=== pwm_comparador_multi ===
### src/rtl/pwm_comparador_multi.sv
// pwm_comparador_multi: multi-channel carrier-vs-reference PWM with double-buffered references
//   clk          system clock, rising edge
//   rst_n        asynchronous active-low reset
//   enable       1 = carrier runs; 0 = carrier held at 0, outputs low, references follow shadow
//   mode         carrier shape request (0 saw, 1 triangle), applied at period boundaries
//   ref_in       packed references, channel k at [k*WIDTH +: WIDTH]
//   ref_valid    loads ref_in into the shadow registers
//   pwm_out      registered PWM, one bit per channel
//   carrier      current carrier value
//   period_start one-cycle pulse when the carrier is written to 0 from a nonzero value
module pwm_comparador_multi #(
    parameter int WIDTH    = 8,
    parameter int CHANNELS = 2,
    parameter int PRESCALE = 1
) (
    input  logic                      clk,
    input  logic                      rst_n,
    input  logic                      enable,
    input  logic                      mode,
    input  logic [CHANNELS*WIDTH-1:0] ref_in,
    input  logic                      ref_valid,
    output logic [CHANNELS-1:0]       pwm_out,
    output logic [WIDTH-1:0]          carrier,
    output logic                      period_start
);
    localparam int              CW      = PRESCALE > 1 ? $clog2(PRESCALE) : 1;
    localparam logic [CW-1:0]   PS_LAST = CW'(PRESCALE - 1);
    localparam logic [WIDTH-1:0] MAX    = '1;

    logic [CW-1:0]             ps_cnt;
    logic                      dir_down, act_mode, tick, boundary, next_down;
    logic [WIDTH-1:0]          next_car;
    logic [CHANNELS*WIDTH-1:0] shadow_ref, active_ref;
    logic [CHANNELS-1:0]       cmp;

    assign tick = enable && ps_cnt == PS_LAST;

    // Sawtooth never turns around, so its direction stays up; a mode switch at a
    // boundary therefore always starts the new shape counting up from 0.
    always_comb begin
        next_car  = (act_mode && dir_down) ? carrier - 1'b1 : carrier + 1'b1;
        next_down = act_mode && (dir_down ? next_car != '0 : next_car == MAX);
        boundary  = tick && next_car == '0 && carrier != '0;
    end

    for (genvar k = 0; k < CHANNELS; k++) begin : g_cmp
        assign cmp[k] = active_ref[k*WIDTH +: WIDTH] >= carrier;
    end

    always_ff @(posedge clk or negedge rst_n) begin
        if (!rst_n) begin
            ps_cnt       <= '0;
            carrier      <= '0;
            dir_down     <= 1'b0;
            act_mode     <= 1'b0;
            shadow_ref   <= '0;
            active_ref   <= '0;
            pwm_out      <= '0;
            period_start <= 1'b0;
        end else begin
            if (ref_valid)
                shadow_ref <= ref_in;
            if (!enable) begin
                ps_cnt       <= '0;
                carrier      <= '0;
                dir_down     <= 1'b0;
                pwm_out      <= '0;
                period_start <= 1'b0;
                // Keep tracking the shadow so the first period after enable is current.
                active_ref   <= shadow_ref;
                act_mode     <= mode;
            end else begin
                ps_cnt       <= tick ? '0 : ps_cnt + 1'b1;
                period_start <= boundary;
                pwm_out      <= cmp;
                if (tick) begin
                    carrier  <= next_car;
                    dir_down <= next_down;
                end
                // Old shadow wins if ref_valid lands on the boundary edge.
                if (boundary) begin
                    active_ref <= shadow_ref;
                    act_mode   <= mode;
                end
            end
        end
    end
endmodule

### config.mk
export PLATFORM = sky130hd
export DESIGN_NAME = pwm_comparador_multi
export DESIGN_NICKNAME = d
export VERILOG_FILES = /design/src/rtl/pwm_comparador_multi.sv
export SDC_FILE = /design/constraint.sdc
export NUM_CORES = 1
export LEC_CHECK = 0
export ABC_AREA = 1
export CAP_MARGIN = 40
export CORE_UTILIZATION = 45
export DETAILED_ROUTE_END_ITERATION = 12
export GPL_TIMING_DRIVEN = 0
export PLACE_DENSITY = 0.69
export SETUP_SLACK_MARGIN = 0.15
export SYNTH_ARGS = -nofsm -noshare
export SYNTH_HDL_FRONTEND = slang
export SYNTH_SLANG_ARGS = --single-unit
### constraint.sdc
create_clock -name clk -period 2 [get_ports clk]
set_input_delay 0.6 -clock clk [delete_from_list [all_inputs] [get_ports clk]]
set_output_delay 0.6 -clock clk [all_outputs]
set_load 0.005 [all_outputs]
=== mem_port_arbiter ===
<file path="config.mk">
export PLATFORM = sky130hd
export DESIGN_NAME = mem_port_arbiter
export DESIGN_NICKNAME = d
export VERILOG_FILES = /design/src/rtl/lc3b_types.sv /design/src/rtl/mem_port_arbiter.sv
export SDC_FILE = /design/constraint.sdc
export NUM_CORES = 1
export LEC_CHECK = 0
export ABC_CLOCK_PERIOD_IN_PS = 1670
export CAP_MARGIN = 20
export CORE_ASPECT_RATIO = 0.9
export CORE_MARGIN = 2
export CORE_UTILIZATION = 32
export CTS_BUF_LIST = sky130_fd_sc_hd__clkbuf_2
export CTS_CLUSTER_SIZE = 25
export DETAILED_ROUTE_END_ITERATION = 8
export PLACE_DENSITY = 0.84
export SYNTH_ARGS = -nofsm -noshare
export SYNTH_HDL_FRONTEND = slang
export SYNTH_SLANG_ARGS = --single-unit
</file>
<file path="constraint.sdc">
create_clock -name clk -period 1.67 [get_ports clk]
set_clock_uncertainty 0.15 [all_clocks]
set_input_delay 0.334 -clock clk [delete_from_list [all_inputs] [get_ports clk]]
set_output_delay 0.334 -clock clk [all_outputs]
set_load 0.1 [all_outputs]
</file>
<file path="src/rtl/lc3b_types.sv">
// lc3b_types: shared word type and arbiter state encoding.
package lc3b_types;
    typedef logic [15:0] lc3b_word;
    typedef enum logic [1:0] {IDLE, SERVE_I, SERVE_D, RECOVER} lc3b_arb_state;
endpackage

</file>
<file path="src/rtl/mem_port_arbiter.sv">
// mem_port_arbiter: shares one memory port between instruction fetch and data access.
module mem_port_arbiter
    import lc3b_types::*;
(
    input  logic           clk,
    input  logic           reset,
    input  lc3b_word       i_addr,
    input  logic           i_read,
    output lc3b_word       i_rdata,
    output logic           i_resp,
    input  lc3b_word       d_addr,
    input  logic           d_read,
    input  logic           d_write,
    input  lc3b_word       d_wdata,
    input  logic [1:0]     d_byte_enable,
    output lc3b_word       d_rdata,
    output logic           d_resp,
    output lc3b_word       m_addr,
    output lc3b_word       m_wdata,
    output logic           m_read,
    output logic           m_write,
    output logic [1:0]     m_byte_enable,
    input  lc3b_word       m_rdata,
    input  logic           m_resp
);
    lc3b_arb_state state, state_next;
    lc3b_word addr_q, wdata_q;
    logic [1:0] be_q;
    logic wr_q, last_d, grant_i, grant_d;

    always_ff @(posedge clk) begin
        if (reset) begin
            state   <= IDLE;
            addr_q  <= '0;
            wdata_q <= '0;
            be_q    <= '0;
            wr_q    <= 1'b0;
            last_d  <= 1'b0;
        end else begin
            state <= state_next;
            if (grant_d) begin
                addr_q  <= d_addr;
                wdata_q <= d_wdata;
                be_q    <= d_byte_enable;
                wr_q    <= d_write;
                last_d  <= 1'b1;
            end else if (grant_i) begin
                addr_q <= i_addr;
                be_q   <= 2'b11;
                wr_q   <= 1'b0;
                last_d <= 1'b0;
            end
        end
    end

    // d_write dominates d_read, so a simultaneous read+write is issued as a write
    always_comb begin
        state_next = state;
        grant_i    = 1'b0;
        grant_d    = 1'b0;
        m_read     = 1'b0;
        m_write    = 1'b0;
        i_resp     = 1'b0;
        d_resp     = 1'b0;
        case (state)
            IDLE: begin
                grant_d    = (d_read || d_write) && (!i_read || !last_d);
                grant_i    = i_read && !grant_d;
                state_next = grant_d ? SERVE_D : grant_i ? SERVE_I : IDLE;
            end
            SERVE_I: begin
                m_read     = 1'b1;
                i_resp     = m_resp;
                state_next = m_resp ? RECOVER : SERVE_I;
            end
            SERVE_D: begin
                m_read     = !wr_q;
                m_write    = wr_q;
                d_resp     = m_resp;
                state_next = m_resp ? RECOVER : SERVE_D;
            end
            default: state_next = IDLE;
        endcase
        // reset squashes strobes immediately, even mid-transaction
        if (reset) begin
            m_read  = 1'b0;
            m_write = 1'b0;
            i_resp  = 1'b0;
            d_resp  = 1'b0;
        end
    end

    assign i_rdata       = m_rdata;
    assign d_rdata       = m_rdata;
    assign m_addr        = addr_q;
    assign m_wdata       = wdata_q;
    assign m_byte_enable = be_q;
endmodule

</file>
**pwm_comparador_multi: clock wires, drivers and flops**

Bar = 20 µm.
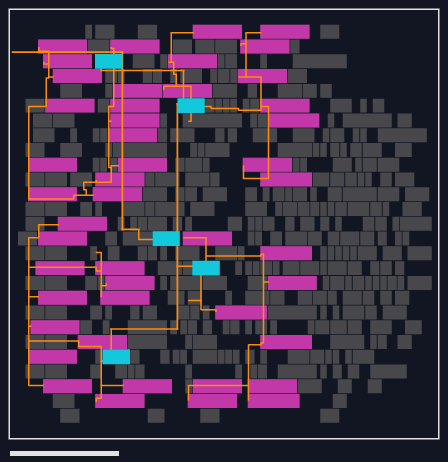
[flip-flops] magenta | count: 46
[clock wires] orange | length: 512 µm
[clock-net drivers] cyan | count: 5
routed clock nets: 6
clock latency (worst-skew pair): 0.30 ns
Clk power: 0.677 mW
clock network power share: 31.6%
clock skew: 0.002735 ns

**pwm_comparador_multi: clock nets**

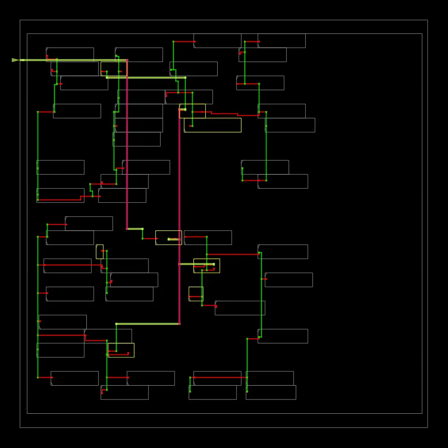
Clock Sinks: 46
CLK BUF: 6
registers: 46
CTS Buf Count: 5

==> summary.txt, pwm_comparador_multi <==
Status -> finished, violations left
Failing checks -> negative setup slack
Tool warnings -> 30
CP arrival -> 2.39 ns
Fin util -> 66.29%
CP bufs+invs -> 5
NumNets Final -> 415
Critical setup path kind -> register to register
Top cell category -> logic gates
Vias in the first global route -> 2360
Largest logic family -> simple AND/OR/NAND/NOR gates
Synth flops -> 46
Synth cell types -> 32
Final wirelength -> 6.215 mm
Final setup vio count -> 19
Placed insts -> 409
Psw -> 0.5527 mW
Final hold slack -> 0.2729 ns
Synth cell count leaders -> 87 x nand2_1, 46 x dfrtp_1, 36 x nand3_1, 29 x inv_1, 20 x ha_1
Vias/cell -> 5.168
Largest Pwr Group -> sequential cells
Syn nets -> 347
Synthesis Warnings -> 0
Depth of the CTS H-tree -> 2
Simple-gate share of the synthesized area -> 27.19%
DR iter-0 viols -> 82
Final instance area -> 0.003717 mm²
Final setup margin -> -0.1998 ns
R2r startpoint -> dir_down
FP Core Util -> 47.34%
Multi-input gates -> 219
Number of max-cap violations -> 0
Post-Synth XOR/XNOR Area -> 0.6598%
Setup TNS Final -> -3.166 ns
Postcts setup bufs -> 21
I/O pin cnt -> 32
Layout area overhead -> 40.01%
Hold-fix buffers, CTS -> 0
# Cells Yosys -> 306
Cell depth of the worst setup path -> 16
HP Class -> input pin to async pin
Seq area share -> 31.17%
TritonRoute pass-1 iters -> 4
Element type at the critical path end -> register
DIE AREA -> 0.006211 mm²
EDFF count, synth -> 0
GRT Util Overall -> 21.89%
Post-CTS sizing -> 35
Logic inverters -> 33
Diode count -> 0
Non-filler cells, final -> 447
pwm_comparador_multi: routing by layer:
| metal | up-vias | track usage [%] | routed length (µm) |
|---|---|---|---|
| met5 | - | 0 | 0 |
| met4 | 0 | 11.64 | 197 |
| met3 | 17 | 3.218 | 238 |
| met2 | 59 | 38.87 | 3204 |
| met1 | 1090 | 25.43 | 2575 |
| li1 | 1144 | - | - |
**mem_port_arbiter: clock nets**

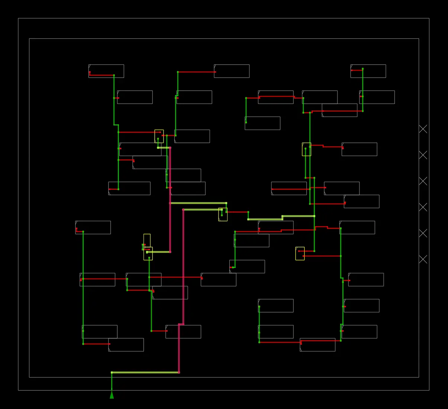
registers: 38
Clock Sinks: 38

**mem_port_arbiter: register map, names as in the netlist**

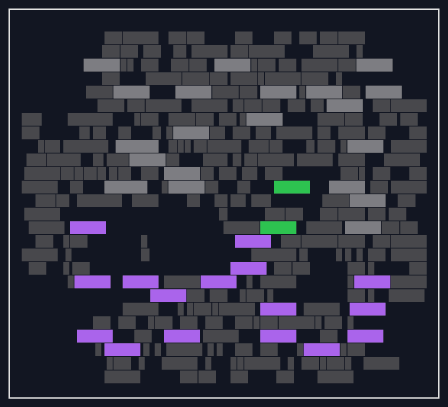
| signal | colour | placed flops |
|---|---|---|
| m_wdata | purple | 16 |
| m_byte_enable | green | 2 |

==> summary.txt, mem_port_arbiter <==
Slowest cell on crit path -> dfxtp_4
Fin util -> 60.02%
Vias/cell -> 4.802
Layout area overhead -> 79.00%
CP max FO -> 3
Biggest area cells -> dfxtp_1 39%, mux2i_1 17%, buf_4 13%
Final clock-cell share -> 0.8327%
Post-route ant nets -> 0
Final setup margin -> -0.3279 ns
Via count -> 1700
Logic share of the area -> 29.83%
Register area -> 768.2 µm²
Max Root-Sink Buffers -> 2
Critical setup path kind -> register to output port
Worst slew pin tran -> 0.3249 ns
Final wirelength -> 5.609 mm
Largest net degree at the start of global routing -> 31
Total power draw -> 5.384 mW
Aoi share -> 12.96%
Placer Congestion -> 0.7475
Number of max-cap violations -> 0
Avg Cell Area, Syn -> 9.237 µm²
GRT Util Overall -> 16.73%
EDFF count, synth -> 0
Input/output buffers -> 93
WP data required -> 1.19 ns
TritonCTS clock tree -> yes
Worst r2r path cells -> 6
Status -> finished, violations left
Synth mux share -> 16.59%
Max IR drop VDD -> 0.0006547 V
Minimum clock period -> 1.998 ns
Die width -> 85.88 µm
DIE HEIGHT -> 77.69 µm
Failing checks -> design-rule violations, negative setup slack
Clk root buf -> clkbuf_2
Final setup vio count -> 4
Dpl hpwl -> 4.161 mm
Drt drc -> 6
NonClk Buf Share -> 43.95%
Largest Pwr Group -> combinational logic
Flop pwr share -> 25.4%
Element type at the critical path end -> output port
Non-filler cells, final -> 354
Most common logic cell in the routed design -> clkdlybuf4s50_1
Final instance area -> 0.003456 mm²
Clock latency (worst-skew pair) -> 0.37 ns
Comb gate area -> 0.001031 mm²
Max frequency -> 500.5 MHz
Clock network power share -> 6.9%
Combinational group share of total power -> 67.7%
Slowest stage delay, CP -> 0.42 ns
Post-CTS sizing -> 15
P_comb -> 3.64 mW
First-pass GRT wire length -> 8.921 mm
Pwr dens -> 1558 mW/mm²
Depth of the CTS H-tree -> 2
Tcrit/Tclk final -> 119.6%
# fillers -> 472
Clk power -> 0.372 mW
mem_port_arbiter: cells by family after synthesis:
kind of cell | Yosys count
AOI/OAI and AO/OA | 30
adders and majority gates | 4
buffers and inverters | 48
DFF | 38
muxes | 32
and+or+nand+nor | 57
mem_port_arbiter: routing by layer:
metal  GRT usage [%]  wire length [µm]  part of all wire, %  vias to the layer above
met3           4.149               283                  5.0                        7
met2           29.30              2969                   53                       55
met1           19.58              2281                   41                      793
li1                -                 -                    -                      845
met4           6.032                75                  1.3                        0
met5               0                 0                    0                        -

## Gallery

Cells coloured by class.
panel A
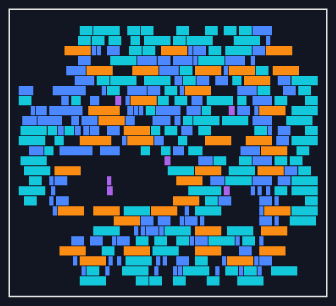
panel B
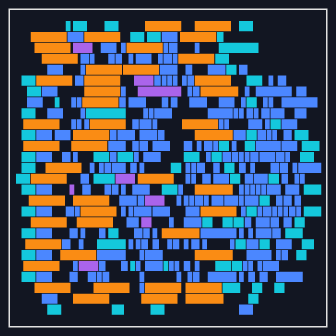
| from | picture |
|---|---|
| pwm_comparador_multi | panel B |
| mem_port_arbiter | panel A |
The one with the most cells is panel B.
The one with the most sequential cells is panel B.

Key to panel A:
| class | colour | cells | share of their area |
|---|---|---|---|
| clock drivers and dummy loads | purple | 6 | 0.85% |
| remaining buffers and delay cells | cyan | 113 | 45% |
| registers | orange | 38 | 23% |
| remaining logic cells | blue | 127 | 31% |


=== bus_timeout_ctrl_flat ===
File: src/rtl/bus_pkg.sv
// rtl/bus_pkg.sv - shared types and constants for the bus timeout controller
package bus_pkg;

    typedef enum logic [1:0] {
        IDLE,
        WAIT,
        ERR_RSP,
        DRAIN
    } bus_state_t;

    localparam logic [31:0] BUS_ERR_DATA = 32'hDEAD_BEEF;

    typedef logic [1:0]  mst_idx_t;
    typedef logic [29:0] bus_addr_t;

    // Lowest-numbered master whose active-low grant is asserted.
    function automatic mst_idx_t lowest_grant(input logic [3:0] grntn);
        lowest_grant = 2'd0;
        for (int i = 3; i >= 0; i--) begin
            if (!grntn[i]) lowest_grant = mst_idx_t'(i);
        end
    endfunction

endpackage

File: src/rtl/bus_timeout_ctrl_if.sv
// rtl/bus_timeout_ctrl_if.sv - observed bus strobes and injected return path
interface bus_timeout_ctrl_if;
    import bus_pkg::*;

    logic [3:0]  m_grntn;
    logic        s_asn;
    logic        s_rw;
    bus_addr_t   s_addr;
    logic [7:0]  s_csn;
    logic        slv_rdy;
    logic        to_rdy;
    logic [31:0] to_rdata;
    logic        rdy_mask;

    modport slave (
        input  m_grntn, s_asn, s_rw, s_addr, s_csn, slv_rdy,
        output to_rdy, to_rdata, rdy_mask
    );

    modport master (
        output m_grntn, s_asn, s_rw, s_addr, s_csn, slv_rdy,
        input  to_rdy, to_rdata, rdy_mask
    );
endinterface

File: src/rtl/bus_err_log.sv
// rtl/bus_err_log.sv - sticky error log with overflow flag and saturating count
module bus_err_log
    import bus_pkg::*;
(
    input  logic      clk,
    input  logic      rstn,
    input  logic      log_en,
    input  logic      clr,
    input  mst_idx_t  cap_master,
    input  logic      cap_rw,
    input  bus_addr_t cap_addr,
    input  logic      cap_unmapped,
    output logic      err_valid,
    output logic      err_ovf,
    output logic      err_unmapped,
    output mst_idx_t  err_master,
    output logic      err_rw,
    output bus_addr_t err_addr,
    output logic [7:0] err_cnt
);

    logic [7:0] cnt_inc;
    assign cnt_inc = (err_cnt == 8'hFF) ? 8'hFF : err_cnt + 8'd1;

    always_ff @(posedge clk or negedge rstn) begin
        if (!rstn) begin
            err_valid    <= 1'b0;
            err_ovf      <= 1'b0;
            err_unmapped <= 1'b0;
            err_master   <= '0;
            err_rw       <= 1'b0;
            err_addr     <= '0;
            err_cnt      <= '0;
        end else if (log_en) begin
            // A coincident clear empties the log first, so the new error becomes the first entry.
            if (err_valid && !clr) begin
                err_ovf <= 1'b1;
                err_cnt <= cnt_inc;
            end else begin
                err_valid    <= 1'b1;
                err_ovf      <= 1'b0;
                err_unmapped <= cap_unmapped;
                err_master   <= cap_master;
                err_rw       <= cap_rw;
                err_addr     <= cap_addr;
                err_cnt      <= clr ? 8'd1 : cnt_inc;
            end
        end else if (clr) begin
            err_valid    <= 1'b0;
            err_ovf      <= 1'b0;
            err_unmapped <= 1'b0;
            err_master   <= '0;
            err_rw       <= 1'b0;
            err_addr     <= '0;
            err_cnt      <= '0;
        end
    end

endmodule

File: src/rtl/bus_timeout_ctrl.sv
// rtl/bus_timeout_ctrl.sv - bus transaction watchdog injecting error responses
module bus_timeout_ctrl
    import bus_pkg::*;
#(
    parameter int          TIMEOUT_CYCLES = 255,
    parameter logic [31:0] ERR_DATA       = BUS_ERR_DATA
) (
    input  logic               bus_clk,
    input  logic               bus_rstn,
    bus_timeout_ctrl_if.slave  bus,
    input  logic               err_clr,
    output logic               busy,
    output logic               err_valid,
    output logic               err_ovf,
    output logic               err_unmapped,
    output mst_idx_t           err_master,
    output logic               err_rw,
    output bus_addr_t          err_addr,
    output logic [7:0]         err_cnt
);

    localparam int             CNT_W   = $clog2(TIMEOUT_CYCLES + 1);
    localparam logic [CNT_W-1:0] CNT_MAX = CNT_W'(TIMEOUT_CYCLES);

    bus_state_t       state;
    logic [CNT_W-1:0] cnt;
    mst_idx_t         cap_master;
    logic             cap_rw;
    bus_addr_t        cap_addr;
    logic             cap_unmapped;
    logic             start;

    assign start = !bus.s_asn && (bus.m_grntn != 4'hF);

    always_ff @(posedge bus_clk or negedge bus_rstn) begin
        if (!bus_rstn) begin
            state        <= IDLE;
            cnt          <= '0;
            cap_master   <= '0;
            cap_rw       <= 1'b0;
            cap_addr     <= '0;
            cap_unmapped <= 1'b0;
        end else begin
            case (state)
                IDLE: begin
                    if (start) begin
                        cap_master   <= lowest_grant(bus.m_grntn);
                        cap_rw       <= bus.s_rw;
                        cap_addr     <= bus.s_addr;
                        cap_unmapped <= (bus.s_csn == 8'hFF);
                        if (bus.s_csn == 8'hFF) begin
                            state <= ERR_RSP;
                        end else if (!bus.slv_rdy) begin
                            state <= WAIT;
                            cnt   <= CNT_W'(1);
                        end
                    end
                end
                WAIT: begin
                    if (bus.slv_rdy || bus.s_asn) begin
                        state <= IDLE;
                        cnt   <= '0;
                    end else if (cnt == CNT_MAX) begin
                        state <= ERR_RSP;
                        cnt   <= '0;
                    end else begin
                        cnt <= cnt + CNT_W'(1);
                    end
                end
                ERR_RSP: state <= DRAIN;
                DRAIN: begin
                    if (bus.s_asn) state <= IDLE;
                end
                default: state <= IDLE;
            endcase
        end
    end

    // Return-path controls come straight off the state flops so no input can glitch them.
    assign bus.to_rdy   = (state == ERR_RSP);
    assign bus.to_rdata = (state == ERR_RSP) ? ERR_DATA : 32'd0;
    assign bus.rdy_mask = (state == ERR_RSP) || (state == DRAIN);
    assign busy         = (state != IDLE);

    bus_err_log u_err_log (
        .clk          (bus_clk),
        .rstn         (bus_rstn),
        .log_en       (state == ERR_RSP),
        .clr          (err_clr),
        .cap_master   (cap_master),
        .cap_rw       (cap_rw),
        .cap_addr     (cap_addr),
        .cap_unmapped (cap_unmapped),
        .err_valid    (err_valid),
        .err_ovf      (err_ovf),
        .err_unmapped (err_unmapped),
        .err_master   (err_master),
        .err_rw       (err_rw),
        .err_addr     (err_addr),
        .err_cnt      (err_cnt)
    );

endmodule

File: src/flat_wrapper.sv
// flat-port wrapper written by rule: the top's interface ports become plain ports
module bus_timeout_ctrl_flat import bus_pkg::*;
#(
    parameter int          TIMEOUT_CYCLES = 255,
    parameter logic [31:0] ERR_DATA       = BUS_ERR_DATA
)
  (bus_clk, bus_rstn, err_clr, busy, err_valid, err_ovf, err_unmapped, err_master, err_rw, err_addr, err_cnt, bus_m_grntn, bus_s_asn, bus_s_rw, bus_s_addr, bus_s_csn, bus_slv_rdy, bus_to_rdy, bus_to_rdata, bus_rdy_mask);
  bus_timeout_ctrl_if bus_i ();
  input  logic bus_clk;
  input  logic bus_rstn;
  input  logic err_clr;
  output logic busy;
  output logic err_valid;
  output logic err_ovf;
  output logic err_unmapped;
  output mst_idx_t err_master;
  output logic err_rw;
  output bus_addr_t err_addr;
  output logic [7:0] err_cnt;
  input wire logic [$bits(bus_i.m_grntn)-1:0] bus_m_grntn;
  input wire logic [$bits(bus_i.s_asn)-1:0] bus_s_asn;
  input wire logic [$bits(bus_i.s_rw)-1:0] bus_s_rw;
  input wire logic [$bits(bus_i.s_addr)-1:0] bus_s_addr;
  input wire logic [$bits(bus_i.s_csn)-1:0] bus_s_csn;
  input wire logic [$bits(bus_i.slv_rdy)-1:0] bus_slv_rdy;
  output wire logic [$bits(bus_i.to_rdy)-1:0] bus_to_rdy;
  output wire logic [$bits(bus_i.to_rdata)-1:0] bus_to_rdata;
  output wire logic [$bits(bus_i.rdy_mask)-1:0] bus_rdy_mask;
  assign bus_i.m_grntn = bus_m_grntn;
  assign bus_i.s_asn = bus_s_asn;
  assign bus_i.s_rw = bus_s_rw;
  assign bus_i.s_addr = bus_s_addr;
  assign bus_i.s_csn = bus_s_csn;
  assign bus_i.slv_rdy = bus_slv_rdy;
  assign bus_to_rdy = bus_i.to_rdy;
  assign bus_to_rdata = bus_i.to_rdata;
  assign bus_rdy_mask = bus_i.rdy_mask;
  bus_timeout_ctrl #(.TIMEOUT_CYCLES(TIMEOUT_CYCLES), .ERR_DATA(ERR_DATA)) u_core (.bus_clk(bus_clk), .bus_rstn(bus_rstn), .bus(bus_i), .err_clr(err_clr), .busy(busy), .err_valid(err_valid), .err_ovf(err_ovf), .err_unmapped(err_unmapped), .err_master(err_master), .err_rw(err_rw), .err_addr(err_addr), .err_cnt(err_cnt));
endmodule
File: config.mk
export PLATFORM = sky130hd
export DESIGN_NAME = bus_timeout_ctrl_flat
export DESIGN_NICKNAME = d
export VERILOG_FILES = /design/src/rtl/bus_pkg.sv /design/src/rtl/bus_timeout_ctrl_if.sv /design/src/rtl/bus_err_log.sv /design/src/rtl/bus_timeout_ctrl.sv /design/src/flat_wrapper.sv
export SDC_FILE = /design/constraint.sdc
export NUM_CORES = 1
export LEC_CHECK = 0
export CAP_MARGIN = 20
export CORE_UTILIZATION = 30
export CTS_CLUSTER_SIZE = 20
export DETAILED_ROUTE_END_ITERATION = 8
export GPL_TIMING_DRIVEN = 0
export PLACE_DENSITY_LB_ADDON = 0.1
export SYNTH_ARGS = -nofsm -noshare
export SYNTH_HDL_FRONTEND = slang
export SYNTH_HIERARCHICAL = 1
export SYNTH_SLANG_ARGS = --single-unit
File: constraint.sdc
create_clock -name bus_clk -period 3.19 [get_ports bus_clk]
set_clock_uncertainty 0.2 [all_clocks]
set_input_delay 0.319 -clock bus_clk [delete_from_list [all_inputs] [get_ports bus_clk]]
set_output_delay 0.319 -clock bus_clk [all_outputs]
set_load 0.03 [all_outputs]
=== fmul_arbiter ===
## src/rtl/fmul_arb_pkg.sv

```systemverilog
// rtl/fmul_arb_pkg.sv - shared types, widths and round-robin pick for fmul_arbiter
package fmul_arb_pkg;

    localparam int FP_W     = 32;
    localparam int NREQ_MAX = 8;
    localparam int GNT_W    = 3;

    typedef enum logic [1:0] {
        IDLE,
        ISSUE,
        EXEC,
        RESP
    } fmul_arb_state_t;

    // valid is zero-padded to NREQ_MAX, so wrapping modulo NREQ_MAX visits
    // the live requesters in the same order as wrapping modulo NREQ.
    function automatic logic [GNT_W-1:0] rr_pick(input logic [NREQ_MAX-1:0] valid,
                                                 input logic [GNT_W-1:0]    last);
        logic [GNT_W-1:0] idx;
        logic             found;
        rr_pick = last;
        found   = 1'b0;
        for (int k = 1; k <= NREQ_MAX; k++) begin
            idx = last + GNT_W'(k);
            if (!found && valid[idx]) begin
                rr_pick = idx;
                found   = 1'b1;
            end
        end
    endfunction

endpackage

```

## src/rtl/fmul.sv

```systemverilog
// rtl/fmul.sv - combinational IEEE single multiply, round-to-nearest-even, denormals flushed to zero
module fmul (
    input  logic [31:0] x1,
    input  logic [31:0] x2,
    output logic [31:0] y,
    output logic        ovf
);

    logic        sgn;
    logic        a_zero, b_zero, a_inf, b_inf, a_nan, b_nan;
    logic [47:0] prod;
    logic [9:0]  e_sum, e_n, e_r;
    logic [22:0] frac, frac_out;
    logic        guard, sticky, rnd;
    logic [24:0] m_r;

    always_comb begin
        y   = '0;
        ovf = 1'b0;
        sgn    = x1[31] ^ x2[31];
        a_zero = (x1[30:23] == 8'h00);
        b_zero = (x2[30:23] == 8'h00);
        a_inf  = (x1[30:23] == 8'hFF) && (x1[22:0] == 23'h0);
        b_inf  = (x2[30:23] == 8'hFF) && (x2[22:0] == 23'h0);
        a_nan  = (x1[30:23] == 8'hFF) && (x1[22:0] != 23'h0);
        b_nan  = (x2[30:23] == 8'hFF) && (x2[22:0] != 23'h0);

        prod  = 48'({1'b1, x1[22:0]}) * 48'({1'b1, x2[22:0]});
        // Biased exponent kept in 10 bits; bit 9 flags a negative (underflowed) value.
        e_sum = {2'b00, x1[30:23]} + {2'b00, x2[30:23]} - 10'd127;
        e_n   = e_sum + {9'd0, prod[47]};

        if (prod[47]) begin
            frac   = prod[46:24];
            guard  = prod[23];
            sticky = |prod[22:0];
        end else begin
            frac   = prod[45:23];
            guard  = prod[22];
            sticky = |prod[21:0];
        end

        rnd      = guard & (sticky | frac[0]);
        m_r      = {2'b01, frac} + {24'd0, rnd};
        frac_out = m_r[24] ? m_r[23:1] : m_r[22:0];
        e_r      = e_n + {9'd0, m_r[24]};

        if (a_nan || b_nan || (a_inf && b_zero) || (a_zero && b_inf)) begin
            y = 32'h7FC0_0000;
        end else if (a_inf || b_inf) begin
            y = {sgn, 8'hFF, 23'h0};
        end else if (a_zero || b_zero) begin
            y = {sgn, 31'h0};
        end else if (!e_r[9] && (e_r >= 10'd255)) begin
            y   = {sgn, 8'hFF, 23'h0};
            ovf = 1'b1;
        end else if (e_r[9] || (e_r == 10'd0)) begin
            y = {sgn, 31'h0};
        end else begin
            y = {sgn, e_r[7:0], frac_out};
        end
    end

endmodule

```

## src/rtl/fmul_arbiter.sv

```systemverilog
// rtl/fmul_arbiter.sv - round-robin sharing of one fmul; FMUL_ARB_OVF_STICKY_EN adds per-requester sticky overflow
module fmul_arbiter
    import fmul_arb_pkg::*;
#(
    parameter int NREQ = 2
) (
    input  logic                       clk,
    input  logic                       rst,
    input  logic [NREQ-1:0]            req_valid,
    output logic [NREQ-1:0]            req_ready,
    input  logic [NREQ-1:0][FP_W-1:0]  req_x1,
    input  logic [NREQ-1:0][FP_W-1:0]  req_x2,
    output logic [NREQ-1:0]            resp_valid,
    input  logic [NREQ-1:0]            resp_ready,
    output logic [FP_W-1:0]            resp_y,
    output logic                       resp_ovf
`ifdef FMUL_ARB_OVF_STICKY_EN
    ,
    output logic [NREQ-1:0]            ovf_sticky,
    input  logic [NREQ-1:0]            ovf_clr
`endif
);

    fmul_arb_state_t state_q, state_d;
    logic [GNT_W-1:0] last_q, last_d, gnt_q, gnt_d, pick;
    logic [FP_W-1:0]  op1_q, op1_d, op2_q, op2_d;
    logic [FP_W-1:0]  y_q, y_d, ry_q, ry_d;
    logic             ovf_q, ovf_d, rovf_q, rovf_d;
    logic [FP_W-1:0]  mul_y;
    logic             mul_ovf;
    logic             accept, resp_hs;

    logic [NREQ_MAX-1:0]           valid_pad, rrdy_pad;
    logic [NREQ_MAX-1:0][FP_W-1:0] x1_pad, x2_pad;

    fmul u_fmul (
        .x1  (op1_q),
        .x2  (op2_q),
        .y   (mul_y),
        .ovf (mul_ovf)
    );

    // Pad per-requester inputs so a GNT_W-bit index is always in range.
    always_comb begin
        valid_pad = NREQ_MAX'(req_valid);
        rrdy_pad  = NREQ_MAX'(resp_ready);
        x1_pad    = '0;
        x2_pad    = '0;
        for (int i = 0; i < NREQ; i++) begin
            x1_pad[i] = req_x1[i];
            x2_pad[i] = req_x2[i];
        end
    end

    always_comb begin
        pick    = rr_pick(valid_pad, last_q);
        accept  = (state_q == IDLE) && (|req_valid);
        resp_hs = (state_q == RESP) && rrdy_pad[gnt_q];
        for (int i = 0; i < NREQ; i++) begin
            req_ready[i]  = accept && (pick == GNT_W'(i));
            resp_valid[i] = (state_q == RESP) && (gnt_q == GNT_W'(i));
        end
    end

    assign resp_y   = ry_q;
    assign resp_ovf = rovf_q;

    always_comb begin
        state_d = state_q;
        last_d  = last_q;
        gnt_d   = gnt_q;
        op1_d   = op1_q;
        op2_d   = op2_q;
        y_d     = y_q;
        ovf_d   = ovf_q;
        ry_d    = ry_q;
        rovf_d  = rovf_q;
        case (state_q)
            IDLE: begin
                if (accept) begin
                    state_d = ISSUE;
                    last_d  = pick;
                    gnt_d   = pick;
                    op1_d   = x1_pad[pick];
                    op2_d   = x2_pad[pick];
                end
            end
            ISSUE: begin
                y_d     = mul_y;
                ovf_d   = mul_ovf;
                state_d = EXEC;
            end
            EXEC: begin
                ry_d    = y_q;
                rovf_d  = ovf_q;
                state_d = RESP;
            end
            RESP: begin
                if (resp_hs) begin
                    state_d = IDLE;
                end
            end
            default: state_d = IDLE;
        endcase
    end

    always_ff @(posedge clk) begin
        if (rst) begin
            state_q <= IDLE;
            last_q  <= GNT_W'(NREQ - 1);
            gnt_q   <= '0;
            op1_q   <= '0;
            op2_q   <= '0;
            y_q     <= '0;
            ovf_q   <= 1'b0;
            ry_q    <= '0;
            rovf_q  <= 1'b0;
        end else begin
            state_q <= state_d;
            last_q  <= last_d;
            gnt_q   <= gnt_d;
            op1_q   <= op1_d;
            op2_q   <= op2_d;
            y_q     <= y_d;
            ovf_q   <= ovf_d;
            ry_q    <= ry_d;
            rovf_q  <= rovf_d;
        end
    end

`ifdef FMUL_ARB_OVF_STICKY_EN
    logic [NREQ-1:0] sticky_q, sticky_d;

    // Set is OR-ed in after the clear so a same-cycle overflow wins.
    always_comb begin
        sticky_d = sticky_q & ~ovf_clr;
        for (int i = 0; i < NREQ; i++) begin
            if (resp_hs && rovf_q && (gnt_q == GNT_W'(i))) begin
                sticky_d[i] = 1'b1;
            end
        end
    end

    always_ff @(posedge clk) begin
        if (rst) begin
            sticky_q <= '0;
        end else begin
            sticky_q <= sticky_d;
        end
    end

    assign ovf_sticky = sticky_q;
`endif

endmodule
```

## config.mk

```make
export PLATFORM = sky130hd
export DESIGN_NAME = fmul_arbiter
export DESIGN_NICKNAME = d
export VERILOG_FILES = /design/src/rtl/fmul_arb_pkg.sv /design/src/rtl/fmul.sv /design/src/rtl/fmul_arbiter.sv
export SDC_FILE = /design/constraint.sdc
export NUM_CORES = 2
export LEC_CHECK = 0
export CAP_MARGIN = 5
export CORE_MARGIN = 8
export CORE_UTILIZATION = 45
export CTS_BUF_LIST = sky130_fd_sc_hd__clkbuf_4
export DETAILED_ROUTE_END_ITERATION = 10
export HOLD_SLACK_MARGIN = 0.12
export PLACE_DENSITY = 0.66
export SLEW_MARGIN = 30
export SYNTH_ARGS = -nofsm -noshare
export SYNTH_HDL_FRONTEND = slang
export SYNTH_SLANG_ARGS = --single-unit
```

## constraint.sdc

```tcl
create_clock -name clk -period 33.9 [get_ports clk]
set_input_delay 6.78 -clock clk [delete_from_list [all_inputs] [get_ports clk]]
set_output_delay 6.78 -clock clk [all_outputs]
set_load 0.03 [all_outputs]
```

=== cis_cds_accumulator ===
<file path="src/rtl/cis_pkg.sv">
// cis_pkg: shared types and constants for the CIS readout blocks.
//   cds_state_t        - CDS accumulator FSM states
//   PIXEL_CLUSTER_SIZE - pixels per global-shutter cluster (pixel index range)
//   ADC_BITS_DEFAULT   - default SPROCKET ADC sample width
//   cds_eff_skip()     - skipper repetition count with 0 promoted to 1
package cis_pkg;

    typedef enum logic [2:0] {
        IDLE      = 3'd0,
        WAIT_BASE = 3'd1,
        ARM_SIG   = 3'd2,
        WAIT_SIG  = 3'd3,
        ARM_BASE  = 3'd4,
        EMIT      = 3'd5
    } cds_state_t;

    localparam int PIXEL_CLUSTER_SIZE = 16;
    localparam int PIXEL_IDX_BITS     = $clog2(PIXEL_CLUSTER_SIZE);
    localparam int ADC_BITS_DEFAULT   = 12;

    // A zero repetition count would never terminate a pixel, so run one pair.
    function automatic logic [9:0] cds_eff_skip(input logic [9:0] skip);
        if (skip == 10'd0) begin
            return 10'd1;
        end else begin
            return skip;
        end
    endfunction

endpackage

</file>
<file path="src/rtl/cds_out_fifo.sv">
// cds_out_fifo: synchronous show-ahead FIFO for CDS results.
//   clk, reset (async, active-high)
//   push, wr_data : write side; a push while full is accepted only when a pop
//                   happens in the same cycle
//   pop           : read side; ignored when empty
//   rd_data       : head entry (valid whenever !empty)
//   full, empty   : occupancy flags
module cds_out_fifo
    import cis_pkg::*;
#(
    parameter int DEPTH = 2,
    parameter int WIDTH = 8
) (
    input  logic             clk,
    input  logic             reset,
    input  logic             push,
    input  logic [WIDTH-1:0] wr_data,
    input  logic             pop,
    output logic [WIDTH-1:0] rd_data,
    output logic             full,
    output logic             empty
);

    localparam int PTR_BITS = (DEPTH > 1) ? $clog2(DEPTH) : 1;
    localparam int CNT_BITS = $clog2(DEPTH + 1);

    logic [WIDTH-1:0]    mem_r [DEPTH];
    logic [PTR_BITS-1:0] rd_ptr_r;
    logic [PTR_BITS-1:0] wr_ptr_r;
    logic [CNT_BITS-1:0] count_r;
    logic                pop_s;
    logic                push_s;

    function automatic logic [PTR_BITS-1:0] ptr_next(input logic [PTR_BITS-1:0] p);
        if (p == PTR_BITS'(DEPTH - 1)) begin
            return {PTR_BITS{1'b0}};
        end else begin
            return p + PTR_BITS'(1);
        end
    endfunction

    assign full    = (count_r == CNT_BITS'(DEPTH));
    assign empty   = (count_r == CNT_BITS'(0));
    // Pop is resolved first so a full FIFO can still take a push in the same cycle.
    assign pop_s   = pop & ~empty;
    assign push_s  = push & (~full | pop_s);
    assign rd_data = mem_r[rd_ptr_r];

    // Storage, pointers and occupancy count.
    always_ff @(posedge clk or posedge reset) begin
        if (reset) begin
            for (int i = 0; i < DEPTH; i++) begin
                mem_r[i] <= {WIDTH{1'b0}};
            end
            rd_ptr_r <= {PTR_BITS{1'b0}};
            wr_ptr_r <= {PTR_BITS{1'b0}};
            count_r  <= {CNT_BITS{1'b0}};
        end else begin
            if (push_s) begin
                mem_r[wr_ptr_r] <= wr_data;
                wr_ptr_r        <= ptr_next(wr_ptr_r);
            end
            if (pop_s) begin
                rd_ptr_r <= ptr_next(rd_ptr_r);
            end
            case ({push_s, pop_s})
                2'b10:   count_r <= count_r + CNT_BITS'(1);
                2'b01:   count_r <= count_r - CNT_BITS'(1);
                default: count_r <= count_r;
            endcase
        end
    end

endmodule

</file>
<file path="src/rtl/cis_cds_accumulator.sv">
// cis_cds_accumulator: correlated-double-sample accumulator for SPROCKET ADC
// conversions. Pairs a baseline (phi1 phase) and a signal (phi2 phase)
// conversion, sums (signal - baseline) over skip_samples repetitions and
// queues one signed result per pixel.
//   clk, reset (async, active-high), row_rst (sync abort / pixel index clear)
//   skip_samples          : CDS pairs per pixel (0 behaves as 1)
//   sprocket_phi1/phi2    : phase strobes, rising edges are used
//   adc_valid, adc_data   : conversion results
//   sprocket_eoc          : level, high once the pixel result is queued
//   out_valid/ready/data/pixel : result stream from the FIFO head
//   err_count             : saturating protocol error count, present only
//                           when CDS_ERR_CNT_EN is defined
module cis_cds_accumulator
    import cis_pkg::*;
#(
    parameter int ADC_BITS  = ADC_BITS_DEFAULT,
    parameter int ACC_BITS  = ADC_BITS + 11,
    parameter int OUT_DEPTH = 2
) (
    input  logic                      clk,
    input  logic                      reset,
    input  logic [9:0]                skip_samples,
    input  logic                      sprocket_phi1,
    input  logic                      sprocket_phi2,
    input  logic                      row_rst,
    input  logic                      adc_valid,
    input  logic [ADC_BITS-1:0]       adc_data,
    output logic                      sprocket_eoc,
    output logic                      out_valid,
    input  logic                      out_ready,
    output logic [ACC_BITS-1:0]       out_data,
    output logic [PIXEL_IDX_BITS-1:0] out_pixel
`ifdef CDS_ERR_CNT_EN
    ,
    output logic [7:0]                err_count
`endif
);

    cds_state_t                state_r, state_s;
    logic                      phi1_q_r, phi2_q_r;
    logic                      phi1_rise_s, phi2_rise_s, both_rise_s;
    logic                      phi1_ok_s, phi2_ok_s;
    logic [9:0]                n_r, sample_cnt_r;
    logic [ADC_BITS-1:0]       baseline_r;
    logic [ACC_BITS-1:0]       acc_r;
    logic [ADC_BITS:0]         diff_s;
    logic [PIXEL_IDX_BITS-1:0] pixel_idx_r;
    logic                      eoc_r;
    logic                      start_s, base_load_s, sig_add_s, push_s, err_s;
    logic                      fifo_full_s, fifo_empty_s;

    assign phi1_rise_s = sprocket_phi1 & ~phi1_q_r;
    assign phi2_rise_s = sprocket_phi2 & ~phi2_q_r;
    assign both_rise_s = phi1_rise_s & phi2_rise_s;
    // Simultaneous rises are a protocol error and must not advance anything.
    assign phi1_ok_s   = phi1_rise_s & ~phi2_rise_s;
    assign phi2_ok_s   = phi2_rise_s & ~phi1_rise_s;
    // Both operands zero-extended, so the top bit is the sign of the difference.
    assign diff_s      = {1'b0, adc_data} - {1'b0, baseline_r};

    // Phase strobe history for rising-edge detection.
    always_ff @(posedge clk or posedge reset) begin
        if (reset) begin
            phi1_q_r <= 1'b0;
            phi2_q_r <= 1'b0;
        end else begin
            phi1_q_r <= sprocket_phi1;
            phi2_q_r <= sprocket_phi2;
        end
    end

    // FSM state register.
    always_ff @(posedge clk or posedge reset) begin
        if (reset) begin
            state_r <= IDLE;
        end else begin
            state_r <= state_s;
        end
    end

    // FSM next state, datapath strobes and protocol error detection.
    always_comb begin
        state_s     = state_r;
        start_s     = 1'b0;
        base_load_s = 1'b0;
        sig_add_s   = 1'b0;
        push_s      = 1'b0;
        err_s       = 1'b0;
        if (row_rst) begin
            state_s = IDLE;
        end else begin
            case (state_r)
                IDLE: begin
                    err_s = adc_valid | phi2_ok_s;
                    if (phi1_ok_s) begin
                        start_s = 1'b1;
                        state_s = WAIT_BASE;
                    end else begin
                        state_s = IDLE;
                    end
                end
                WAIT_BASE: begin
                    err_s = phi2_ok_s;
                    if (adc_valid) begin
                        base_load_s = 1'b1;
                        state_s     = ARM_SIG;
                    end else begin
                        state_s = WAIT_BASE;
                    end
                end
                ARM_SIG: begin
                    err_s = adc_valid | phi1_ok_s;
                    if (phi2_ok_s) begin
                        state_s = WAIT_SIG;
                    end else begin
                        state_s = ARM_SIG;
                    end
                end
                WAIT_SIG: begin
                    err_s = phi1_ok_s;
                    if (adc_valid) begin
                        sig_add_s = 1'b1;
                        if ((sample_cnt_r + 10'd1) == n_r) begin
                            state_s = EMIT;
                        end else begin
                            state_s = ARM_BASE;
                        end
                    end else begin
                        state_s = WAIT_SIG;
                    end
                end
                ARM_BASE: begin
                    err_s = adc_valid | phi2_ok_s;
                    if (phi1_ok_s) begin
                        state_s = WAIT_BASE;
                    end else begin
                        state_s = ARM_BASE;
                    end
                end
                EMIT: begin
                    err_s = adc_valid | phi2_ok_s;
                    // A pop this cycle frees the slot even when the FIFO reads full.
                    if (!fifo_full_s || (out_ready && !fifo_empty_s)) begin
                        push_s  = 1'b1;
                        state_s = IDLE;
                    end else begin
                        state_s = EMIT;
                    end
                end
                default: begin
                    state_s = IDLE;
                end
            endcase
            err_s = err_s | both_rise_s;
        end
    end

    // Accumulator, repetition bookkeeping, pixel index and end-of-conversion flag.
    always_ff @(posedge clk or posedge reset) begin
        if (reset) begin
            n_r          <= 10'd1;
            sample_cnt_r <= 10'd0;
            baseline_r   <= {ADC_BITS{1'b0}};
            acc_r        <= {ACC_BITS{1'b0}};
            pixel_idx_r  <= {PIXEL_IDX_BITS{1'b0}};
            eoc_r        <= 1'b0;
        end else if (row_rst) begin
            sample_cnt_r <= 10'd0;
            acc_r        <= {ACC_BITS{1'b0}};
            pixel_idx_r  <= {PIXEL_IDX_BITS{1'b0}};
            eoc_r        <= 1'b0;
        end else begin
            if (start_s) begin
                n_r          <= cds_eff_skip(skip_samples);
                sample_cnt_r <= 10'd0;
                acc_r        <= {ACC_BITS{1'b0}};
            end
            if (base_load_s) begin
                baseline_r <= adc_data;
            end
            if (sig_add_s) begin
                acc_r        <= acc_r + {{(ACC_BITS-ADC_BITS-1){diff_s[ADC_BITS]}}, diff_s};
                sample_cnt_r <= sample_cnt_r + 10'd1;
            end
            // Index wraps 15 -> 0 through natural overflow of the 4-bit counter.
            if (push_s) begin
                pixel_idx_r <= pixel_idx_r + {{(PIXEL_IDX_BITS-1){1'b0}}, 1'b1};
                eoc_r       <= 1'b1;
            end else if (phi1_ok_s) begin
                eoc_r <= 1'b0;
            end
        end
    end

    assign sprocket_eoc = eoc_r;

    cds_out_fifo #(
        .DEPTH (OUT_DEPTH),
        .WIDTH (ACC_BITS + PIXEL_IDX_BITS)
    ) u_out_fifo (
        .clk     (clk),
        .reset   (reset),
        .push    (push_s),
        .wr_data ({acc_r, pixel_idx_r}),
        .pop     (out_ready),
        .rd_data ({out_data, out_pixel}),
        .full    (fifo_full_s),
        .empty   (fifo_empty_s)
    );

    assign out_valid = ~fifo_empty_s;

`ifdef CDS_ERR_CNT_EN
    logic [7:0] err_cnt_r;

    // Saturating count of cycles that contain at least one protocol error.
    always_ff @(posedge clk or posedge reset) begin
        if (reset) begin
            err_cnt_r <= 8'd0;
        end else if (err_s && (err_cnt_r != 8'hFF)) begin
            err_cnt_r <= err_cnt_r + 8'd1;
        end else begin
            err_cnt_r <= err_cnt_r;
        end
    end

    assign err_count = err_cnt_r;
`else
    logic err_unused_s;
    assign err_unused_s = err_s;
`endif

endmodule

</file>
<file path="config.mk">
export PLATFORM = sky130hd
export DESIGN_NAME = cis_cds_accumulator
export DESIGN_NICKNAME = d
export VERILOG_FILES = /design/src/rtl/cis_pkg.sv /design/src/rtl/cds_out_fifo.sv /design/src/rtl/cis_cds_accumulator.sv
export SDC_FILE = /design/constraint.sdc
export NUM_CORES = 1
export LEC_CHECK = 0
export CORE_MARGIN = 8
export CORE_UTILIZATION = 35
export DETAILED_ROUTE_END_ITERATION = 10
export PLACE_DENSITY = 0.62
export SLEW_MARGIN = 25
export SYNTH_ARGS = -nofsm -noshare
export SYNTH_HDL_FRONTEND = slang
export SYNTH_SLANG_ARGS = --single-unit
</file>
<file path="constraint.sdc">
create_clock -name clk -period 5.42 [get_ports clk]
set_input_delay 0.813 -clock clk [delete_from_list [all_inputs] [get_ports clk]]
set_output_delay 0.813 -clock clk [all_outputs]
set_load 0.02 [all_outputs]
</file>
=== systolic_skew_feeder ===
File: config.mk
export PLATFORM = sky130hd
export DESIGN_NAME = systolic_skew_feeder
export DESIGN_NICKNAME = d
export VERILOG_FILES = /design/src/rtl/systolic_skew_feeder.sv
export SDC_FILE = /design/constraint.sdc
export NUM_CORES = 1
export LEC_CHECK = 0
export CAP_MARGIN = 40
export CELL_PAD_IN_SITES_DETAIL_PLACEMENT = 0
export CELL_PAD_IN_SITES_GLOBAL_PLACEMENT = 1
export CORE_UTILIZATION = 33
export DETAILED_ROUTE_END_ITERATION = 8
export PLACE_DENSITY = 0.76
export SLEW_MARGIN = 20
export SYNTH_ARGS = -nofsm -noshare
export SYNTH_HDL_FRONTEND = slang
export SYNTH_SLANG_ARGS = --single-unit
File: constraint.sdc
create_clock -name clk -period 1 [get_ports clk]
set_input_delay 0.1 -clock clk [delete_from_list [all_inputs] [get_ports clk]]
set_output_delay 0.1 -clock clk [all_outputs]
set_load 0.005 [all_outputs]
File: src/rtl/systolic_skew_feeder.sv
// Edge feeder for the systolic array: skews each lane by its index, inserts zero bubbles,
// and produces the per-lane done pulse delayed to cover the PE multiplier pipeline.
module systolic_skew_feeder #(
  parameter int WIDTH      = 16,
  parameter int LANES      = 4,
  parameter int DONE_DELAY = 2
) (
  input  logic                   clk,
  input  logic                   reset,
  input  logic                   in_valid,
  output logic                   in_ready,
  input  logic [LANES*WIDTH-1:0] in_data,
  input  logic                   in_last,
  output logic [LANES*WIDTH-1:0] out_data,
  output logic [LANES-1:0]       out_valid,
  output logic [LANES-1:0]       out_done,
  output logic                   busy
);

  typedef enum logic [0:0] {
    ST_ACCEPT = 1'b0,
    ST_DRAIN  = 1'b1
  } state_t;

  localparam int CW = $clog2(LANES + DONE_DELAY + 1);
  localparam logic [CW-1:0] DRAIN_LOAD = CW'(LANES + DONE_DELAY);
  localparam logic [CW-1:0] CNT_ONE    = CW'(1);
  localparam logic [CW-1:0] CNT_ZERO   = CW'(0);

  state_t          state_r;
  state_t          state_s;
  logic [CW-1:0]   cnt_r;
  logic [CW-1:0]   cnt_s;
  logic            accept_s;
  logic [LANES-1:0] lane_busy_s;

  assign accept_s = in_valid & in_ready;

  // State and drain counter register
  always_ff @(posedge clk) begin
    if (reset) begin
      state_r <= ST_ACCEPT;
      cnt_r   <= CNT_ZERO;
    end else begin
      state_r <= state_s;
      cnt_r   <= cnt_s;
    end
  end

  // Next-state: hold off new beats until the last done pulse has left every lane
  always_comb begin
    state_s = state_r;
    cnt_s   = cnt_r;
    case (state_r)
      ST_ACCEPT: begin
        if (accept_s && in_last) begin
          state_s = ST_DRAIN;
          cnt_s   = DRAIN_LOAD;
        end else begin
          state_s = ST_ACCEPT;
          cnt_s   = cnt_r;
        end
      end
      ST_DRAIN: begin
        cnt_s = cnt_r - CNT_ONE;
        if (cnt_r == CNT_ONE) begin
          state_s = ST_ACCEPT;
        end else begin
          state_s = ST_DRAIN;
        end
      end
      default: begin
        state_s = ST_ACCEPT;
        cnt_s   = CNT_ZERO;
      end
    endcase
  end

  // Output decode of the state
  always_comb begin
    in_ready = 1'b0;
    case (state_r)
      ST_ACCEPT: in_ready = 1'b1;
      ST_DRAIN:  in_ready = 1'b0;
      default:   in_ready = 1'b0;
    endcase
  end

  for (genvar i = 0; i < LANES; i++) begin : g_lane
    logic [WIDTH-1:0]      data_r [0:i];
    logic [i:0]            valid_r;
    logic [i:0]            last_r;
    logic [DONE_DELAY-1:0] done_r;

    // Stage 0 is the common input register; stages 1..i form the lane skew
    always_ff @(posedge clk) begin
      if (reset) begin
        for (int k = 0; k <= i; k++) begin
          data_r[k] <= {WIDTH{1'b0}};
        end
        valid_r <= {(i+1){1'b0}};
        last_r  <= {(i+1){1'b0}};
        done_r  <= {DONE_DELAY{1'b0}};
      end else begin
        data_r[0]  <= accept_s ? in_data[i*WIDTH +: WIDTH] : {WIDTH{1'b0}};
        valid_r[0] <= accept_s;
        last_r[0]  <= accept_s & in_last;
        for (int k = 1; k <= i; k++) begin
          data_r[k]  <= data_r[k-1];
          valid_r[k] <= valid_r[k-1];
          last_r[k]  <= last_r[k-1];
        end
        done_r[0] <= last_r[i];
        for (int k = 1; k < DONE_DELAY; k++) begin
          done_r[k] <= done_r[k-1];
        end
      end
    end

    assign out_data[i*WIDTH +: WIDTH] = data_r[i];
    assign out_valid[i]               = valid_r[i];
    assign out_done[i]                = done_r[DONE_DELAY-1];
    assign lane_busy_s[i]             = |valid_r;
  end

  assign busy = (state_r == ST_DRAIN) | (|lane_busy_s);

endmodule

## Gallery

Cells coloured by class.
shot_01.png
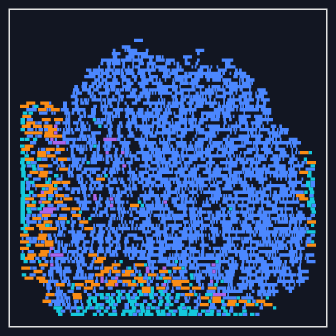
shot_02.png
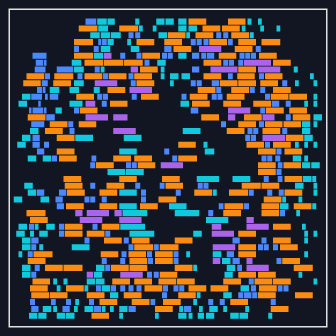
shot_03.png
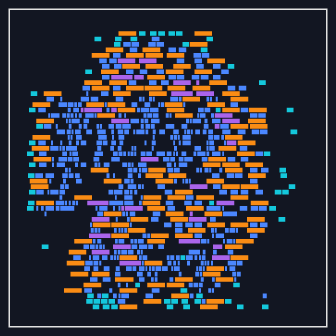
shot_04.png
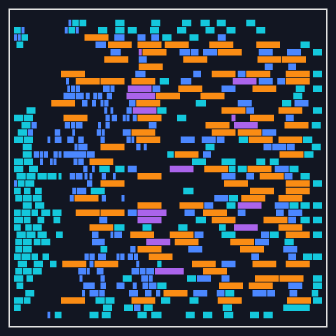
| from | picture |
|---|---|
| systolic_skew_feeder | shot_02.png |
| fmul_arbiter | shot_01.png |
| cis_cds_accumulator | shot_03.png |
| bus_timeout_ctrl_flat | shot_04.png |
- most sequential cells: shot_02.png

Key to shot_03.png:
| class | colour | cells | share of their area |
|---|---|---|---|
| remaining buffers and delay cells | cyan | 61 | 7.4% |
| registers | orange | 123 | 38% |
| clock drivers and dummy loads | purple | 32 | 8.4% |
| remaining logic cells | blue | 495 | 46% |

**bus_timeout_ctrl_flat: wiring heat map**

24 x 24 tiles, from dark blue (low) to red (high), scaled to the fullest tile. Values are wire area over tile area, all layers added.
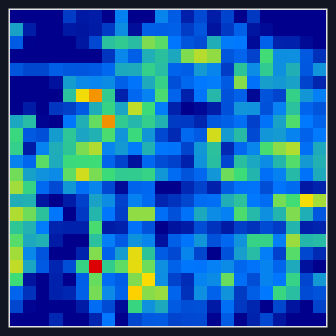
tiles over half the peak: 11%
nearly empty tiles: 13%
mean over tiles: 0.10
emptiest ninth of the die: upper left
fullest tile: 0.42
GRT Util Overall: 13.76%
final wirelength: 8.992 mm
DR WL/cell: 14.34 µm
via count: 2879

==> summary.txt, bus_timeout_ctrl_flat <==
Cell depth of the worst setup path -> 5
CP arrival -> 2.14 ns
Crit path to -> bus_to_rdata[3]
R2r startpoint -> u_core/state[1]
# Cells Yosys -> 313
Logic inverters -> 6
Antenna violations before repair -> 0
Yosys chip area -> 0.004016 mm²
GRT overflow -> 0
Buffers, non-clock -> 168
Worst r2r path cells -> 7
Aoi share -> 14.02%
Clk root buf -> clkbuf_16
NumNets Final -> 502
Die width -> 117.7 µm
First-pass GRT wire length -> 15.28 mm
Status -> finished, final reports clean
Synth flops -> 88
Adder Share, Synth -> 0.6231%
-- bus_timeout_ctrl_flat: logic make-up after synthesis --
kind of cell	count (synthesis)
buf+inv	53
flops	88
fa+ha+maj	2
compound gates	75
xor+xnor	1
mux	33
simple gates	60
other cells	1
**systolic_skew_feeder: wiring heat map**

25 x 25 tiles, from dark blue (low) to red (high), scaled to the fullest tile. Values are wire area over tile area, all layers added.
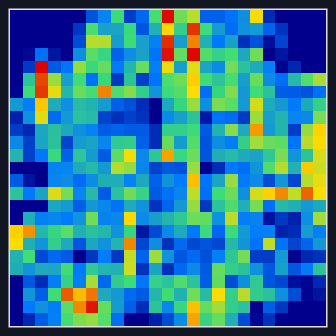
mean over tiles: 0.10
fullest tile: 0.30
tiles over half the peak: 23%
nearly empty tiles: 11%

==> summary.txt, systolic_skew_feeder <==
Clock latency (worst-skew pair) -> 0.42 ns
Top-count cell post-synth -> dfxtp_1
Status -> finished, violations left
Hold depth -> 3
Failing checks -> design-rule violations, negative setup slack
Buffers, non-clock -> 170
First-pass GRT wire length -> 15.86 mm
# fillers -> 1331
Top cell category -> flip-flops and latches
Diode count -> 2
Final setup vio count -> 73
Register area -> 0.003507 mm²
Registers -> 174
Pre-CTS WS -> -0.3820 ns
CTS Buf Count -> 17
Largest regs -> g_lane.data_r x160, g_lane.done_r x5, g_lane.valid_r x4
Clock Sinks -> 174
Tap Cells -> 184
WHS Endpoint -> cnt_r[0]
Final setup margin -> -0.3141 ns
Drt drc -> 20
Element type at the critical path end -> output port
NumNets Final -> 622
Seq area share -> 48.50%
Adder Share, Synth -> 0.4959%
Crit-path cells -> nor4_2 -> nand2_1 -> buf_2
DIE AREA -> 0.01579 mm²
DR iter-0 viols -> 115
Critical setup path kind -> register to output port
Clock skew -> 0.004507 ns
Synth flops -> 174
FF-to-FF End -> g_lane[0].data_r[0][5]
Non-filler cells, final -> 751
Max Root-Sink Buffers -> 2
R2R Setup Slk -> -0.30 ns
# Cells Yosys -> 417
Aoi share -> 0.7687%
Logic inverters -> 4
Unrepaired setup endpoints after global routing -> true
Largest logic family -> simple AND/OR/NAND/NOR gates
## systolic_skew_feeder: routing by layer
metal | wire length (µm) | vias to the layer above | share of wire (%)
met3 | 498 | 15 | 4.9
met2 | 5093 | 78 | 50
met4 | 177 | 0 | 1.7
met5 | 0 | - | 0
li1 | - | 1506 | -
met1 | 4445 | 1340 | 44
**fmul_arbiter: clock wires, drivers and flops**

Bar = 100 µm.
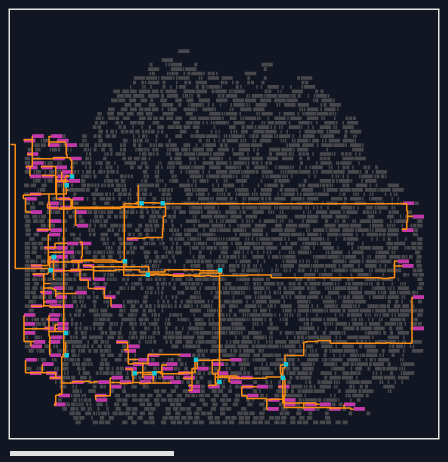
[clock-net drivers] cyan | count: 17
[flip-flops] magenta | count: 136
[clock wires] orange | length: 2590 µm
routed clock nets: 18

==> summary.txt, fmul_arbiter <==
Hold Startpoint -> y_q[20]
Crit-path cells -> clkdlybuf4s50_1 -> mux2_2 -> a21oi_1 -> nand2_1 -> o21ai_0 -> o21ai_0 -> nand4_1 -> o21ai_0 -> o21ai_0 -> nand2_4 -> nor2_1 -> clkdlybuf4s50_1
Slew margin rel. -> 40.05%
Clock Pin Slew Worst Setup and Hold Paths -> 0.13 ns
Post-Synthesis Cell Area -> 0.02686 mm²
WP data required -> 27.12 ns
Hold depth -> 2
Core area -> 0.05902 mm²
Critical setup path kind -> input pin to output port
Cell depth of the worst setup path -> 12
Post-CTS sizing -> 0
EDFF count, synth -> 0
Slowest stage delay, CP -> 0.69 ns
Fin util -> 50.35%
Wire length on met3 -> 6.667 mm
Clk root buf -> clkbuf_4
Clock Sinks -> 136
Worst r2r path cells -> 46
Avg Cell Area, Syn -> 8.552 µm²
Pre-CTS WS -> 17.71 ns
Top layer reached by signal wires -> met4
Status -> finished, final reports clean
FP Rows -> 89
FF-to-FF End -> y_q[2]
Input/output buffers -> 170
-- fmul_arbiter: layout make-up --
class | count | area, µm² | area share [%]
diodes | 1 | 2.502 | 0.008422
clock buffers | 19 | 142.6 | 0.4800
clock inverters | 13 | 240.2 | 0.8085
inverters | 605 | 2271 | 7.643
multi-input cells | 2231 | 21250 | 71.52
flip-flops and latches | 136 | 2723 | 9.163
well taps | 773 | 967.2 | 3.255
repair buffers | 225 | 2116 | 7.121
-- fmul_arbiter: cells by family after synthesis --
kind of cell,Yosys count
mux,114
buf+inv,774
xor+xnor,60
compound gates,361
fa+ha+maj,677
simple gates,1019
flops,136
**cis_cds_accumulator: metal 4**

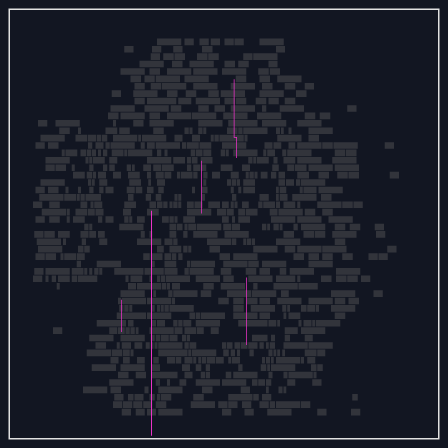
wire length on this layer: 167 µm
longest straight run: 82.3 µm
share of all routed wire: 1.2%
nets with wire on the layer: 2

==> summary.txt, cis_cds_accumulator <==
Status -> finished, final reports clean
Most common logic cell in the routed design -> dfrtp_1
Clk root buf -> clkbuf_16
Synth flops -> 123
Top_reg_cell synth -> dfrtp_1
DR WL/cell -> 14.48 µm
DIE HEIGHT -> 157.2 µm
Drt drc -> 0
Most flops, register -> u_out_fifo.mem_r
CTS Buf Count -> 17
Logic share of the area -> 43.49%
Logic inverters -> 24
Placer Congestion -> 0.8138
Placed insts -> 944
Dpl cell area -> 0.007787 mm²
Setup TNS Final -> 0 ns
Non-filler cells, final -> 976
Worst r2r path cells -> 19
Final max-slew violation count -> 0
==> cis_cds_accumulator: critical path, delay by kind of cell <==
family / cells / cell delay [ns]
AOI/OAI and AO/OA: 11 / 2.21
adders and majority gates: 2 / 0.65
buffers and inverters: 1 / 0.44
xor gates and xnor gates: 2 / 0.34
and+or+nand+nor: 3 / 0.31
==> cis_cds_accumulator: per-layer routing <==
metal,vias to the layer above,routed length (µm)
met5,-,0
met4,0,166
met3,13,423
met2,75,6585
met1,2310,6957
li1,2402,-

=== resource_tag_track_bp ===
`src/rtl/resource_tag_track_bp.sv`:
```
// resource_tag_track_bp
//
// Sits in front of a shared compute resource that does not carry the ctl
// routing tag. The ctl of every accepted request packet goes into an in-order
// tag FIFO. The tag at the head of the FIFO is re-attached to every beat of
// the matching response packet. Request packets are blocked at sop when the
// FIFO is full, so the number of outstanding requests never exceeds the FIFO
// depth.
//
// Ports
//   i_clk, i_rst_n        clock, asynchronous active-low reset
//   i_req_*               request stream from the arbiter (sink)
//   o_req_*               request stream to the resource (source)
//   i_rsp_*               response stream from the resource (sink); ctl ignored
//   o_rsp_*               response stream with restored ctl, to the demux (source)
//   o_outstanding         current tag FIFO occupancy
//   o_timeout             sticky watchdog flag
//
// Build option
//   RESOURCE_TAG_TIMEOUT_EN  when defined, adds a watchdog that sets o_timeout
//                            after TIMEOUT_CYC cycles with tags outstanding and
//                            no pop. When undefined, o_timeout is tied to 0.

module resource_tag_track_bp #(
  parameter int CTL_BITS        = 16,
  parameter int DAT_BYTS        = 8,
  parameter int DAT_BITS        = DAT_BYTS * 8,
  parameter int MOD_BITS        = (DAT_BYTS > 1) ? $clog2(DAT_BYTS) : 1,
  parameter int MAX_OUTSTANDING = 8,
  parameter int TIMEOUT_CYC     = 1024
) (
  input  logic                                     i_clk,
  input  logic                                     i_rst_n,

  input  logic                                     i_req_val,
  output logic                                     i_req_rdy,
  input  logic [DAT_BITS-1:0]                      i_req_dat,
  input  logic                                     i_req_sop,
  input  logic                                     i_req_eop,
  input  logic                                     i_req_err,
  input  logic [MOD_BITS-1:0]                      i_req_mod,
  input  logic [CTL_BITS-1:0]                      i_req_ctl,

  output logic                                     o_req_val,
  input  logic                                     o_req_rdy,
  output logic [DAT_BITS-1:0]                      o_req_dat,
  output logic                                     o_req_sop,
  output logic                                     o_req_eop,
  output logic                                     o_req_err,
  output logic [MOD_BITS-1:0]                      o_req_mod,
  output logic [CTL_BITS-1:0]                      o_req_ctl,

  input  logic                                     i_rsp_val,
  output logic                                     i_rsp_rdy,
  input  logic [DAT_BITS-1:0]                      i_rsp_dat,
  input  logic                                     i_rsp_sop,
  input  logic                                     i_rsp_eop,
  input  logic                                     i_rsp_err,
  input  logic [MOD_BITS-1:0]                      i_rsp_mod,
  input  logic [CTL_BITS-1:0]                      i_rsp_ctl,

  output logic                                     o_rsp_val,
  input  logic                                     o_rsp_rdy,
  output logic [DAT_BITS-1:0]                      o_rsp_dat,
  output logic                                     o_rsp_sop,
  output logic                                     o_rsp_eop,
  output logic                                     o_rsp_err,
  output logic [MOD_BITS-1:0]                      o_rsp_mod,
  output logic [CTL_BITS-1:0]                      o_rsp_ctl,

  output logic [$clog2(MAX_OUTSTANDING+1)-1:0]     o_outstanding,
  output logic                                     o_timeout
);

  localparam int PTR_BITS = $clog2(MAX_OUTSTANDING);
  localparam int CNT_BITS = $clog2(MAX_OUTSTANDING + 1);
  localparam logic [CNT_BITS-1:0] CNT_FULL = CNT_BITS'(MAX_OUTSTANDING);

  if ((MAX_OUTSTANDING < 2) || (MAX_OUTSTANDING > 256) ||
      ((MAX_OUTSTANDING & (MAX_OUTSTANDING - 1)) != 0) || (TIMEOUT_CYC < 1)) begin : g_bad_param
    $error("resource_tag_track_bp: MAX_OUTSTANDING must be a power of two in 2..256, TIMEOUT_CYC >= 1");
  end

  logic [CTL_BITS-1:0] tag_mem [MAX_OUTSTANDING];
  logic [PTR_BITS-1:0] wr_ptr;
  logic [PTR_BITS-1:0] rd_ptr;
  logic [CNT_BITS-1:0] count;
  logic                blk;
  logic                not_empty;
  logic                push;
  logic                pop;

  // The resource ignores ctl on its response; the tag comes from the FIFO.
  logic unused_rsp_ctl;
  assign unused_rsp_ctl = ^i_rsp_ctl;

  // Blocking looks at the registered count only, so a same-cycle pop does not
  // free a slot until the next cycle. This keeps val independent of rdy.
  assign blk       = i_req_sop && (count == CNT_FULL);
  assign not_empty = (count != '0);

  assign o_req_val = i_req_val && !blk;
  assign i_req_rdy = o_req_rdy && !blk;
  assign o_req_dat = i_req_dat;
  assign o_req_sop = i_req_sop;
  assign o_req_eop = i_req_eop;
  assign o_req_err = i_req_err;
  assign o_req_mod = i_req_mod;
  assign o_req_ctl = i_req_ctl;

  // An empty FIFO holds the resource off rather than dropping its response.
  assign o_rsp_val = i_rsp_val && not_empty;
  assign i_rsp_rdy = o_rsp_rdy && not_empty;
  assign o_rsp_dat = i_rsp_dat;
  assign o_rsp_sop = i_rsp_sop;
  assign o_rsp_eop = i_rsp_eop;
  assign o_rsp_err = i_rsp_err;
  assign o_rsp_mod = i_rsp_mod;
  assign o_rsp_ctl = tag_mem[rd_ptr];

  assign push = i_req_val && i_req_rdy && i_req_sop;
  assign pop  = i_rsp_val && i_rsp_rdy && i_rsp_eop;

  always_ff @(posedge i_clk) begin
    if (push) begin
      tag_mem[wr_ptr] <= i_req_ctl;
    end
  end

  // Depth is a power of two, so the pointers wrap naturally.
  always_ff @(posedge i_clk or negedge i_rst_n) begin
    if (!i_rst_n) begin
      wr_ptr <= '0;
      rd_ptr <= '0;
      count  <= '0;
    end else begin
      if (push) begin
        wr_ptr <= wr_ptr + PTR_BITS'(1);
      end
      if (pop) begin
        rd_ptr <= rd_ptr + PTR_BITS'(1);
      end
      case ({push, pop})
        2'b10:   count <= count + CNT_BITS'(1);
        2'b01:   count <= count - CNT_BITS'(1);
        default: count <= count;
      endcase
    end
  end

  assign o_outstanding = count;

`ifdef RESOURCE_TAG_TIMEOUT_EN
  localparam int WD_BITS = $clog2(TIMEOUT_CYC + 1);
  localparam logic [WD_BITS-1:0] WD_LIMIT = WD_BITS'(TIMEOUT_CYC);

  logic [WD_BITS-1:0] wd_cnt;
  logic [WD_BITS-1:0] wd_next;
  logic               timeout_q;

  // Counts cycles since the last pop while tags are outstanding; saturates.
  always_comb begin
    wd_next = wd_cnt;
    if (pop || !not_empty) begin
      wd_next = '0;
    end else if (wd_cnt != WD_LIMIT) begin
      wd_next = wd_cnt + WD_BITS'(1);
    end
  end

  always_ff @(posedge i_clk or negedge i_rst_n) begin
    if (!i_rst_n) begin
      wd_cnt    <= '0;
      timeout_q <= 1'b0;
    end else begin
      wd_cnt <= wd_next;
      if (wd_next == WD_LIMIT) begin
        timeout_q <= 1'b1;
      end
    end
  end

  assign o_timeout = timeout_q;
`else
  assign o_timeout = 1'b0;
`endif

endmodule

```
`config.mk`:
```
export PLATFORM = sky130hd
export DESIGN_NAME = resource_tag_track_bp
export DESIGN_NICKNAME = d
export VERILOG_FILES = /design/src/rtl/resource_tag_track_bp.sv
export SDC_FILE = /design/constraint.sdc
export NUM_CORES = 1
export LEC_CHECK = 0
export CAP_MARGIN = 20
export CORE_ASPECT_RATIO = 0.6
export CORE_MARGIN = 5
export CORE_UTILIZATION = 36
export DETAILED_ROUTE_END_ITERATION = 10
export PLACE_DENSITY = 0.77
export SYNTH_ARGS = -nofsm -noshare
export SYNTH_HDL_FRONTEND = slang
export SYNTH_SLANG_ARGS = --single-unit
```
`constraint.sdc`:
```
create_clock -name i_clk -period 2.9 [get_ports i_clk]
set_input_delay 0.725 -clock i_clk [delete_from_list [all_inputs] [get_ports i_clk]]
set_output_delay 0.725 -clock i_clk [all_outputs]
set_load 0.01 [all_outputs]
```
=== dmem_access_unit_flat ===
==> src/rtl/dmem_access_unit_pkg.sv <==
// ============================================================================
// Module      : dmem_access_unit_pkg
// Description : Shared types and helpers for the MEM-stage data-port
//               controller: port FSM states, load/store funct3 encodings and
//               the access-alignment rule.
// Revision    : 1.0 - initial release
// ============================================================================
`default_nettype none

package dmem_access_unit_pkg;

  typedef enum logic [1:0] {
    IDLE = 2'd0,
    BUSY = 2'd1,
    DONE = 2'd2
  } dport_state_t;

  typedef enum logic [2:0] {
    LB  = 3'b000,
    LH  = 3'b001,
    LW  = 3'b010,
    LBU = 3'b100,
    LHU = 3'b101
  } load_funct3_t;

  typedef enum logic [2:0] {
    SB = 3'b000,
    SH = 3'b001,
    SW = 3'b010
  } store_funct3_t;

  // funct3[1:0] carries the access size for both loads and stores
  localparam logic [1:0] C_SIZE_BYTE = 2'b00;
  localparam logic [1:0] C_SIZE_HALF = 2'b01;

  // Halfwords may sit at offsets 0..2 (they never cross the word); words
  // must be word aligned.
  function automatic logic is_misaligned(input logic [2:0] f3, input logic [1:0] off);
    logic r;
    case (f3[1:0])
      C_SIZE_BYTE: r = 1'b0;
      C_SIZE_HALF: r = (off == 2'b11);
      default:     r = (off != 2'b00);
    endcase
    return r;
  endfunction

endpackage

`default_nettype wire

==> src/rtl/dmem_access_unit_if.sv <==
// ============================================================================
// Module      : dmem_access_unit_if
// Description : Data-cache request/response bus.
//   data_read / data_write : request strobes, held until data_resp
//   data_mbe               : byte mask, already shifted to the byte lane
//   data_addr              : word-aligned address
//   data_wdata             : lane-shifted store data
//   data_resp              : 1-cycle completion pulse from the cache
//   data_rdata             : read word, valid with data_resp
// Revision    : 1.0 - initial release
// ============================================================================
`default_nettype none

interface dmem_access_unit_if;
  logic        data_read;
  logic        data_write;
  logic [3:0]  data_mbe;
  logic [31:0] data_addr;
  logic [31:0] data_wdata;
  logic        data_resp;
  logic [31:0] data_rdata;

  // Controller side
  modport master (
    output data_read, data_write, data_mbe, data_addr, data_wdata,
    input  data_resp, data_rdata
  );

  // Cache side
  modport slave (
    input  data_read, data_write, data_mbe, data_addr, data_wdata,
    output data_resp, data_rdata
  );
endinterface

`default_nettype wire

==> src/rtl/dmem_access_unit_load_align.sv <==
// ============================================================================
// Module      : dmem_access_unit_load_align
// Description : Combinational load aligner. Moves the addressed byte lane of
//               the cache word down to bit 0 and sign/zero-extends it
//               according to the load funct3.
//   rdata     in  32  raw cache word
//   lane      in  2   byte offset of the access within the word
//   funct3    in  3   load funct3 (lb/lh/lw/lbu/lhu)
//   load_word out 32  extended result
// Revision    : 1.0 - initial release
// ============================================================================
`default_nettype none

module dmem_access_unit_load_align
  import dmem_access_unit_pkg::*;
(
  input  logic [31:0] rdata,
  input  logic [1:0]  lane,
  input  logic [2:0]  funct3,
  output logic [31:0] load_word
);

  logic [31:0] w_shifted;

  assign w_shifted = rdata >> {lane, 3'b000};

  always_comb begin
    load_word = w_shifted;
    case (funct3)
      LB:      load_word = {{24{w_shifted[7]}}, w_shifted[7:0]};
      LBU:     load_word = {24'h000000, w_shifted[7:0]};
      LH:      load_word = {{16{w_shifted[15]}}, w_shifted[15:0]};
      LHU:     load_word = {16'h0000, w_shifted[15:0]};
      default: load_word = w_shifted;
    endcase
  end

endmodule

`default_nettype wire

==> src/rtl/dmem_access_unit.sv <==
// ============================================================================
// Module      : dmem_access_unit
// Description : MEM-stage data-port controller. Issues one cache request per
//               memory instruction, stalls the pipeline until the cache
//               responds and returns the extended load result.
//   clk, rst                 clock / synchronous active-high reset
//   mem_valid, d_read,       MEM-stage instruction and its control word
//   d_write, d_byte_en,
//   funct3, addr, store_data
//   advance                  MEM->WB register loads this cycle
//   dbus (master)            data-cache request/response bus
//   mem_stall                hold upstream stages
//   load_data                extended load result
//   misaligned               1-cycle pulse, access rejected
//   timeout_err              sticky watchdog flag
// Revision    : 1.0 - initial release
// ============================================================================
`default_nettype none

module dmem_access_unit
  import dmem_access_unit_pkg::*;
#(
  parameter int unsigned TIMEOUT_CYCLES = 0
) (
  input  logic                      clk,
  input  logic                      rst,
  input  logic                      mem_valid,
  input  logic                      d_read,
  input  logic                      d_write,
  input  logic [3:0]                d_byte_en,
  input  logic [2:0]                funct3,
  input  logic [31:0]               addr,
  input  logic [31:0]               store_data,
  input  logic                      advance,
  dmem_access_unit_if.master        dbus,
  output logic                      mem_stall,
  output logic [31:0]               load_data,
  output logic                      misaligned,
  output logic                      timeout_err
);

  localparam int unsigned C_CNT_W = (TIMEOUT_CYCLES > 0) ? $clog2(TIMEOUT_CYCLES + 1) : 1;
  localparam logic [C_CNT_W-1:0] C_CNT_MAX = C_CNT_W'(TIMEOUT_CYCLES);

  dport_state_t       state_q, state_d;
  logic               data_read_q, data_read_d;
  logic               data_write_q, data_write_d;
  logic [3:0]         data_mbe_q, data_mbe_d;
  logic [31:0]        data_addr_q, data_addr_d;
  logic [31:0]        data_wdata_q, data_wdata_d;
  logic [31:0]        load_data_q, load_data_d;
  logic [1:0]         lane_q, lane_d;
  logic [2:0]         funct3_q, funct3_d;
  logic [C_CNT_W-1:0] cnt_q, cnt_d;
  logic               timeout_q, timeout_d;

  logic        w_req;
  logic        w_is_write;
  logic        w_is_read;
  logic [1:0]  w_off;
  logic        w_mis;
  logic        w_issue;
  logic [31:0] w_load_word;

  assign w_req      = mem_valid & (d_read | d_write);
  // read+write together is illegal; it resolves to a store
  assign w_is_write = d_write;
  assign w_is_read  = d_read & ~d_write;
  assign w_off      = addr[1:0];
  assign w_mis      = is_misaligned(funct3, w_off);
  assign w_issue    = (state_q == IDLE) & w_req & ~w_mis;

  // Stall and reject are combinational so the pipeline sees them in the
  // same cycle the instruction arrives.
  assign mem_stall  = w_issue | (state_q == BUSY);
  assign misaligned = (state_q == IDLE) & w_req & w_mis;

  assign dbus.data_read  = data_read_q;
  assign dbus.data_write = data_write_q;
  assign dbus.data_mbe   = data_mbe_q;
  assign dbus.data_addr  = data_addr_q;
  assign dbus.data_wdata = data_wdata_q;
  assign load_data       = load_data_q;
  assign timeout_err     = timeout_q;

  dmem_access_unit_load_align u_load_align (
    .rdata     (dbus.data_rdata),
    .lane      (lane_q),
    .funct3    (funct3_q),
    .load_word (w_load_word)
  );

  always_comb begin
    state_d      = state_q;
    data_read_d  = data_read_q;
    data_write_d = data_write_q;
    data_mbe_d   = data_mbe_q;
    data_addr_d  = data_addr_q;
    data_wdata_d = data_wdata_q;
    load_data_d  = load_data_q;
    lane_d       = lane_q;
    funct3_d     = funct3_q;
    cnt_d        = '0;
    timeout_d    = timeout_q;

    case (state_q)
      IDLE: begin
        if (w_issue) begin
          data_read_d  = w_is_read;
          data_write_d = w_is_write;
          data_mbe_d   = d_byte_en << w_off;
          data_addr_d  = {addr[31:2], 2'b00};
          data_wdata_d = store_data << {w_off, 3'b000};
          lane_d       = w_off;
          funct3_d     = funct3;
          state_d      = BUSY;
        end
      end
      BUSY: begin
        // Saturating watchdog; the request is left asserted on timeout
        cnt_d = cnt_q;
        if (cnt_q != C_CNT_MAX) begin
          cnt_d = cnt_q + 1'b1;
        end
        if ((TIMEOUT_CYCLES != 0) && (cnt_d == C_CNT_MAX)) begin
          timeout_d = 1'b1;
        end
        if (dbus.data_resp) begin
          if (data_read_q) begin
            load_data_d = w_load_word;
          end
          data_read_d  = 1'b0;
          data_write_d = 1'b0;
          cnt_d        = '0;
          state_d      = DONE;
        end
      end
      DONE: begin
        // Wait for the pipeline to take the result; never re-issue
        if (advance) begin
          state_d = IDLE;
        end
      end
      default: state_d = IDLE;
    endcase
  end

  always_ff @(posedge clk) begin
    if (rst) begin
      state_q      <= IDLE;
      data_read_q  <= 1'b0;
      data_write_q <= 1'b0;
      data_mbe_q   <= 4'b0000;
      data_addr_q  <= 32'h0;
      data_wdata_q <= 32'h0;
      load_data_q  <= 32'h0;
      lane_q       <= 2'b00;
      funct3_q     <= 3'b000;
      cnt_q        <= '0;
      timeout_q    <= 1'b0;
    end else begin
      state_q      <= state_d;
      data_read_q  <= data_read_d;
      data_write_q <= data_write_d;
      data_mbe_q   <= data_mbe_d;
      data_addr_q  <= data_addr_d;
      data_wdata_q <= data_wdata_d;
      load_data_q  <= load_data_d;
      lane_q       <= lane_d;
      funct3_q     <= funct3_d;
      cnt_q        <= cnt_d;
      timeout_q    <= timeout_d;
    end
  end

  a_rw_exclusive: assert property (@(posedge clk) disable iff (rst)
    !(mem_valid && d_read && d_write));

  a_resp_in_busy: assert property (@(posedge clk) disable iff (rst)
    dbus.data_resp |-> (state_q == BUSY));

endmodule

`default_nettype wire

==> src/flat_wrapper.sv <==
// flat-port wrapper written by rule: the top's interface ports become plain ports
module dmem_access_unit_flat import dmem_access_unit_pkg::*;
#(
  parameter int unsigned TIMEOUT_CYCLES = 0
)
  (clk, rst, mem_valid, d_read, d_write, d_byte_en, funct3, addr, store_data, advance, mem_stall, load_data, misaligned, timeout_err, dbus_data_read, dbus_data_write, dbus_data_mbe, dbus_data_addr, dbus_data_wdata, dbus_data_resp, dbus_data_rdata);
  dmem_access_unit_if dbus_i ();
  input  logic clk;
  input  logic rst;
  input  logic mem_valid;
  input  logic d_read;
  input  logic d_write;
  input  logic [3:0] d_byte_en;
  input  logic [2:0] funct3;
  input  logic [31:0] addr;
  input  logic [31:0] store_data;
  input  logic advance;
  output logic mem_stall;
  output logic [31:0] load_data;
  output logic misaligned;
  output logic timeout_err;
  output wire logic [$bits(dbus_i.data_read)-1:0] dbus_data_read;
  output wire logic [$bits(dbus_i.data_write)-1:0] dbus_data_write;
  output wire logic [$bits(dbus_i.data_mbe)-1:0] dbus_data_mbe;
  output wire logic [$bits(dbus_i.data_addr)-1:0] dbus_data_addr;
  output wire logic [$bits(dbus_i.data_wdata)-1:0] dbus_data_wdata;
  input wire logic [$bits(dbus_i.data_resp)-1:0] dbus_data_resp;
  input wire logic [$bits(dbus_i.data_rdata)-1:0] dbus_data_rdata;
  assign dbus_data_read = dbus_i.data_read;
  assign dbus_data_write = dbus_i.data_write;
  assign dbus_data_mbe = dbus_i.data_mbe;
  assign dbus_data_addr = dbus_i.data_addr;
  assign dbus_data_wdata = dbus_i.data_wdata;
  assign dbus_i.data_resp = dbus_data_resp;
  assign dbus_i.data_rdata = dbus_data_rdata;
  dmem_access_unit #(.TIMEOUT_CYCLES(TIMEOUT_CYCLES)) u_core (.clk(clk), .rst(rst), .mem_valid(mem_valid), .d_read(d_read), .d_write(d_write), .d_byte_en(d_byte_en), .funct3(funct3), .addr(addr), .store_data(store_data), .advance(advance), .dbus(dbus_i), .mem_stall(mem_stall), .load_data(load_data), .misaligned(misaligned), .timeout_err(timeout_err));
endmodule
==> config.mk <==
export PLATFORM = sky130hd
export DESIGN_NAME = dmem_access_unit_flat
export DESIGN_NICKNAME = d
export VERILOG_FILES = /design/src/rtl/dmem_access_unit_pkg.sv /design/src/rtl/dmem_access_unit_if.sv /design/src/rtl/dmem_access_unit_load_align.sv /design/src/rtl/dmem_access_unit.sv /design/src/flat_wrapper.sv
export SDC_FILE = /design/constraint.sdc
export NUM_CORES = 1
export LEC_CHECK = 0
export CORE_UTILIZATION = 35
export DETAILED_ROUTE_END_ITERATION = 7
export PLACE_DENSITY = 0.66
export SLEW_MARGIN = 20
export SYNTH_ARGS = -nofsm -noshare
export SYNTH_HDL_FRONTEND = slang
export SYNTH_SLANG_ARGS = --single-unit
==> constraint.sdc <==
create_clock -name clk -period 4.5 [get_ports clk]
set_input_delay 0.45 -clock clk [delete_from_list [all_inputs] [get_ports clk]]
set_output_delay 0.45 -clock clk [all_outputs]
set_load 0.1 [all_outputs]

## Gallery

Clock nets.
picture 1
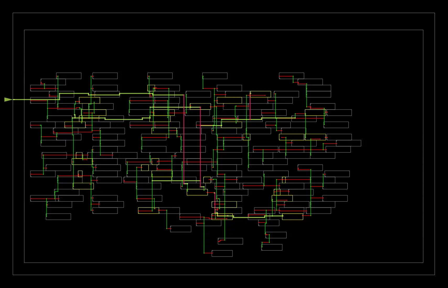
picture 2
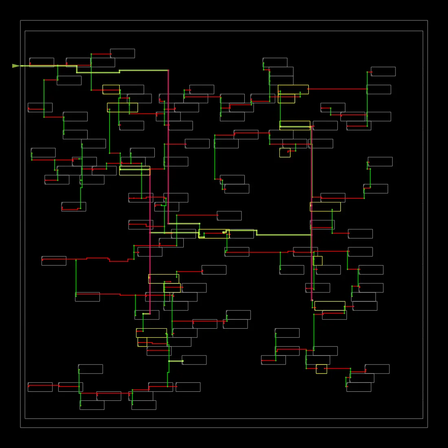
dmem_access_unit_flat is picture 2.
resource_tag_track_bp is picture 1.
Of these, most clock buffers: picture 1
Of these, most sequential cells: picture 1

**dmem_access_unit_flat: clock wires, drivers and flops**

Bar = 20 µm.
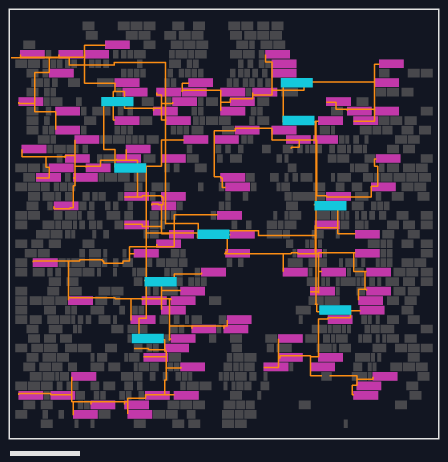
[clock-net drivers] cyan | count: 9
[clock wires] orange | length: 1290 µm
[flip-flops] magenta | count: 107
flops lie: widely spread
routed clock nets: 10

==> summary.txt, dmem_access_unit_flat <==
Status -> finished, final reports clean
Clock latency (worst-skew pair) -> 0.36 ns
Final setup margin -> 1.251 ns
Non-filler cells, final -> 960
Gr busiest metal -> met2
TritonCTS clock tree -> yes
TritonRoute pass-1 iters -> 5
Unrepaired setup endpoints after global routing -> false
Hold depth -> 2
Synthesis Warnings -> 0
Logic share of the area -> 35.50%
Hold-fix buffers, CTS -> 0
Top-count cell post-synth -> dfxtp_1
Synth Seq Share -> 41.90%
Hold Startpoint -> u_core.load_data[5]
Die width -> 122.9 µm
Drt drc -> 0
Setup TNS Final -> 0 ns
Top cells excl fill/tap -> 208 x clkdlybuf4s50_1, 107 x dfxtp_1, 98 x a21oi_1
Worst r2r path cells -> 4
Crit-path cells -> clkdlybuf4s50_1 -> buf_4 -> o21ai_0 -> and2_2 -> nand2_1 -> nand2_1 -> buf_4
Core area -> 0.01404 mm²
Postcts setup bufs -> 0
Post-route ant nets -> 0
Tcrit/Tclk final -> 72.20%
Crit path to -> mem_stall
Synth cell types -> 42
Multi-input gates -> 432
Max frequency -> 307.8 MHz
WHS Endpoint -> u_core.load_data[5]
GRT Util Overall -> 22.84%
dmem_access_unit_flat: cells by family (layout without fill, tap and decap cells):
group	Yosys count	count (layout)	share of synthesized area (%)
mux	52	52	10.89
flops	107	107	41.90
other cells	1	3	0.07335
compound gates	228	228	26.87
buf+inv	68	241	6.167
simple gates	149	149	14.10
dmem_access_unit_flat: power breakdown:
part	switching (mW)	internal, mW
logic	0.456	0.208
registers	0.0214	0.981
clock network	0.360	0.424
total	0.837	1.61
**resource_tag_track_bp: cells coloured by class**

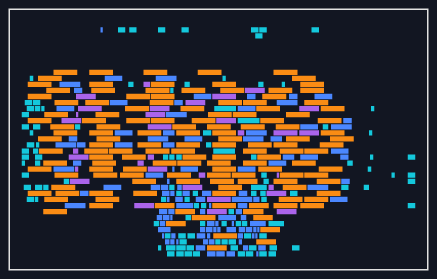
| class | colour | cells | share of their area |
|---|---|---|---|
| registers | orange | 138 | 57% |
| remaining buffers and delay cells | cyan | 109 | 14% |
| clock drivers and dummy loads | purple | 32 | 9.0% |
| remaining logic cells | blue | 108 | 20% |
fin util: 40.94%
FP Rows: 38
core area: 0.01831 mm²

==> summary.txt, resource_tag_track_bp <==
Top_reg_cell synth -> edfxtp_1
Crit path to -> o_rsp_ctl[4]
Tool warnings -> 43
Worst r2r path cells -> 7
Status -> finished, final reports clean
Top cell category -> flip-flops and latches
Final wirelength -> 14.58 mm
Max reg flops -> 128
Max Root-Sink Buffers -> 2
Setup TNS Final -> 0 ns
DR iter-0 viols -> 220
Yosys chip area -> 0.006789 mm²
Drt drc -> 0
Unrepaired setup endpoints after global routing -> false
R2r startpoint -> o_outstanding[0]
Post-Synth XOR/XNOR Area -> 0.7741%
Synthesis Warnings -> 0
Multi-input gates -> 104
Max frequency -> 354.4 MHz
Mapped Cells -> 414
Total power draw -> 6.978 mW
[resource_tag_track_bp: power groups by stage]
stage / Sequential [mW] / Combinational (mW) / Clock, mW
2_1_floorplan: 2.46 / 1.40 / 0
3_3_place_gp: 2.49 / 1.99 / 0
3_5_place_dp: 2.51 / 2.04 / 0
4_1_cts: 2.47 / 2.21 / 2.40
5_1_grt: 2.50 / 2.31 / 2.49
6_report: 2.48 / 2.15 / 2.35
[resource_tag_track_bp: worst max-delay path: stages, from the launching register on]
cell and delay [ns]:
dfrtp_2 0.41, buf_4 0.16, mux4_1 0.54, mux2_2 0.29, dlygate4sd2_1 0.29

=== axis_frame_indexer ===
**axis_frame_indexer: cells coloured by class**

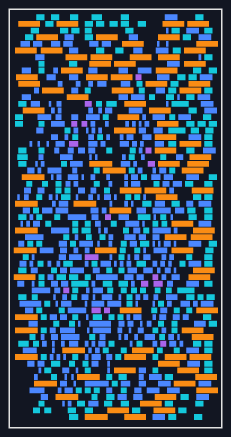

## config.mk

```make
export PLATFORM = sky130hd
export DESIGN_NAME = axis_frame_indexer
export DESIGN_NICKNAME = d
export VERILOG_FILES = /design/src/rtl/axis_frame_pkg.sv /design/src/rtl/axis_reg_slice.sv /design/src/rtl/axis_frame_indexer.sv
export SDC_FILE = /design/constraint.sdc
export NUM_CORES = 1
export LEC_CHECK = 0
export CAP_MARGIN = 10
export CELL_PAD_IN_SITES_DETAIL_PLACEMENT = 1
export CELL_PAD_IN_SITES_GLOBAL_PLACEMENT = 1
export CORE_ASPECT_RATIO = 2
export CORE_UTILIZATION = 39
export CTS_BUF_LIST = sky130_fd_sc_hd__clkbuf_4
export DETAILED_ROUTE_END_ITERATION = 6
export PLACE_DENSITY_LB_ADDON = 0.1
export SLEW_MARGIN = 20
export SYNTH_ARGS = -nofsm -noshare
export SYNTH_HDL_FRONTEND = slang
export SYNTH_HIERARCHICAL = 1
export SYNTH_SLANG_ARGS = --single-unit
```

## constraint.sdc

```tcl
create_clock -name aclk -period 2.2 [get_ports aclk]
set_input_delay 0.22 -clock aclk [delete_from_list [all_inputs] [get_ports aclk]]
set_output_delay 0.22 -clock aclk [all_outputs]
set_load 0.05 [all_outputs]
```

## src/rtl/axis_frame_pkg.sv

```systemverilog
// Shared types for the AXI-Stream frame indexer.
package axis_frame_pkg;
  typedef enum logic [1:0] {
    IDLE  = 2'd0,
    RUN   = 2'd1,
    DRAIN = 2'd2
  } state_e;
endpackage

```

## src/rtl/axis_reg_slice.sv

```systemverilog
// One-deep registered valid/ready slice; full throughput when the sink keeps ready high.
module axis_reg_slice #(
  parameter int WIDTH = 8
) (
  input  logic             clk,
  input  logic             rst,
  input  logic [WIDTH-1:0] s_data_i,
  input  logic             s_valid_i,
  output logic             s_ready_o,
  output logic [WIDTH-1:0] m_data_o,
  output logic             m_valid_o,
  input  logic             m_ready_i
);
  logic [WIDTH-1:0] data_q;
  logic             vld_q;

  assign s_ready_o = !vld_q || m_ready_i;
  assign m_data_o  = data_q;
  assign m_valid_o = vld_q;

  always_ff @(posedge clk or posedge rst) begin
    if (rst) begin
      data_q <= '0;
      vld_q  <= 1'b0;
    end else if (s_ready_o) begin
      vld_q <= s_valid_i;
      if (s_valid_i) data_q <= s_data_i;
    end
  end
endmodule

```

## src/rtl/axis_frame_indexer.sv

```systemverilog
// Tags each forwarded sample with its index within a frame and counts frames per run.
// Optional sticky overrun flag: define AXIS_FRAME_INDEXER_OVERRUN_EN.
module axis_frame_indexer
  import axis_frame_pkg::*;
#(
  parameter int TDATA_WIDTH = 16,
  parameter int TUSER_WIDTH = 16,
  parameter int LEN_WIDTH   = 12,
  parameter int CNT_WIDTH   = 16
) (
  input  logic                   aclk,
  input  logic                   areset,
  input  logic [TDATA_WIDTH-1:0] s_axis_tdata,
  input  logic                   s_axis_tvalid,
  output logic                   s_axis_tready,
  output logic [TDATA_WIDTH-1:0] m_axis_tdata,
  output logic [TUSER_WIDTH-1:0] m_axis_tuser,
  output logic                   m_axis_tvalid,
  output logic                   m_axis_tlast,
  input  logic                   m_axis_tready,
  input  logic [LEN_WIDTH-1:0]   cfg_frame_len,
  input  logic [CNT_WIDTH-1:0]   cfg_frames,
  input  logic                   start,
  input  logic                   stop,
`ifdef AXIS_FRAME_INDEXER_OVERRUN_EN
  output logic                   overrun,
`endif
  output logic                   busy,
  output logic [CNT_WIDTH-1:0]   frame_cnt
);
  localparam int SW = TDATA_WIDTH + TUSER_WIDTH + 1;

  state_e               state_q;
  logic [LEN_WIDTH-1:0] idx_q, len_q, idx_nxt;
  logic [CNT_WIDTH-1:0] fcnt_q, frames_q, fcnt_inc;
  logic                 slice_rdy, acc, at_last, run_done, go_run;
  logic [SW-1:0]        slice_in, slice_out;

  assign busy          = (state_q != IDLE);
  assign s_axis_tready = busy ? slice_rdy : 1'b1;
  assign acc           = busy && s_axis_tvalid && slice_rdy;
  assign at_last       = (idx_q == len_q);
  assign idx_nxt       = at_last ? '0 : idx_q + 1'b1;
  assign fcnt_inc      = (fcnt_q == '1) ? fcnt_q : fcnt_q + 1'b1;
  assign run_done      = (frames_q != '0) && (fcnt_inc == frames_q);
  assign go_run        = (state_q == IDLE) && start && !stop;
  assign frame_cnt     = fcnt_q;

  always_ff @(posedge aclk or posedge areset) begin
    if (areset) begin
      state_q  <= IDLE;
      idx_q    <= '0;
      len_q    <= '0;
      fcnt_q   <= '0;
      frames_q <= '0;
    end else begin
      case (state_q)
        IDLE: if (go_run) begin
          state_q  <= RUN;
          len_q    <= cfg_frame_len;
          frames_q <= cfg_frames;
          idx_q    <= '0;
          fcnt_q   <= '0;
        end
        RUN, DRAIN: begin
          if (acc) begin
            idx_q <= idx_nxt;
            if (at_last) fcnt_q <= fcnt_inc;
          end
          if (acc && at_last && (run_done || state_q == DRAIN))
            state_q <= IDLE;
          // A stop landing on a frame boundary ends the run without a drain phase.
          else if (state_q == RUN && stop)
            state_q <= (((acc ? idx_nxt : idx_q) == '0)) ? IDLE : DRAIN;
        end
        default: state_q <= IDLE;
      endcase
    end
  end

  assign slice_in = {s_axis_tdata, TUSER_WIDTH'(idx_q), at_last};

  axis_reg_slice #(.WIDTH(SW)) u_out (
    .clk       (aclk),
    .rst       (areset),
    .s_data_i  (slice_in),
    .s_valid_i (busy && s_axis_tvalid),
    .s_ready_o (slice_rdy),
    .m_data_o  (slice_out),
    .m_valid_o (m_axis_tvalid),
    .m_ready_i (m_axis_tready)
  );

  assign m_axis_tdata = slice_out[SW-1 -: TDATA_WIDTH];
  assign m_axis_tuser = slice_out[TUSER_WIDTH:1];
  assign m_axis_tlast = slice_out[0];

`ifdef AXIS_FRAME_INDEXER_OVERRUN_EN
  logic overrun_q;
  assign overrun = overrun_q;
  always_ff @(posedge aclk or posedge areset) begin
    if (areset)                                     overrun_q <= 1'b0;
    else if (go_run)                                overrun_q <= 1'b0;
    else if (busy && s_axis_tvalid && !s_axis_tready) overrun_q <= 1'b1;
  end
`endif
endmodule

```

=== mgc_axi_wr_arbiter ===
--- config.mk ---
export PLATFORM = sky130hd
export DESIGN_NAME = mgc_axi_wr_arbiter
export DESIGN_NICKNAME = d
export VERILOG_FILES = /design/src/rtl/mgc_axi_arb_pkg.sv /design/src/rtl/mgc_axi_arb_order_fifo.sv /design/src/rtl/mgc_axi_wr_arbiter.sv
export SDC_FILE = /design/constraint.sdc
export NUM_CORES = 1
export LEC_CHECK = 0
export CAP_MARGIN = 20
export CORE_AREA = 2 2 174 176
export DETAILED_ROUTE_END_ITERATION = 10
export DIE_AREA = 0 0 176 178
export PLACE_DENSITY = 0.61
export SLEW_MARGIN = 20
export SYNTH_ARGS = -nofsm -noshare
export SYNTH_HDL_FRONTEND = slang
export SYNTH_SLANG_ARGS = --single-unit
--- constraint.sdc ---
create_clock -name ACLK -period 4.8 [get_ports ACLK]
set_input_delay 0.96 -clock ACLK [delete_from_list [all_inputs] [get_ports ACLK]]
set_output_delay 0.96 -clock ACLK [all_outputs]
set_load 0.005 [all_outputs]
--- src/rtl/mgc_axi_arb_pkg.sv ---
// Shared types and helpers for the mgc_axi_wr_arbiter slice.
// Holds the AW FSM state enum, the round-robin pick function and the OKAY response code.
package mgc_axi_arb_pkg;

  typedef enum logic {IDLE, ADDR} arb_state_e;

  localparam logic [1:0] BRESP_OKAY = 2'b00;
  localparam int         MAX_REQ    = 8;

  // First asserted bit at or after ptr, wrapping modulo n (n <= MAX_REQ).
  function automatic logic [2:0] rr_pick(input logic [MAX_REQ-1:0] valid,
                                         input logic [2:0]         ptr,
                                         input int                 n);
    logic [2:0] pick;
    logic       found;
    int         idx;
    pick  = '0;
    found = 1'b0;
    for (int i = 0; i < MAX_REQ; i++) begin
      idx = (int'(ptr) + i) % n;
      if (i < n && !found && valid[idx[2:0]]) begin
        pick  = idx[2:0];
        found = 1'b1;
      end
    end
    return pick;
  endfunction

endpackage

--- src/rtl/mgc_axi_arb_order_fifo.sv ---
// Order FIFO recording AW grant indices so W beats are routed in grant order.
// Push is ignored while full and pop while empty; simultaneous push/pop keeps the count.
module mgc_axi_arb_order_fifo #(
  parameter int DEPTH = 8,
  parameter int WIDTH = 2
) (
  input  logic             clk,
  input  logic             rst_n,
  input  logic             push,
  input  logic [WIDTH-1:0] push_data,
  input  logic             pop,
  output logic [WIDTH-1:0] head,
  output logic             full,
  output logic             empty
);

  localparam int AW = $clog2(DEPTH);

  logic [WIDTH-1:0] mem [DEPTH];
  logic [AW-1:0]    wr_ptr;
  logic [AW-1:0]    rd_ptr;
  logic [AW:0]      count;
  logic             push_ok;
  logic             pop_ok;

  assign full    = (count == (AW+1)'(DEPTH));
  assign empty   = (count == '0);
  assign push_ok = push && !full;
  assign pop_ok  = pop && !empty;
  assign head    = mem[rd_ptr];

  always_ff @(posedge clk or negedge rst_n) begin
    if (!rst_n) begin
      wr_ptr <= '0;
      rd_ptr <= '0;
      count  <= '0;
    end else begin
      if (push_ok) wr_ptr <= wr_ptr + 1'b1;
      if (pop_ok)  rd_ptr <= rd_ptr + 1'b1;
      if (push_ok && !pop_ok)      count <= count + 1'b1;
      else if (pop_ok && !push_ok) count <= count - 1'b1;
    end
  end

  // Storage carries no reset; the head is only consumed while the FIFO is non-empty.
  always_ff @(posedge clk) begin
    if (push_ok) mem[wr_ptr] <= push_data;
  end

endmodule

--- src/rtl/mgc_axi_wr_arbiter.sv ---
// N-to-1 AXI write arbiter: round-robin AW, W routed in grant order, B routed by the AWID index prefix.
// Define MGC_AXI_ARB_QOS_EN to add s_awqos and grant the highest QoS first (ties round-robin).
module mgc_axi_wr_arbiter
  import mgc_axi_arb_pkg::*;
#(
  parameter int N_REQ       = 4,
  parameter int ADDR_WIDTH  = 32,
  parameter int WDATA_WIDTH = 32,
  parameter int ID_WIDTH    = 4,
  parameter int IDX_W       = $clog2(N_REQ),
  parameter int WQ_DEPTH    = 8
) (
  input  logic                             ACLK,
  input  logic                             ARESETn,
  input  logic [N_REQ-1:0]                 s_awvalid,
  output logic [N_REQ-1:0]                 s_awready,
  input  logic [N_REQ*ADDR_WIDTH-1:0]      s_awaddr,
  input  logic [N_REQ*8-1:0]               s_awlen,
  input  logic [N_REQ*ID_WIDTH-1:0]        s_awid,
`ifdef MGC_AXI_ARB_QOS_EN
  input  logic [N_REQ*4-1:0]               s_awqos,
`endif
  input  logic [N_REQ-1:0]                 s_wvalid,
  output logic [N_REQ-1:0]                 s_wready,
  input  logic [N_REQ*WDATA_WIDTH-1:0]     s_wdata,
  input  logic [N_REQ*(WDATA_WIDTH/8)-1:0] s_wstrb,
  input  logic [N_REQ-1:0]                 s_wlast,
  output logic [N_REQ-1:0]                 s_bvalid,
  input  logic [N_REQ-1:0]                 s_bready,
  output logic [1:0]                       s_bresp,
  output logic [ID_WIDTH-1:0]              s_bid,
  output logic                             m_awvalid,
  input  logic                             m_awready,
  output logic [ADDR_WIDTH-1:0]            m_awaddr,
  output logic [7:0]                       m_awlen,
  output logic [ID_WIDTH+IDX_W-1:0]        m_awid,
  output logic                             m_wvalid,
  input  logic                             m_wready,
  output logic [WDATA_WIDTH-1:0]           m_wdata,
  output logic [WDATA_WIDTH/8-1:0]         m_wstrb,
  output logic                             m_wlast,
  input  logic                             m_bvalid,
  output logic                             m_bready,
  input  logic [1:0]                       m_bresp,
  input  logic [ID_WIDTH+IDX_W-1:0]        m_bid
);

  localparam int STRB_W = WDATA_WIDTH / 8;

  arb_state_e                state, state_next;
  logic [IDX_W-1:0]          g, g_next;
  logic [IDX_W-1:0]          rr_ptr, rr_ptr_next;
  logic                      grant;
  logic [N_REQ-1:0]          cand;
  logic [ADDR_WIDTH-1:0]     aw_addr_q;
  logic [7:0]                aw_len_q;
  logic [ID_WIDTH+IDX_W-1:0] aw_id_q;

  logic                      fifo_push;
  logic                      fifo_pop;
  logic                      fifo_full;
  logic                      fifo_empty;
  logic [IDX_W-1:0]          head;
  logic [IDX_W-1:0]          b_idx;

`ifdef MGC_AXI_ARB_QOS_EN
  // Only requesters sharing the highest valid QoS compete in the round-robin pick.
  logic [3:0] max_qos;
  always_comb begin
    max_qos = '0;
    cand    = '0;
    for (int i = 0; i < N_REQ; i++) begin
      if (s_awvalid[i] && s_awqos[i*4 +: 4] > max_qos) max_qos = s_awqos[i*4 +: 4];
    end
    for (int i = 0; i < N_REQ; i++) begin
      cand[i] = s_awvalid[i] && (s_awqos[i*4 +: 4] == max_qos);
    end
  end
`else
  assign cand = s_awvalid;
`endif

  always_ff @(posedge ACLK or negedge ARESETn) begin
    if (!ARESETn) begin
      state     <= IDLE;
      g         <= '0;
      rr_ptr    <= '0;
      aw_addr_q <= '0;
      aw_len_q  <= '0;
      aw_id_q   <= '0;
    end else begin
      state  <= state_next;
      g      <= g_next;
      rr_ptr <= rr_ptr_next;
      if (grant) begin
        aw_addr_q <= s_awaddr[int'(g_next)*ADDR_WIDTH +: ADDR_WIDTH];
        aw_len_q  <= s_awlen[int'(g_next)*8 +: 8];
        aw_id_q   <= {g_next, s_awid[int'(g_next)*ID_WIDTH +: ID_WIDTH]};
      end
    end
  end

  always_comb begin
    state_next  = state;
    g_next      = g;
    rr_ptr_next = rr_ptr;
    grant       = 1'b0;
    unique case (state)
      IDLE: begin
        if (|s_awvalid && !fifo_full) begin
          grant      = 1'b1;
          g_next     = IDX_W'(rr_pick(MAX_REQ'(cand), 3'(rr_ptr), N_REQ));
          state_next = ADDR;
        end
      end
      ADDR: begin
        if (m_awready) begin
          state_next  = IDLE;
          rr_ptr_next = IDX_W'((int'(g) + 1) % N_REQ);
        end
      end
      default: state_next = IDLE;
    endcase
  end

  always_comb begin
    s_awready = '0;
    m_awvalid = (state == ADDR);
    if (state == ADDR) s_awready[g] = m_awready;
  end

  assign m_awaddr  = aw_addr_q;
  assign m_awlen   = aw_len_q;
  assign m_awid    = aw_id_q;
  assign fifo_push = (state == ADDR) && m_awready;
  assign fifo_pop  = m_wvalid && m_wready && m_wlast;

  mgc_axi_arb_order_fifo #(
    .DEPTH (WQ_DEPTH),
    .WIDTH (IDX_W)
  ) u_order_fifo (
    .clk       (ACLK),
    .rst_n     (ARESETn),
    .push      (fifo_push),
    .push_data (g),
    .pop       (fifo_pop),
    .head      (head),
    .full      (fifo_full),
    .empty     (fifo_empty)
  );

  // W follows the FIFO head only; beats from other requesters wait with wready low.
  always_comb begin
    s_wready = '0;
    m_wvalid = 1'b0;
    m_wdata  = '0;
    m_wstrb  = '0;
    m_wlast  = 1'b0;
    if (!fifo_empty) begin
      m_wvalid       = s_wvalid[head];
      s_wready[head] = m_wready;
      m_wdata        = s_wdata[int'(head)*WDATA_WIDTH +: WDATA_WIDTH];
      m_wstrb        = s_wstrb[int'(head)*STRB_W +: STRB_W];
      m_wlast        = s_wlast[head];
    end
  end

  assign b_idx   = m_bid[ID_WIDTH+IDX_W-1 -: IDX_W];
  assign s_bid   = m_bid[ID_WIDTH-1:0];
  assign s_bresp = m_bresp;

  // An out-of-range index is accepted and dropped so the master never stalls on it.
  always_comb begin
    s_bvalid = '0;
    m_bready = 1'b0;
    if (ARESETn) begin
      if (int'(b_idx) < N_REQ) begin
        s_bvalid[b_idx] = m_bvalid;
        m_bready        = s_bready[b_idx];
      end else begin
        m_bready = 1'b1;
      end
    end
  end

endmodule

=== addernet_pe ===
===== config.mk =====
export PLATFORM = sky130hd
export DESIGN_NAME = addernet_pe
export DESIGN_NICKNAME = d
export VERILOG_FILES = /design/src/rtl/addernet_pe.sv
export SDC_FILE = /design/constraint.sdc
export NUM_CORES = 1
export LEC_CHECK = 0
export CAP_MARGIN = 20
export CORE_MARGIN = 2
export CORE_UTILIZATION = 60
export DETAILED_ROUTE_END_ITERATION = 8
export PLACE_DENSITY = 0.87
export SYNTH_ARGS = -nofsm -noshare
export SYNTH_HDL_FRONTEND = slang
export SYNTH_SLANG_ARGS = --single-unit

===== constraint.sdc =====
create_clock -name CLK -period 44.4 [get_ports CLK]
set_input_delay 11.1 -clock CLK [delete_from_list [all_inputs] [get_ports CLK]]
set_output_delay 11.1 -clock CLK [all_outputs]
set_load 0.02 [all_outputs]

===== src/rtl/addernet_pe.sv =====
// AdderNet processing element: per-lane |if - w|, a registered adder tree and a
// window accumulator that reports -sum(|if - w|) with a beat count and a saturation flag.
module addernet_pe #(
    parameter int  NBIT   = 8,
    parameter int  NDATA  = 16,
    parameter int  BEAT_W = 4,
    localparam int LOG2N  = $clog2(NDATA),
    localparam int S      = NBIT + LOG2N,
    localparam int A      = S + BEAT_W
) (
    input  logic                  CLK,
    input  logic                  RSTN,
    input  logic                  i_valid,
    output logic                  o_ready,
    input  logic                  i_last,
    input  logic [NBIT*NDATA-1:0] i_if,
    input  logic [NBIT*NDATA-1:0] i_w,
    output logic                  o_valid,
    input  logic                  i_ready,
    output logic [A:0]            o_result,
    output logic [BEAT_W:0]       o_nbeat,
    output logic                  o_sat
);

    // Bit offset of tree level l inside the flat tree register; level 0 holds the
    // per-lane magnitudes, and level l has NDATA>>l entries of NBIT+l bits.
    function automatic int lvl_off(input int l);
        int off;
        off = 0;
        for (int k = 0; k < l; k++) off += (NDATA >> k) * (NBIT + k);
        return off;
    endfunction

    localparam int TREE_BITS = lvl_off(LOG2N + 1);
    localparam int TOP       = LOG2N + 1;

    logic                  adv;
    logic [NBIT*NDATA-1:0] if_q, w_q;
    logic [TREE_BITS-1:0]  tree_q, tree_d;
    logic [TOP:0]          vld_q, last_q;

    logic [A-1:0]          acc_q, acc_d;
    logic [BEAT_W:0]       cnt_q, cnt_d, cnt_inc;
    logic                  sat_r_q, sat_r_d;
    logic [A:0]            result_q, result_d;
    logic [BEAT_W:0]       nbeat_q, nbeat_d;
    logic                  sat_q, sat_d;
    logic                  valid_q, valid_d;

    logic [S-1:0]          tree_sum;
    logic [A:0]            sum;
    logic                  ovf;
    logic [A-1:0]          clamped;

    assign adv      = ~valid_q | i_ready;
    assign o_ready  = adv;
    assign o_valid  = valid_q;
    assign o_result = result_q;
    assign o_nbeat  = nbeat_q;
    assign o_sat    = sat_q;

    // Stage 1: |a - b| at NBIT+1 bits; the largest magnitude 2^NBIT-1 fits in NBIT bits.
    for (genvar k = 0; k < NDATA; k++) begin : g_abs
        logic [NBIT-1:0] a, b, mag;
        logic [NBIT:0]   diff;
        assign a    = if_q[NBIT*k +: NBIT];
        assign b    = w_q[NBIT*k +: NBIT];
        assign diff = {a[NBIT-1], a} - {b[NBIT-1], b};
        assign mag  = diff[NBIT] ? NBIT'(-diff) : diff[NBIT-1:0];
        assign tree_d[NBIT*k +: NBIT] = mag;
    end

    for (genvar l = 1; l <= LOG2N; l++) begin : g_lvl
        localparam int W       = NBIT + l;
        localparam int N       = NDATA >> l;
        localparam int IN_OFF  = lvl_off(l - 1);
        localparam int OUT_OFF = lvl_off(l);
        for (genvar j = 0; j < N; j++) begin : g_add
            assign tree_d[OUT_OFF + W*j +: W] =
                W'(tree_q[IN_OFF + (W-1)*(2*j)   +: W-1]) +
                W'(tree_q[IN_OFF + (W-1)*(2*j+1) +: W-1]);
        end
    end

    assign tree_sum = tree_q[TREE_BITS-1 -: S];
    assign sum      = {1'b0, acc_q} + (A+1)'(tree_sum);
    assign ovf      = sum[A];
    assign clamped  = ovf ? {A{1'b1}} : sum[A-1:0];
    assign cnt_inc  = (&cnt_q) ? cnt_q : cnt_q + 1'b1;

    // NOTE: combinational blocks use blocking assignments and give every output a
    // default first, so no path can leave a variable unassigned and infer a latch.
    always_comb begin
        acc_d    = acc_q;
        cnt_d    = cnt_q;
        sat_r_d  = sat_r_q;
        result_d = result_q;
        nbeat_d  = nbeat_q;
        sat_d    = sat_q;
        valid_d  = 1'b0;
        if (vld_q[TOP]) begin
            if (last_q[TOP]) begin
                result_d = -{1'b0, clamped};
                nbeat_d  = cnt_inc;
                sat_d    = sat_r_q | ovf;
                valid_d  = 1'b1;
                acc_d    = '0;
                cnt_d    = '0;
                sat_r_d  = 1'b0;
            end else begin
                acc_d    = clamped;
                cnt_d    = cnt_inc;
                sat_r_d  = sat_r_q | ovf;
            end
        end
    end

    // NOTE: the datapath registers carry no reset; they are only ever observed
    // through a valid bit, and those valid bits are reset.
    always_ff @(posedge CLK) begin
        if (adv) begin
            if_q   <= i_if;
            w_q    <= i_w;
            tree_q <= tree_d;
        end
    end

    always_ff @(posedge CLK or negedge RSTN) begin
        if (!RSTN) begin
            vld_q    <= '0;
            last_q   <= '0;
            acc_q    <= '0;
            cnt_q    <= '0;
            sat_r_q  <= 1'b0;
            result_q <= '0;
            nbeat_q  <= '0;
            sat_q    <= 1'b0;
            valid_q  <= 1'b0;
        end else if (adv) begin
            vld_q    <= {vld_q[TOP-1:0], i_valid};
            last_q   <= {last_q[TOP-1:0], i_last};
            acc_q    <= acc_d;
            cnt_q    <= cnt_d;
            sat_r_q  <= sat_r_d;
            result_q <= result_d;
            nbeat_q  <= nbeat_d;
            sat_q    <= sat_d;
            valid_q  <= valid_d;
        end
    end

endmodule



## Gallery

Metal 4.
(a)
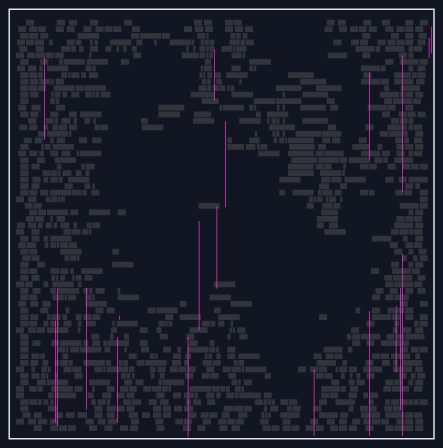
(b)
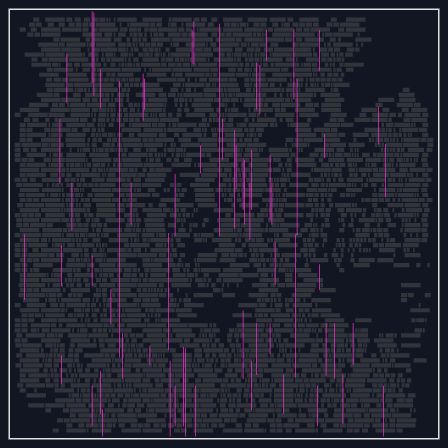
(c)
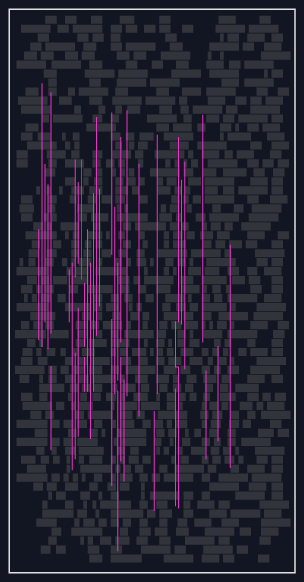
(b) is addernet_pe.
(a) is mgc_axi_wr_arbiter.
(c) is axis_frame_indexer.

**mgc_axi_wr_arbiter: cells coloured by class**

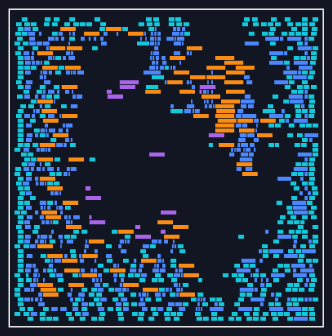
| class | colour | cells | share of their area |
|---|---|---|---|
| remaining logic cells | blue | 456 | 36% |
| remaining buffers and delay cells | cyan | 450 | 42% |
| clock drivers and dummy loads | purple | 16 | 2.8% |
| registers | orange | 77 | 19% |

**mgc_axi_wr_arbiter: wiring heat map**

35 x 36 tiles, from dark blue (low) to red (high), scaled to the fullest tile. Values are wire area over tile area, all layers added.
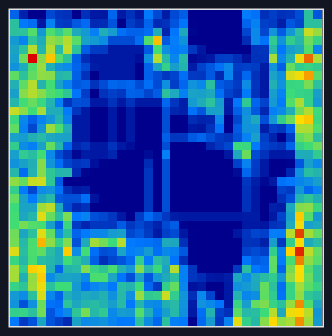
nearly empty tiles: 18%
densest ninth of the die: lower left
tiles over half the peak: 14%
final wirelength: 25.61 mm
via count: 6287

==> summary.txt, mgc_axi_wr_arbiter <==
Multi-input gates -> 449
Area leader share -> 24.88%
Leakage power -> 4.411 nW
HP Class -> input pin to async pin
Vias in the first global route -> 6536
Max Root-Sink Buffers -> 2
CTS Buf Count -> 9
WP data required -> 3.84 ns
Logic inverters -> 7
Cell depth of the worst setup path -> 7
# fillers -> 2915
Element type at the critical path end -> output port
Seq pwr -> 1.22 mW
Biggest area cells -> dfrtp_1 25%, mux4_2 15%, mux2i_1 8.6%
Vias/cell -> 4.513
Antenna violations before repair -> 5
Worst r2r path cells -> 13
Final hold vios -> 0
Register area -> 0.002007 mm²
Critical Path Start -> u_order_fifo.rd_ptr[0]
CP max FO -> 25
Worst setup SP type -> register
R2R Setup Slk -> 0.94 ns
# Cells Yosys -> 592
Wire length on met3 -> 2.517 mm
DIE HEIGHT -> 178 µm
NonClk Buf Share -> 40.52%
Depth of the CTS H-tree -> 3
Pint -> 3.937 mW
Most common logic cell in the routed design -> clkdlybuf4s50_1
Post-Synth XOR/XNOR Area -> 0.9994%
Max reg flops -> 32
Flop pwr share -> 19.4%
Logic share of the area -> 34.22%
Synth mux share -> 32.51%
Fin util -> 38.08%
Final max-slew violation count -> 0
Post-synth top area cell -> dfrtp_1
GRT Util Overall -> 15.83%
Sw frac -> 37.45%
Yosys chip area -> 0.006135 mm²
Synthesis Warnings -> 0
Slowest stage delay, CP -> 0.59 ns
TritonRoute pass-1 iters -> 4
Status -> finished, final reports clean
CLK BUF -> 10
DR iter-0 viols -> 184
Synth flops -> 77
Clk root buf -> clkbuf_16
Minimum clock period -> 4.240 ns
FP Rows -> 63
Unrepaired setup endpoints after global routing -> false
Post-Synthesis Cell Area -> 0.006135 mm²
Final instance area -> 0.01120 mm²
[mgc_axi_wr_arbiter: worst min-delay path by stage]
stage | start | end | slack [ns] | depth (start not counted)
2_1_floorplan | u_order_fifo.count[3] | u_order_fifo.count[3] | 0.45 | 1
3_3_place_gp | m_awaddr[10] | m_awaddr[10] | 0.46 | 2
3_5_place_dp | m_awaddr[25] | m_awaddr[25] | 0.47 | 2
4_1_cts | ARESETn | m_awaddr[29] | 0.44 | 1
5_1_grt | ARESETn | m_awaddr[29] | 0.44 | 1
6_report | ARESETn | m_awaddr[29] | 0.45 | 1
**addernet_pe: clock wires, drivers and flops**

Bar = 50 µm.
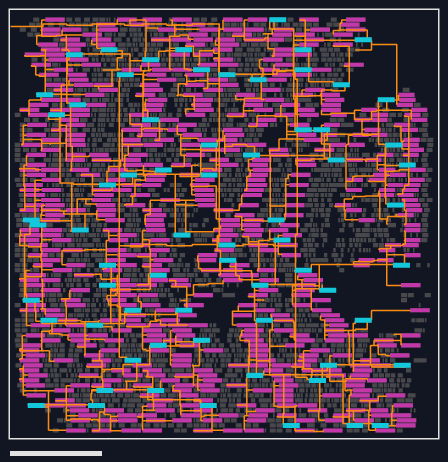
[clock-net drivers] cyan | count: 67
[clock wires] orange | length: 7330 µm
[flip-flops] magenta | count: 588
routed clock nets: 68
clock skew: 0.02370 ns
clock network power share: 17.9%
clock latency (worst-skew pair): 0.59 ns
Clk power: 0.523 mW

==> summary.txt, addernet_pe <==
Status -> finished, final reports clean
Slowest cell on crit path -> clkdlybuf4s50_1
Top cell category -> flip-flops and latches
Number of max-cap violations -> 0
CP bufs+invs -> 2
Pre-CTS WS -> 20.43 ns
Met3 Use GR -> 3.401%
FF-to-FF End -> if_q[72]
Pint -> 1.860 mW
Register area -> 0.01737 mm²
Clk root buf -> clkbuf_16
Post-route ant nets -> 0
Max IR drop VDD -> 0.00003775 V
P_comb -> 1.37 mW
Combinational group share of total power -> 46.7%
Biggest area cells -> edfxtp_1 51%, ha_1 12%, xnor2_1 7.0%
CP arrival -> 12.88 ns
Hold depth -> 2
Post-Synthesis Cell Area -> 0.03129 mm²
Pwr dens -> 79.27 mW/mm²
CLK BUF -> 84
Total power draw -> 2.930 mW
Synthesis Warnings -> 0
Flop pwr share -> 35.5%
Core area -> 0.05141 mm²
Registers -> 588
R2R Setup Slk -> 39.61 ns
Postcts setup bufs -> 0
Final setup vio count -> 0
Post-CTS sizing -> 0
Final clock-cell share -> 5.588%
Critical setup path kind -> input pin to output port
Gr busiest metal -> met2
Diode count -> 0
Sw frac -> 36.52%
Cell family with most CP delay -> buffers and inverters
Element type at the critical path end -> output port
Synth flops -> 588
Wire length on met3 -> 2.364 mm
EDFF count, synth -> 530
NumNets Final -> 3412
Area leader share -> 50.87%
Fin util -> 71.91%
## addernet_pe: cell families after synthesis
| logic type | count (synthesis) | synth area share (%) |
|---|---|---|
| fa+ha+maj | 321 | 13.60 |
| flops | 588 | 55.51 |
| xor+xnor | 303 | 8.482 |
| buf+inv | 319 | 4.039 |
| mux | 15 | 0.5319 |
| simple gates | 382 | 5.963 |
| compound gates | 563 | 11.87 |
## addernet_pe: per-stage QoR
stage               std cells  hold WS (ns)
floorplan                2491        0.4526
CTS                      3554        0.4822
detailed placement       3441        0.4697
global route             3554        0.5082
global placement         3441        0.4611
finish                   3554        0.4765
**axis_frame_indexer: clock nets**

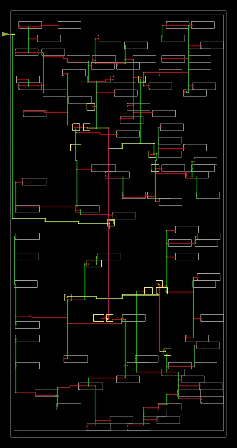
clock latency (worst-skew pair): 0.49 ns
registers: 92
CTS Buf Count: 9
clock skew: 0.02442 ns
Clk power: 1.00 mW

About 'cells coloured by class' of axis_frame_indexer:
| class | colour | cells | share of their area |
|---|---|---|---|
| clock drivers and dummy loads | purple | 16 | 1.8% |
| registers | orange | 92 | 29% |
| remaining logic cells | blue | 377 | 42% |
| remaining buffers and delay cells | cyan | 243 | 27% |

==> summary.txt, axis_frame_indexer <==
Top cells excl fill/tap -> 125 x buf_4, 91 x clkdlybuf4s50_1, 77 x dfrtp_1
TritonRoute pass-1 iters -> 6
Met3 Use GR -> 4.316%
Die width -> 86.12 µm
Worst slew pin tran -> 0.5445 ns
WP data required -> 2.65 ns
Clock Sinks -> 92
Status -> finished, violations left
Failing checks -> negative setup slack
Slowest cell on crit path -> or4b_4
Final hold slack -> 0.3209 ns
Final setup vio count -> 12
GRT Util Overall -> 27.90%
Final setup margin -> -0.1806 ns
Simple-gate share of the synthesized area -> 19.04%
Fin util -> 58.96%
Async S/R FF share, synth -> 100.0%
Clk root buf -> clkbuf_4
Input/output buffers -> 101
Combinational group share of total power -> 59.5%
Met2 usage -> 53.35%
I/O pin cnt -> 102
Final hold vios -> 0
Via count -> 4994
FP Rows -> 61
Element type at the critical path end -> register
Seq area share -> 28.34%
[axis_frame_indexer: power by group through the flow]
| stage | sequential, mW | clock, mW | combinational [mW] |
|---|---|---|---|
| after floorplan | 3.49 | 0 | 2.31 |
| after global placement | 2.80 | 0 | 4.80 |
| after detailed placement | 2.84 | 0 | 4.90 |
| after CTS | 2.80 | 1.05 | 5.22 |
| after global routing | 2.87 | 1.10 | 5.91 |
| final | 2.81 | 1.00 | 5.60 |


## Gallery

Clock nets.
image #1
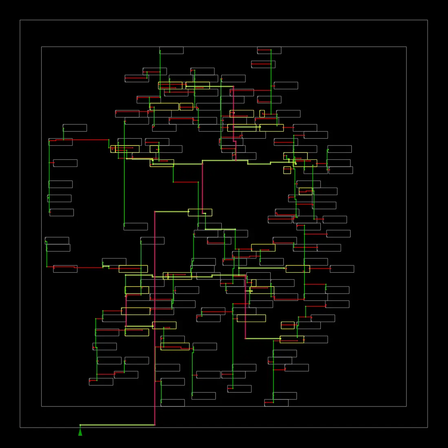
image #2
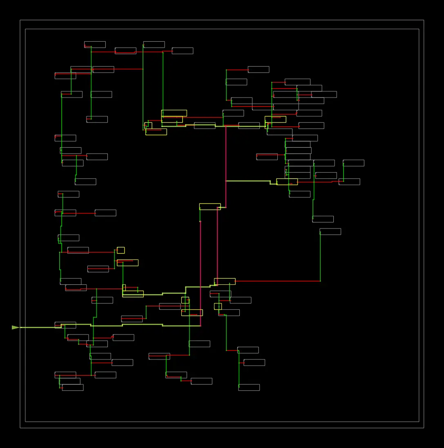
image #3
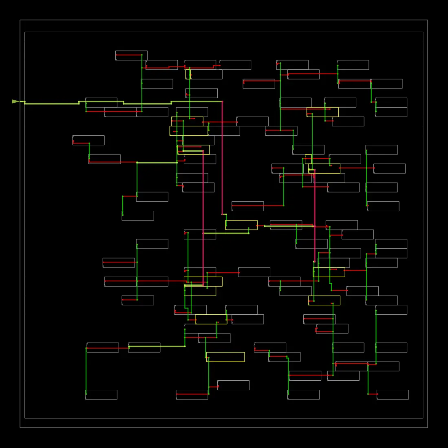
image #4
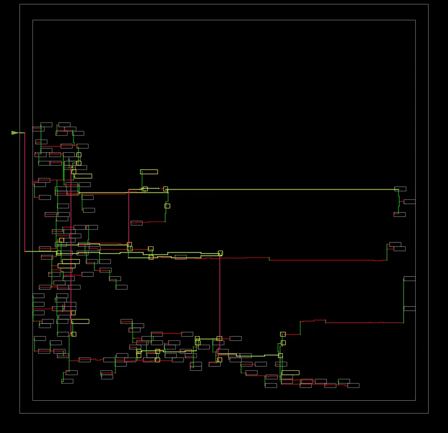
image #5
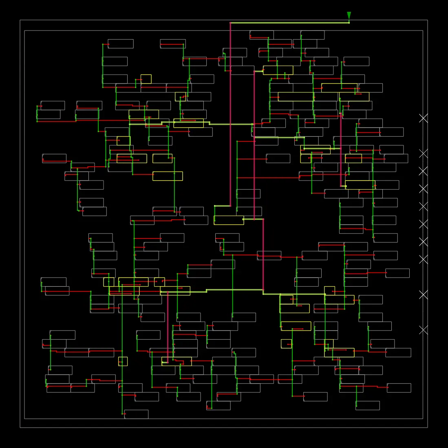
image #6
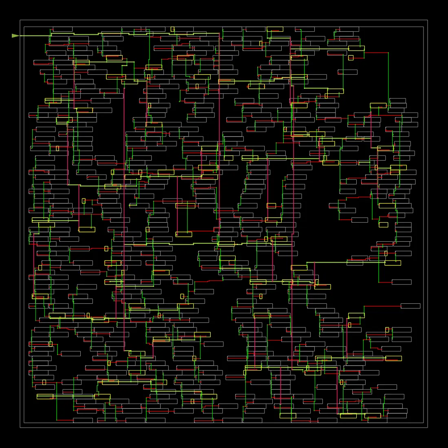
The one with the most clock buffers is image #6.
Image #1 comes from cis_cds_accumulator.
Image #2 comes from mgc_axi_wr_arbiter.
Image #4 comes from fmul_arbiter.
Image #5 comes from systolic_skew_feeder.
Image #3 comes from bus_timeout_ctrl_flat.
Image #6 comes from addernet_pe.


==> layout pictures side by side <==
Wiring heat map.
Plate I
23 x 23 tiles, from dark blue (low) to red (high), scaled to the fullest tile. Values are wire area over tile area, all layers added.
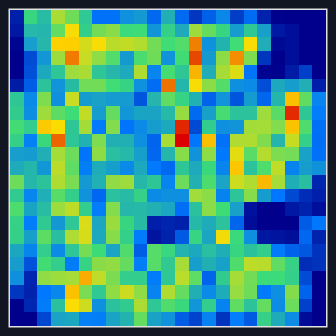
Plate II
26 x 26 tiles, from dark blue (low) to red (high), scaled to the fullest tile. Values are wire area over tile area, all layers added.
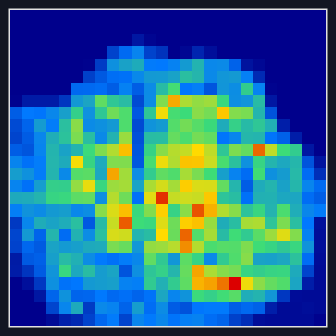
Plate III
17 x 16 tiles, from dark blue (low) to red (high), scaled to the fullest tile. Values are wire area over tile area, all layers added.
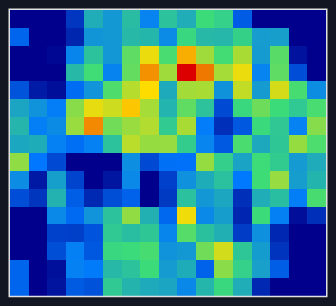
Plate IV
16 x 16 tiles, from dark blue (low) to red (high), scaled to the fullest tile. Values are wire area over tile area, all layers added.
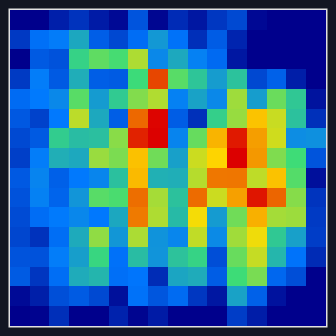
Plate V
31 x 31 tiles, from dark blue (low) to red (high), scaled to the fullest tile. Values are wire area over tile area, all layers added.
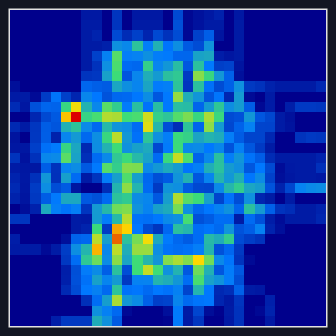
Plate VI
17 x 34 tiles, from dark blue (low) to red (high), scaled to the fullest tile. Values are wire area over tile area, all layers added.
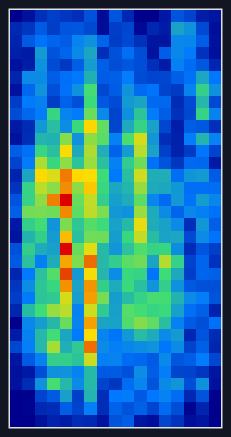
Plate V is cis_cds_accumulator.
Plate II is fmul_arbiter.
Plate IV is pwm_comparador_multi.
Plate III is mem_port_arbiter.
Plate VI is axis_frame_indexer.
Plate I is addernet_pe.

Key to Plate II:
densest ninth of the die: centre
nearly empty tiles: 23%
mean over tiles: 0.19
fullest tile: 0.63
tiles over half the peak: 22%

Power figures rest on the tool's default switching activity, not on a simulated workload.
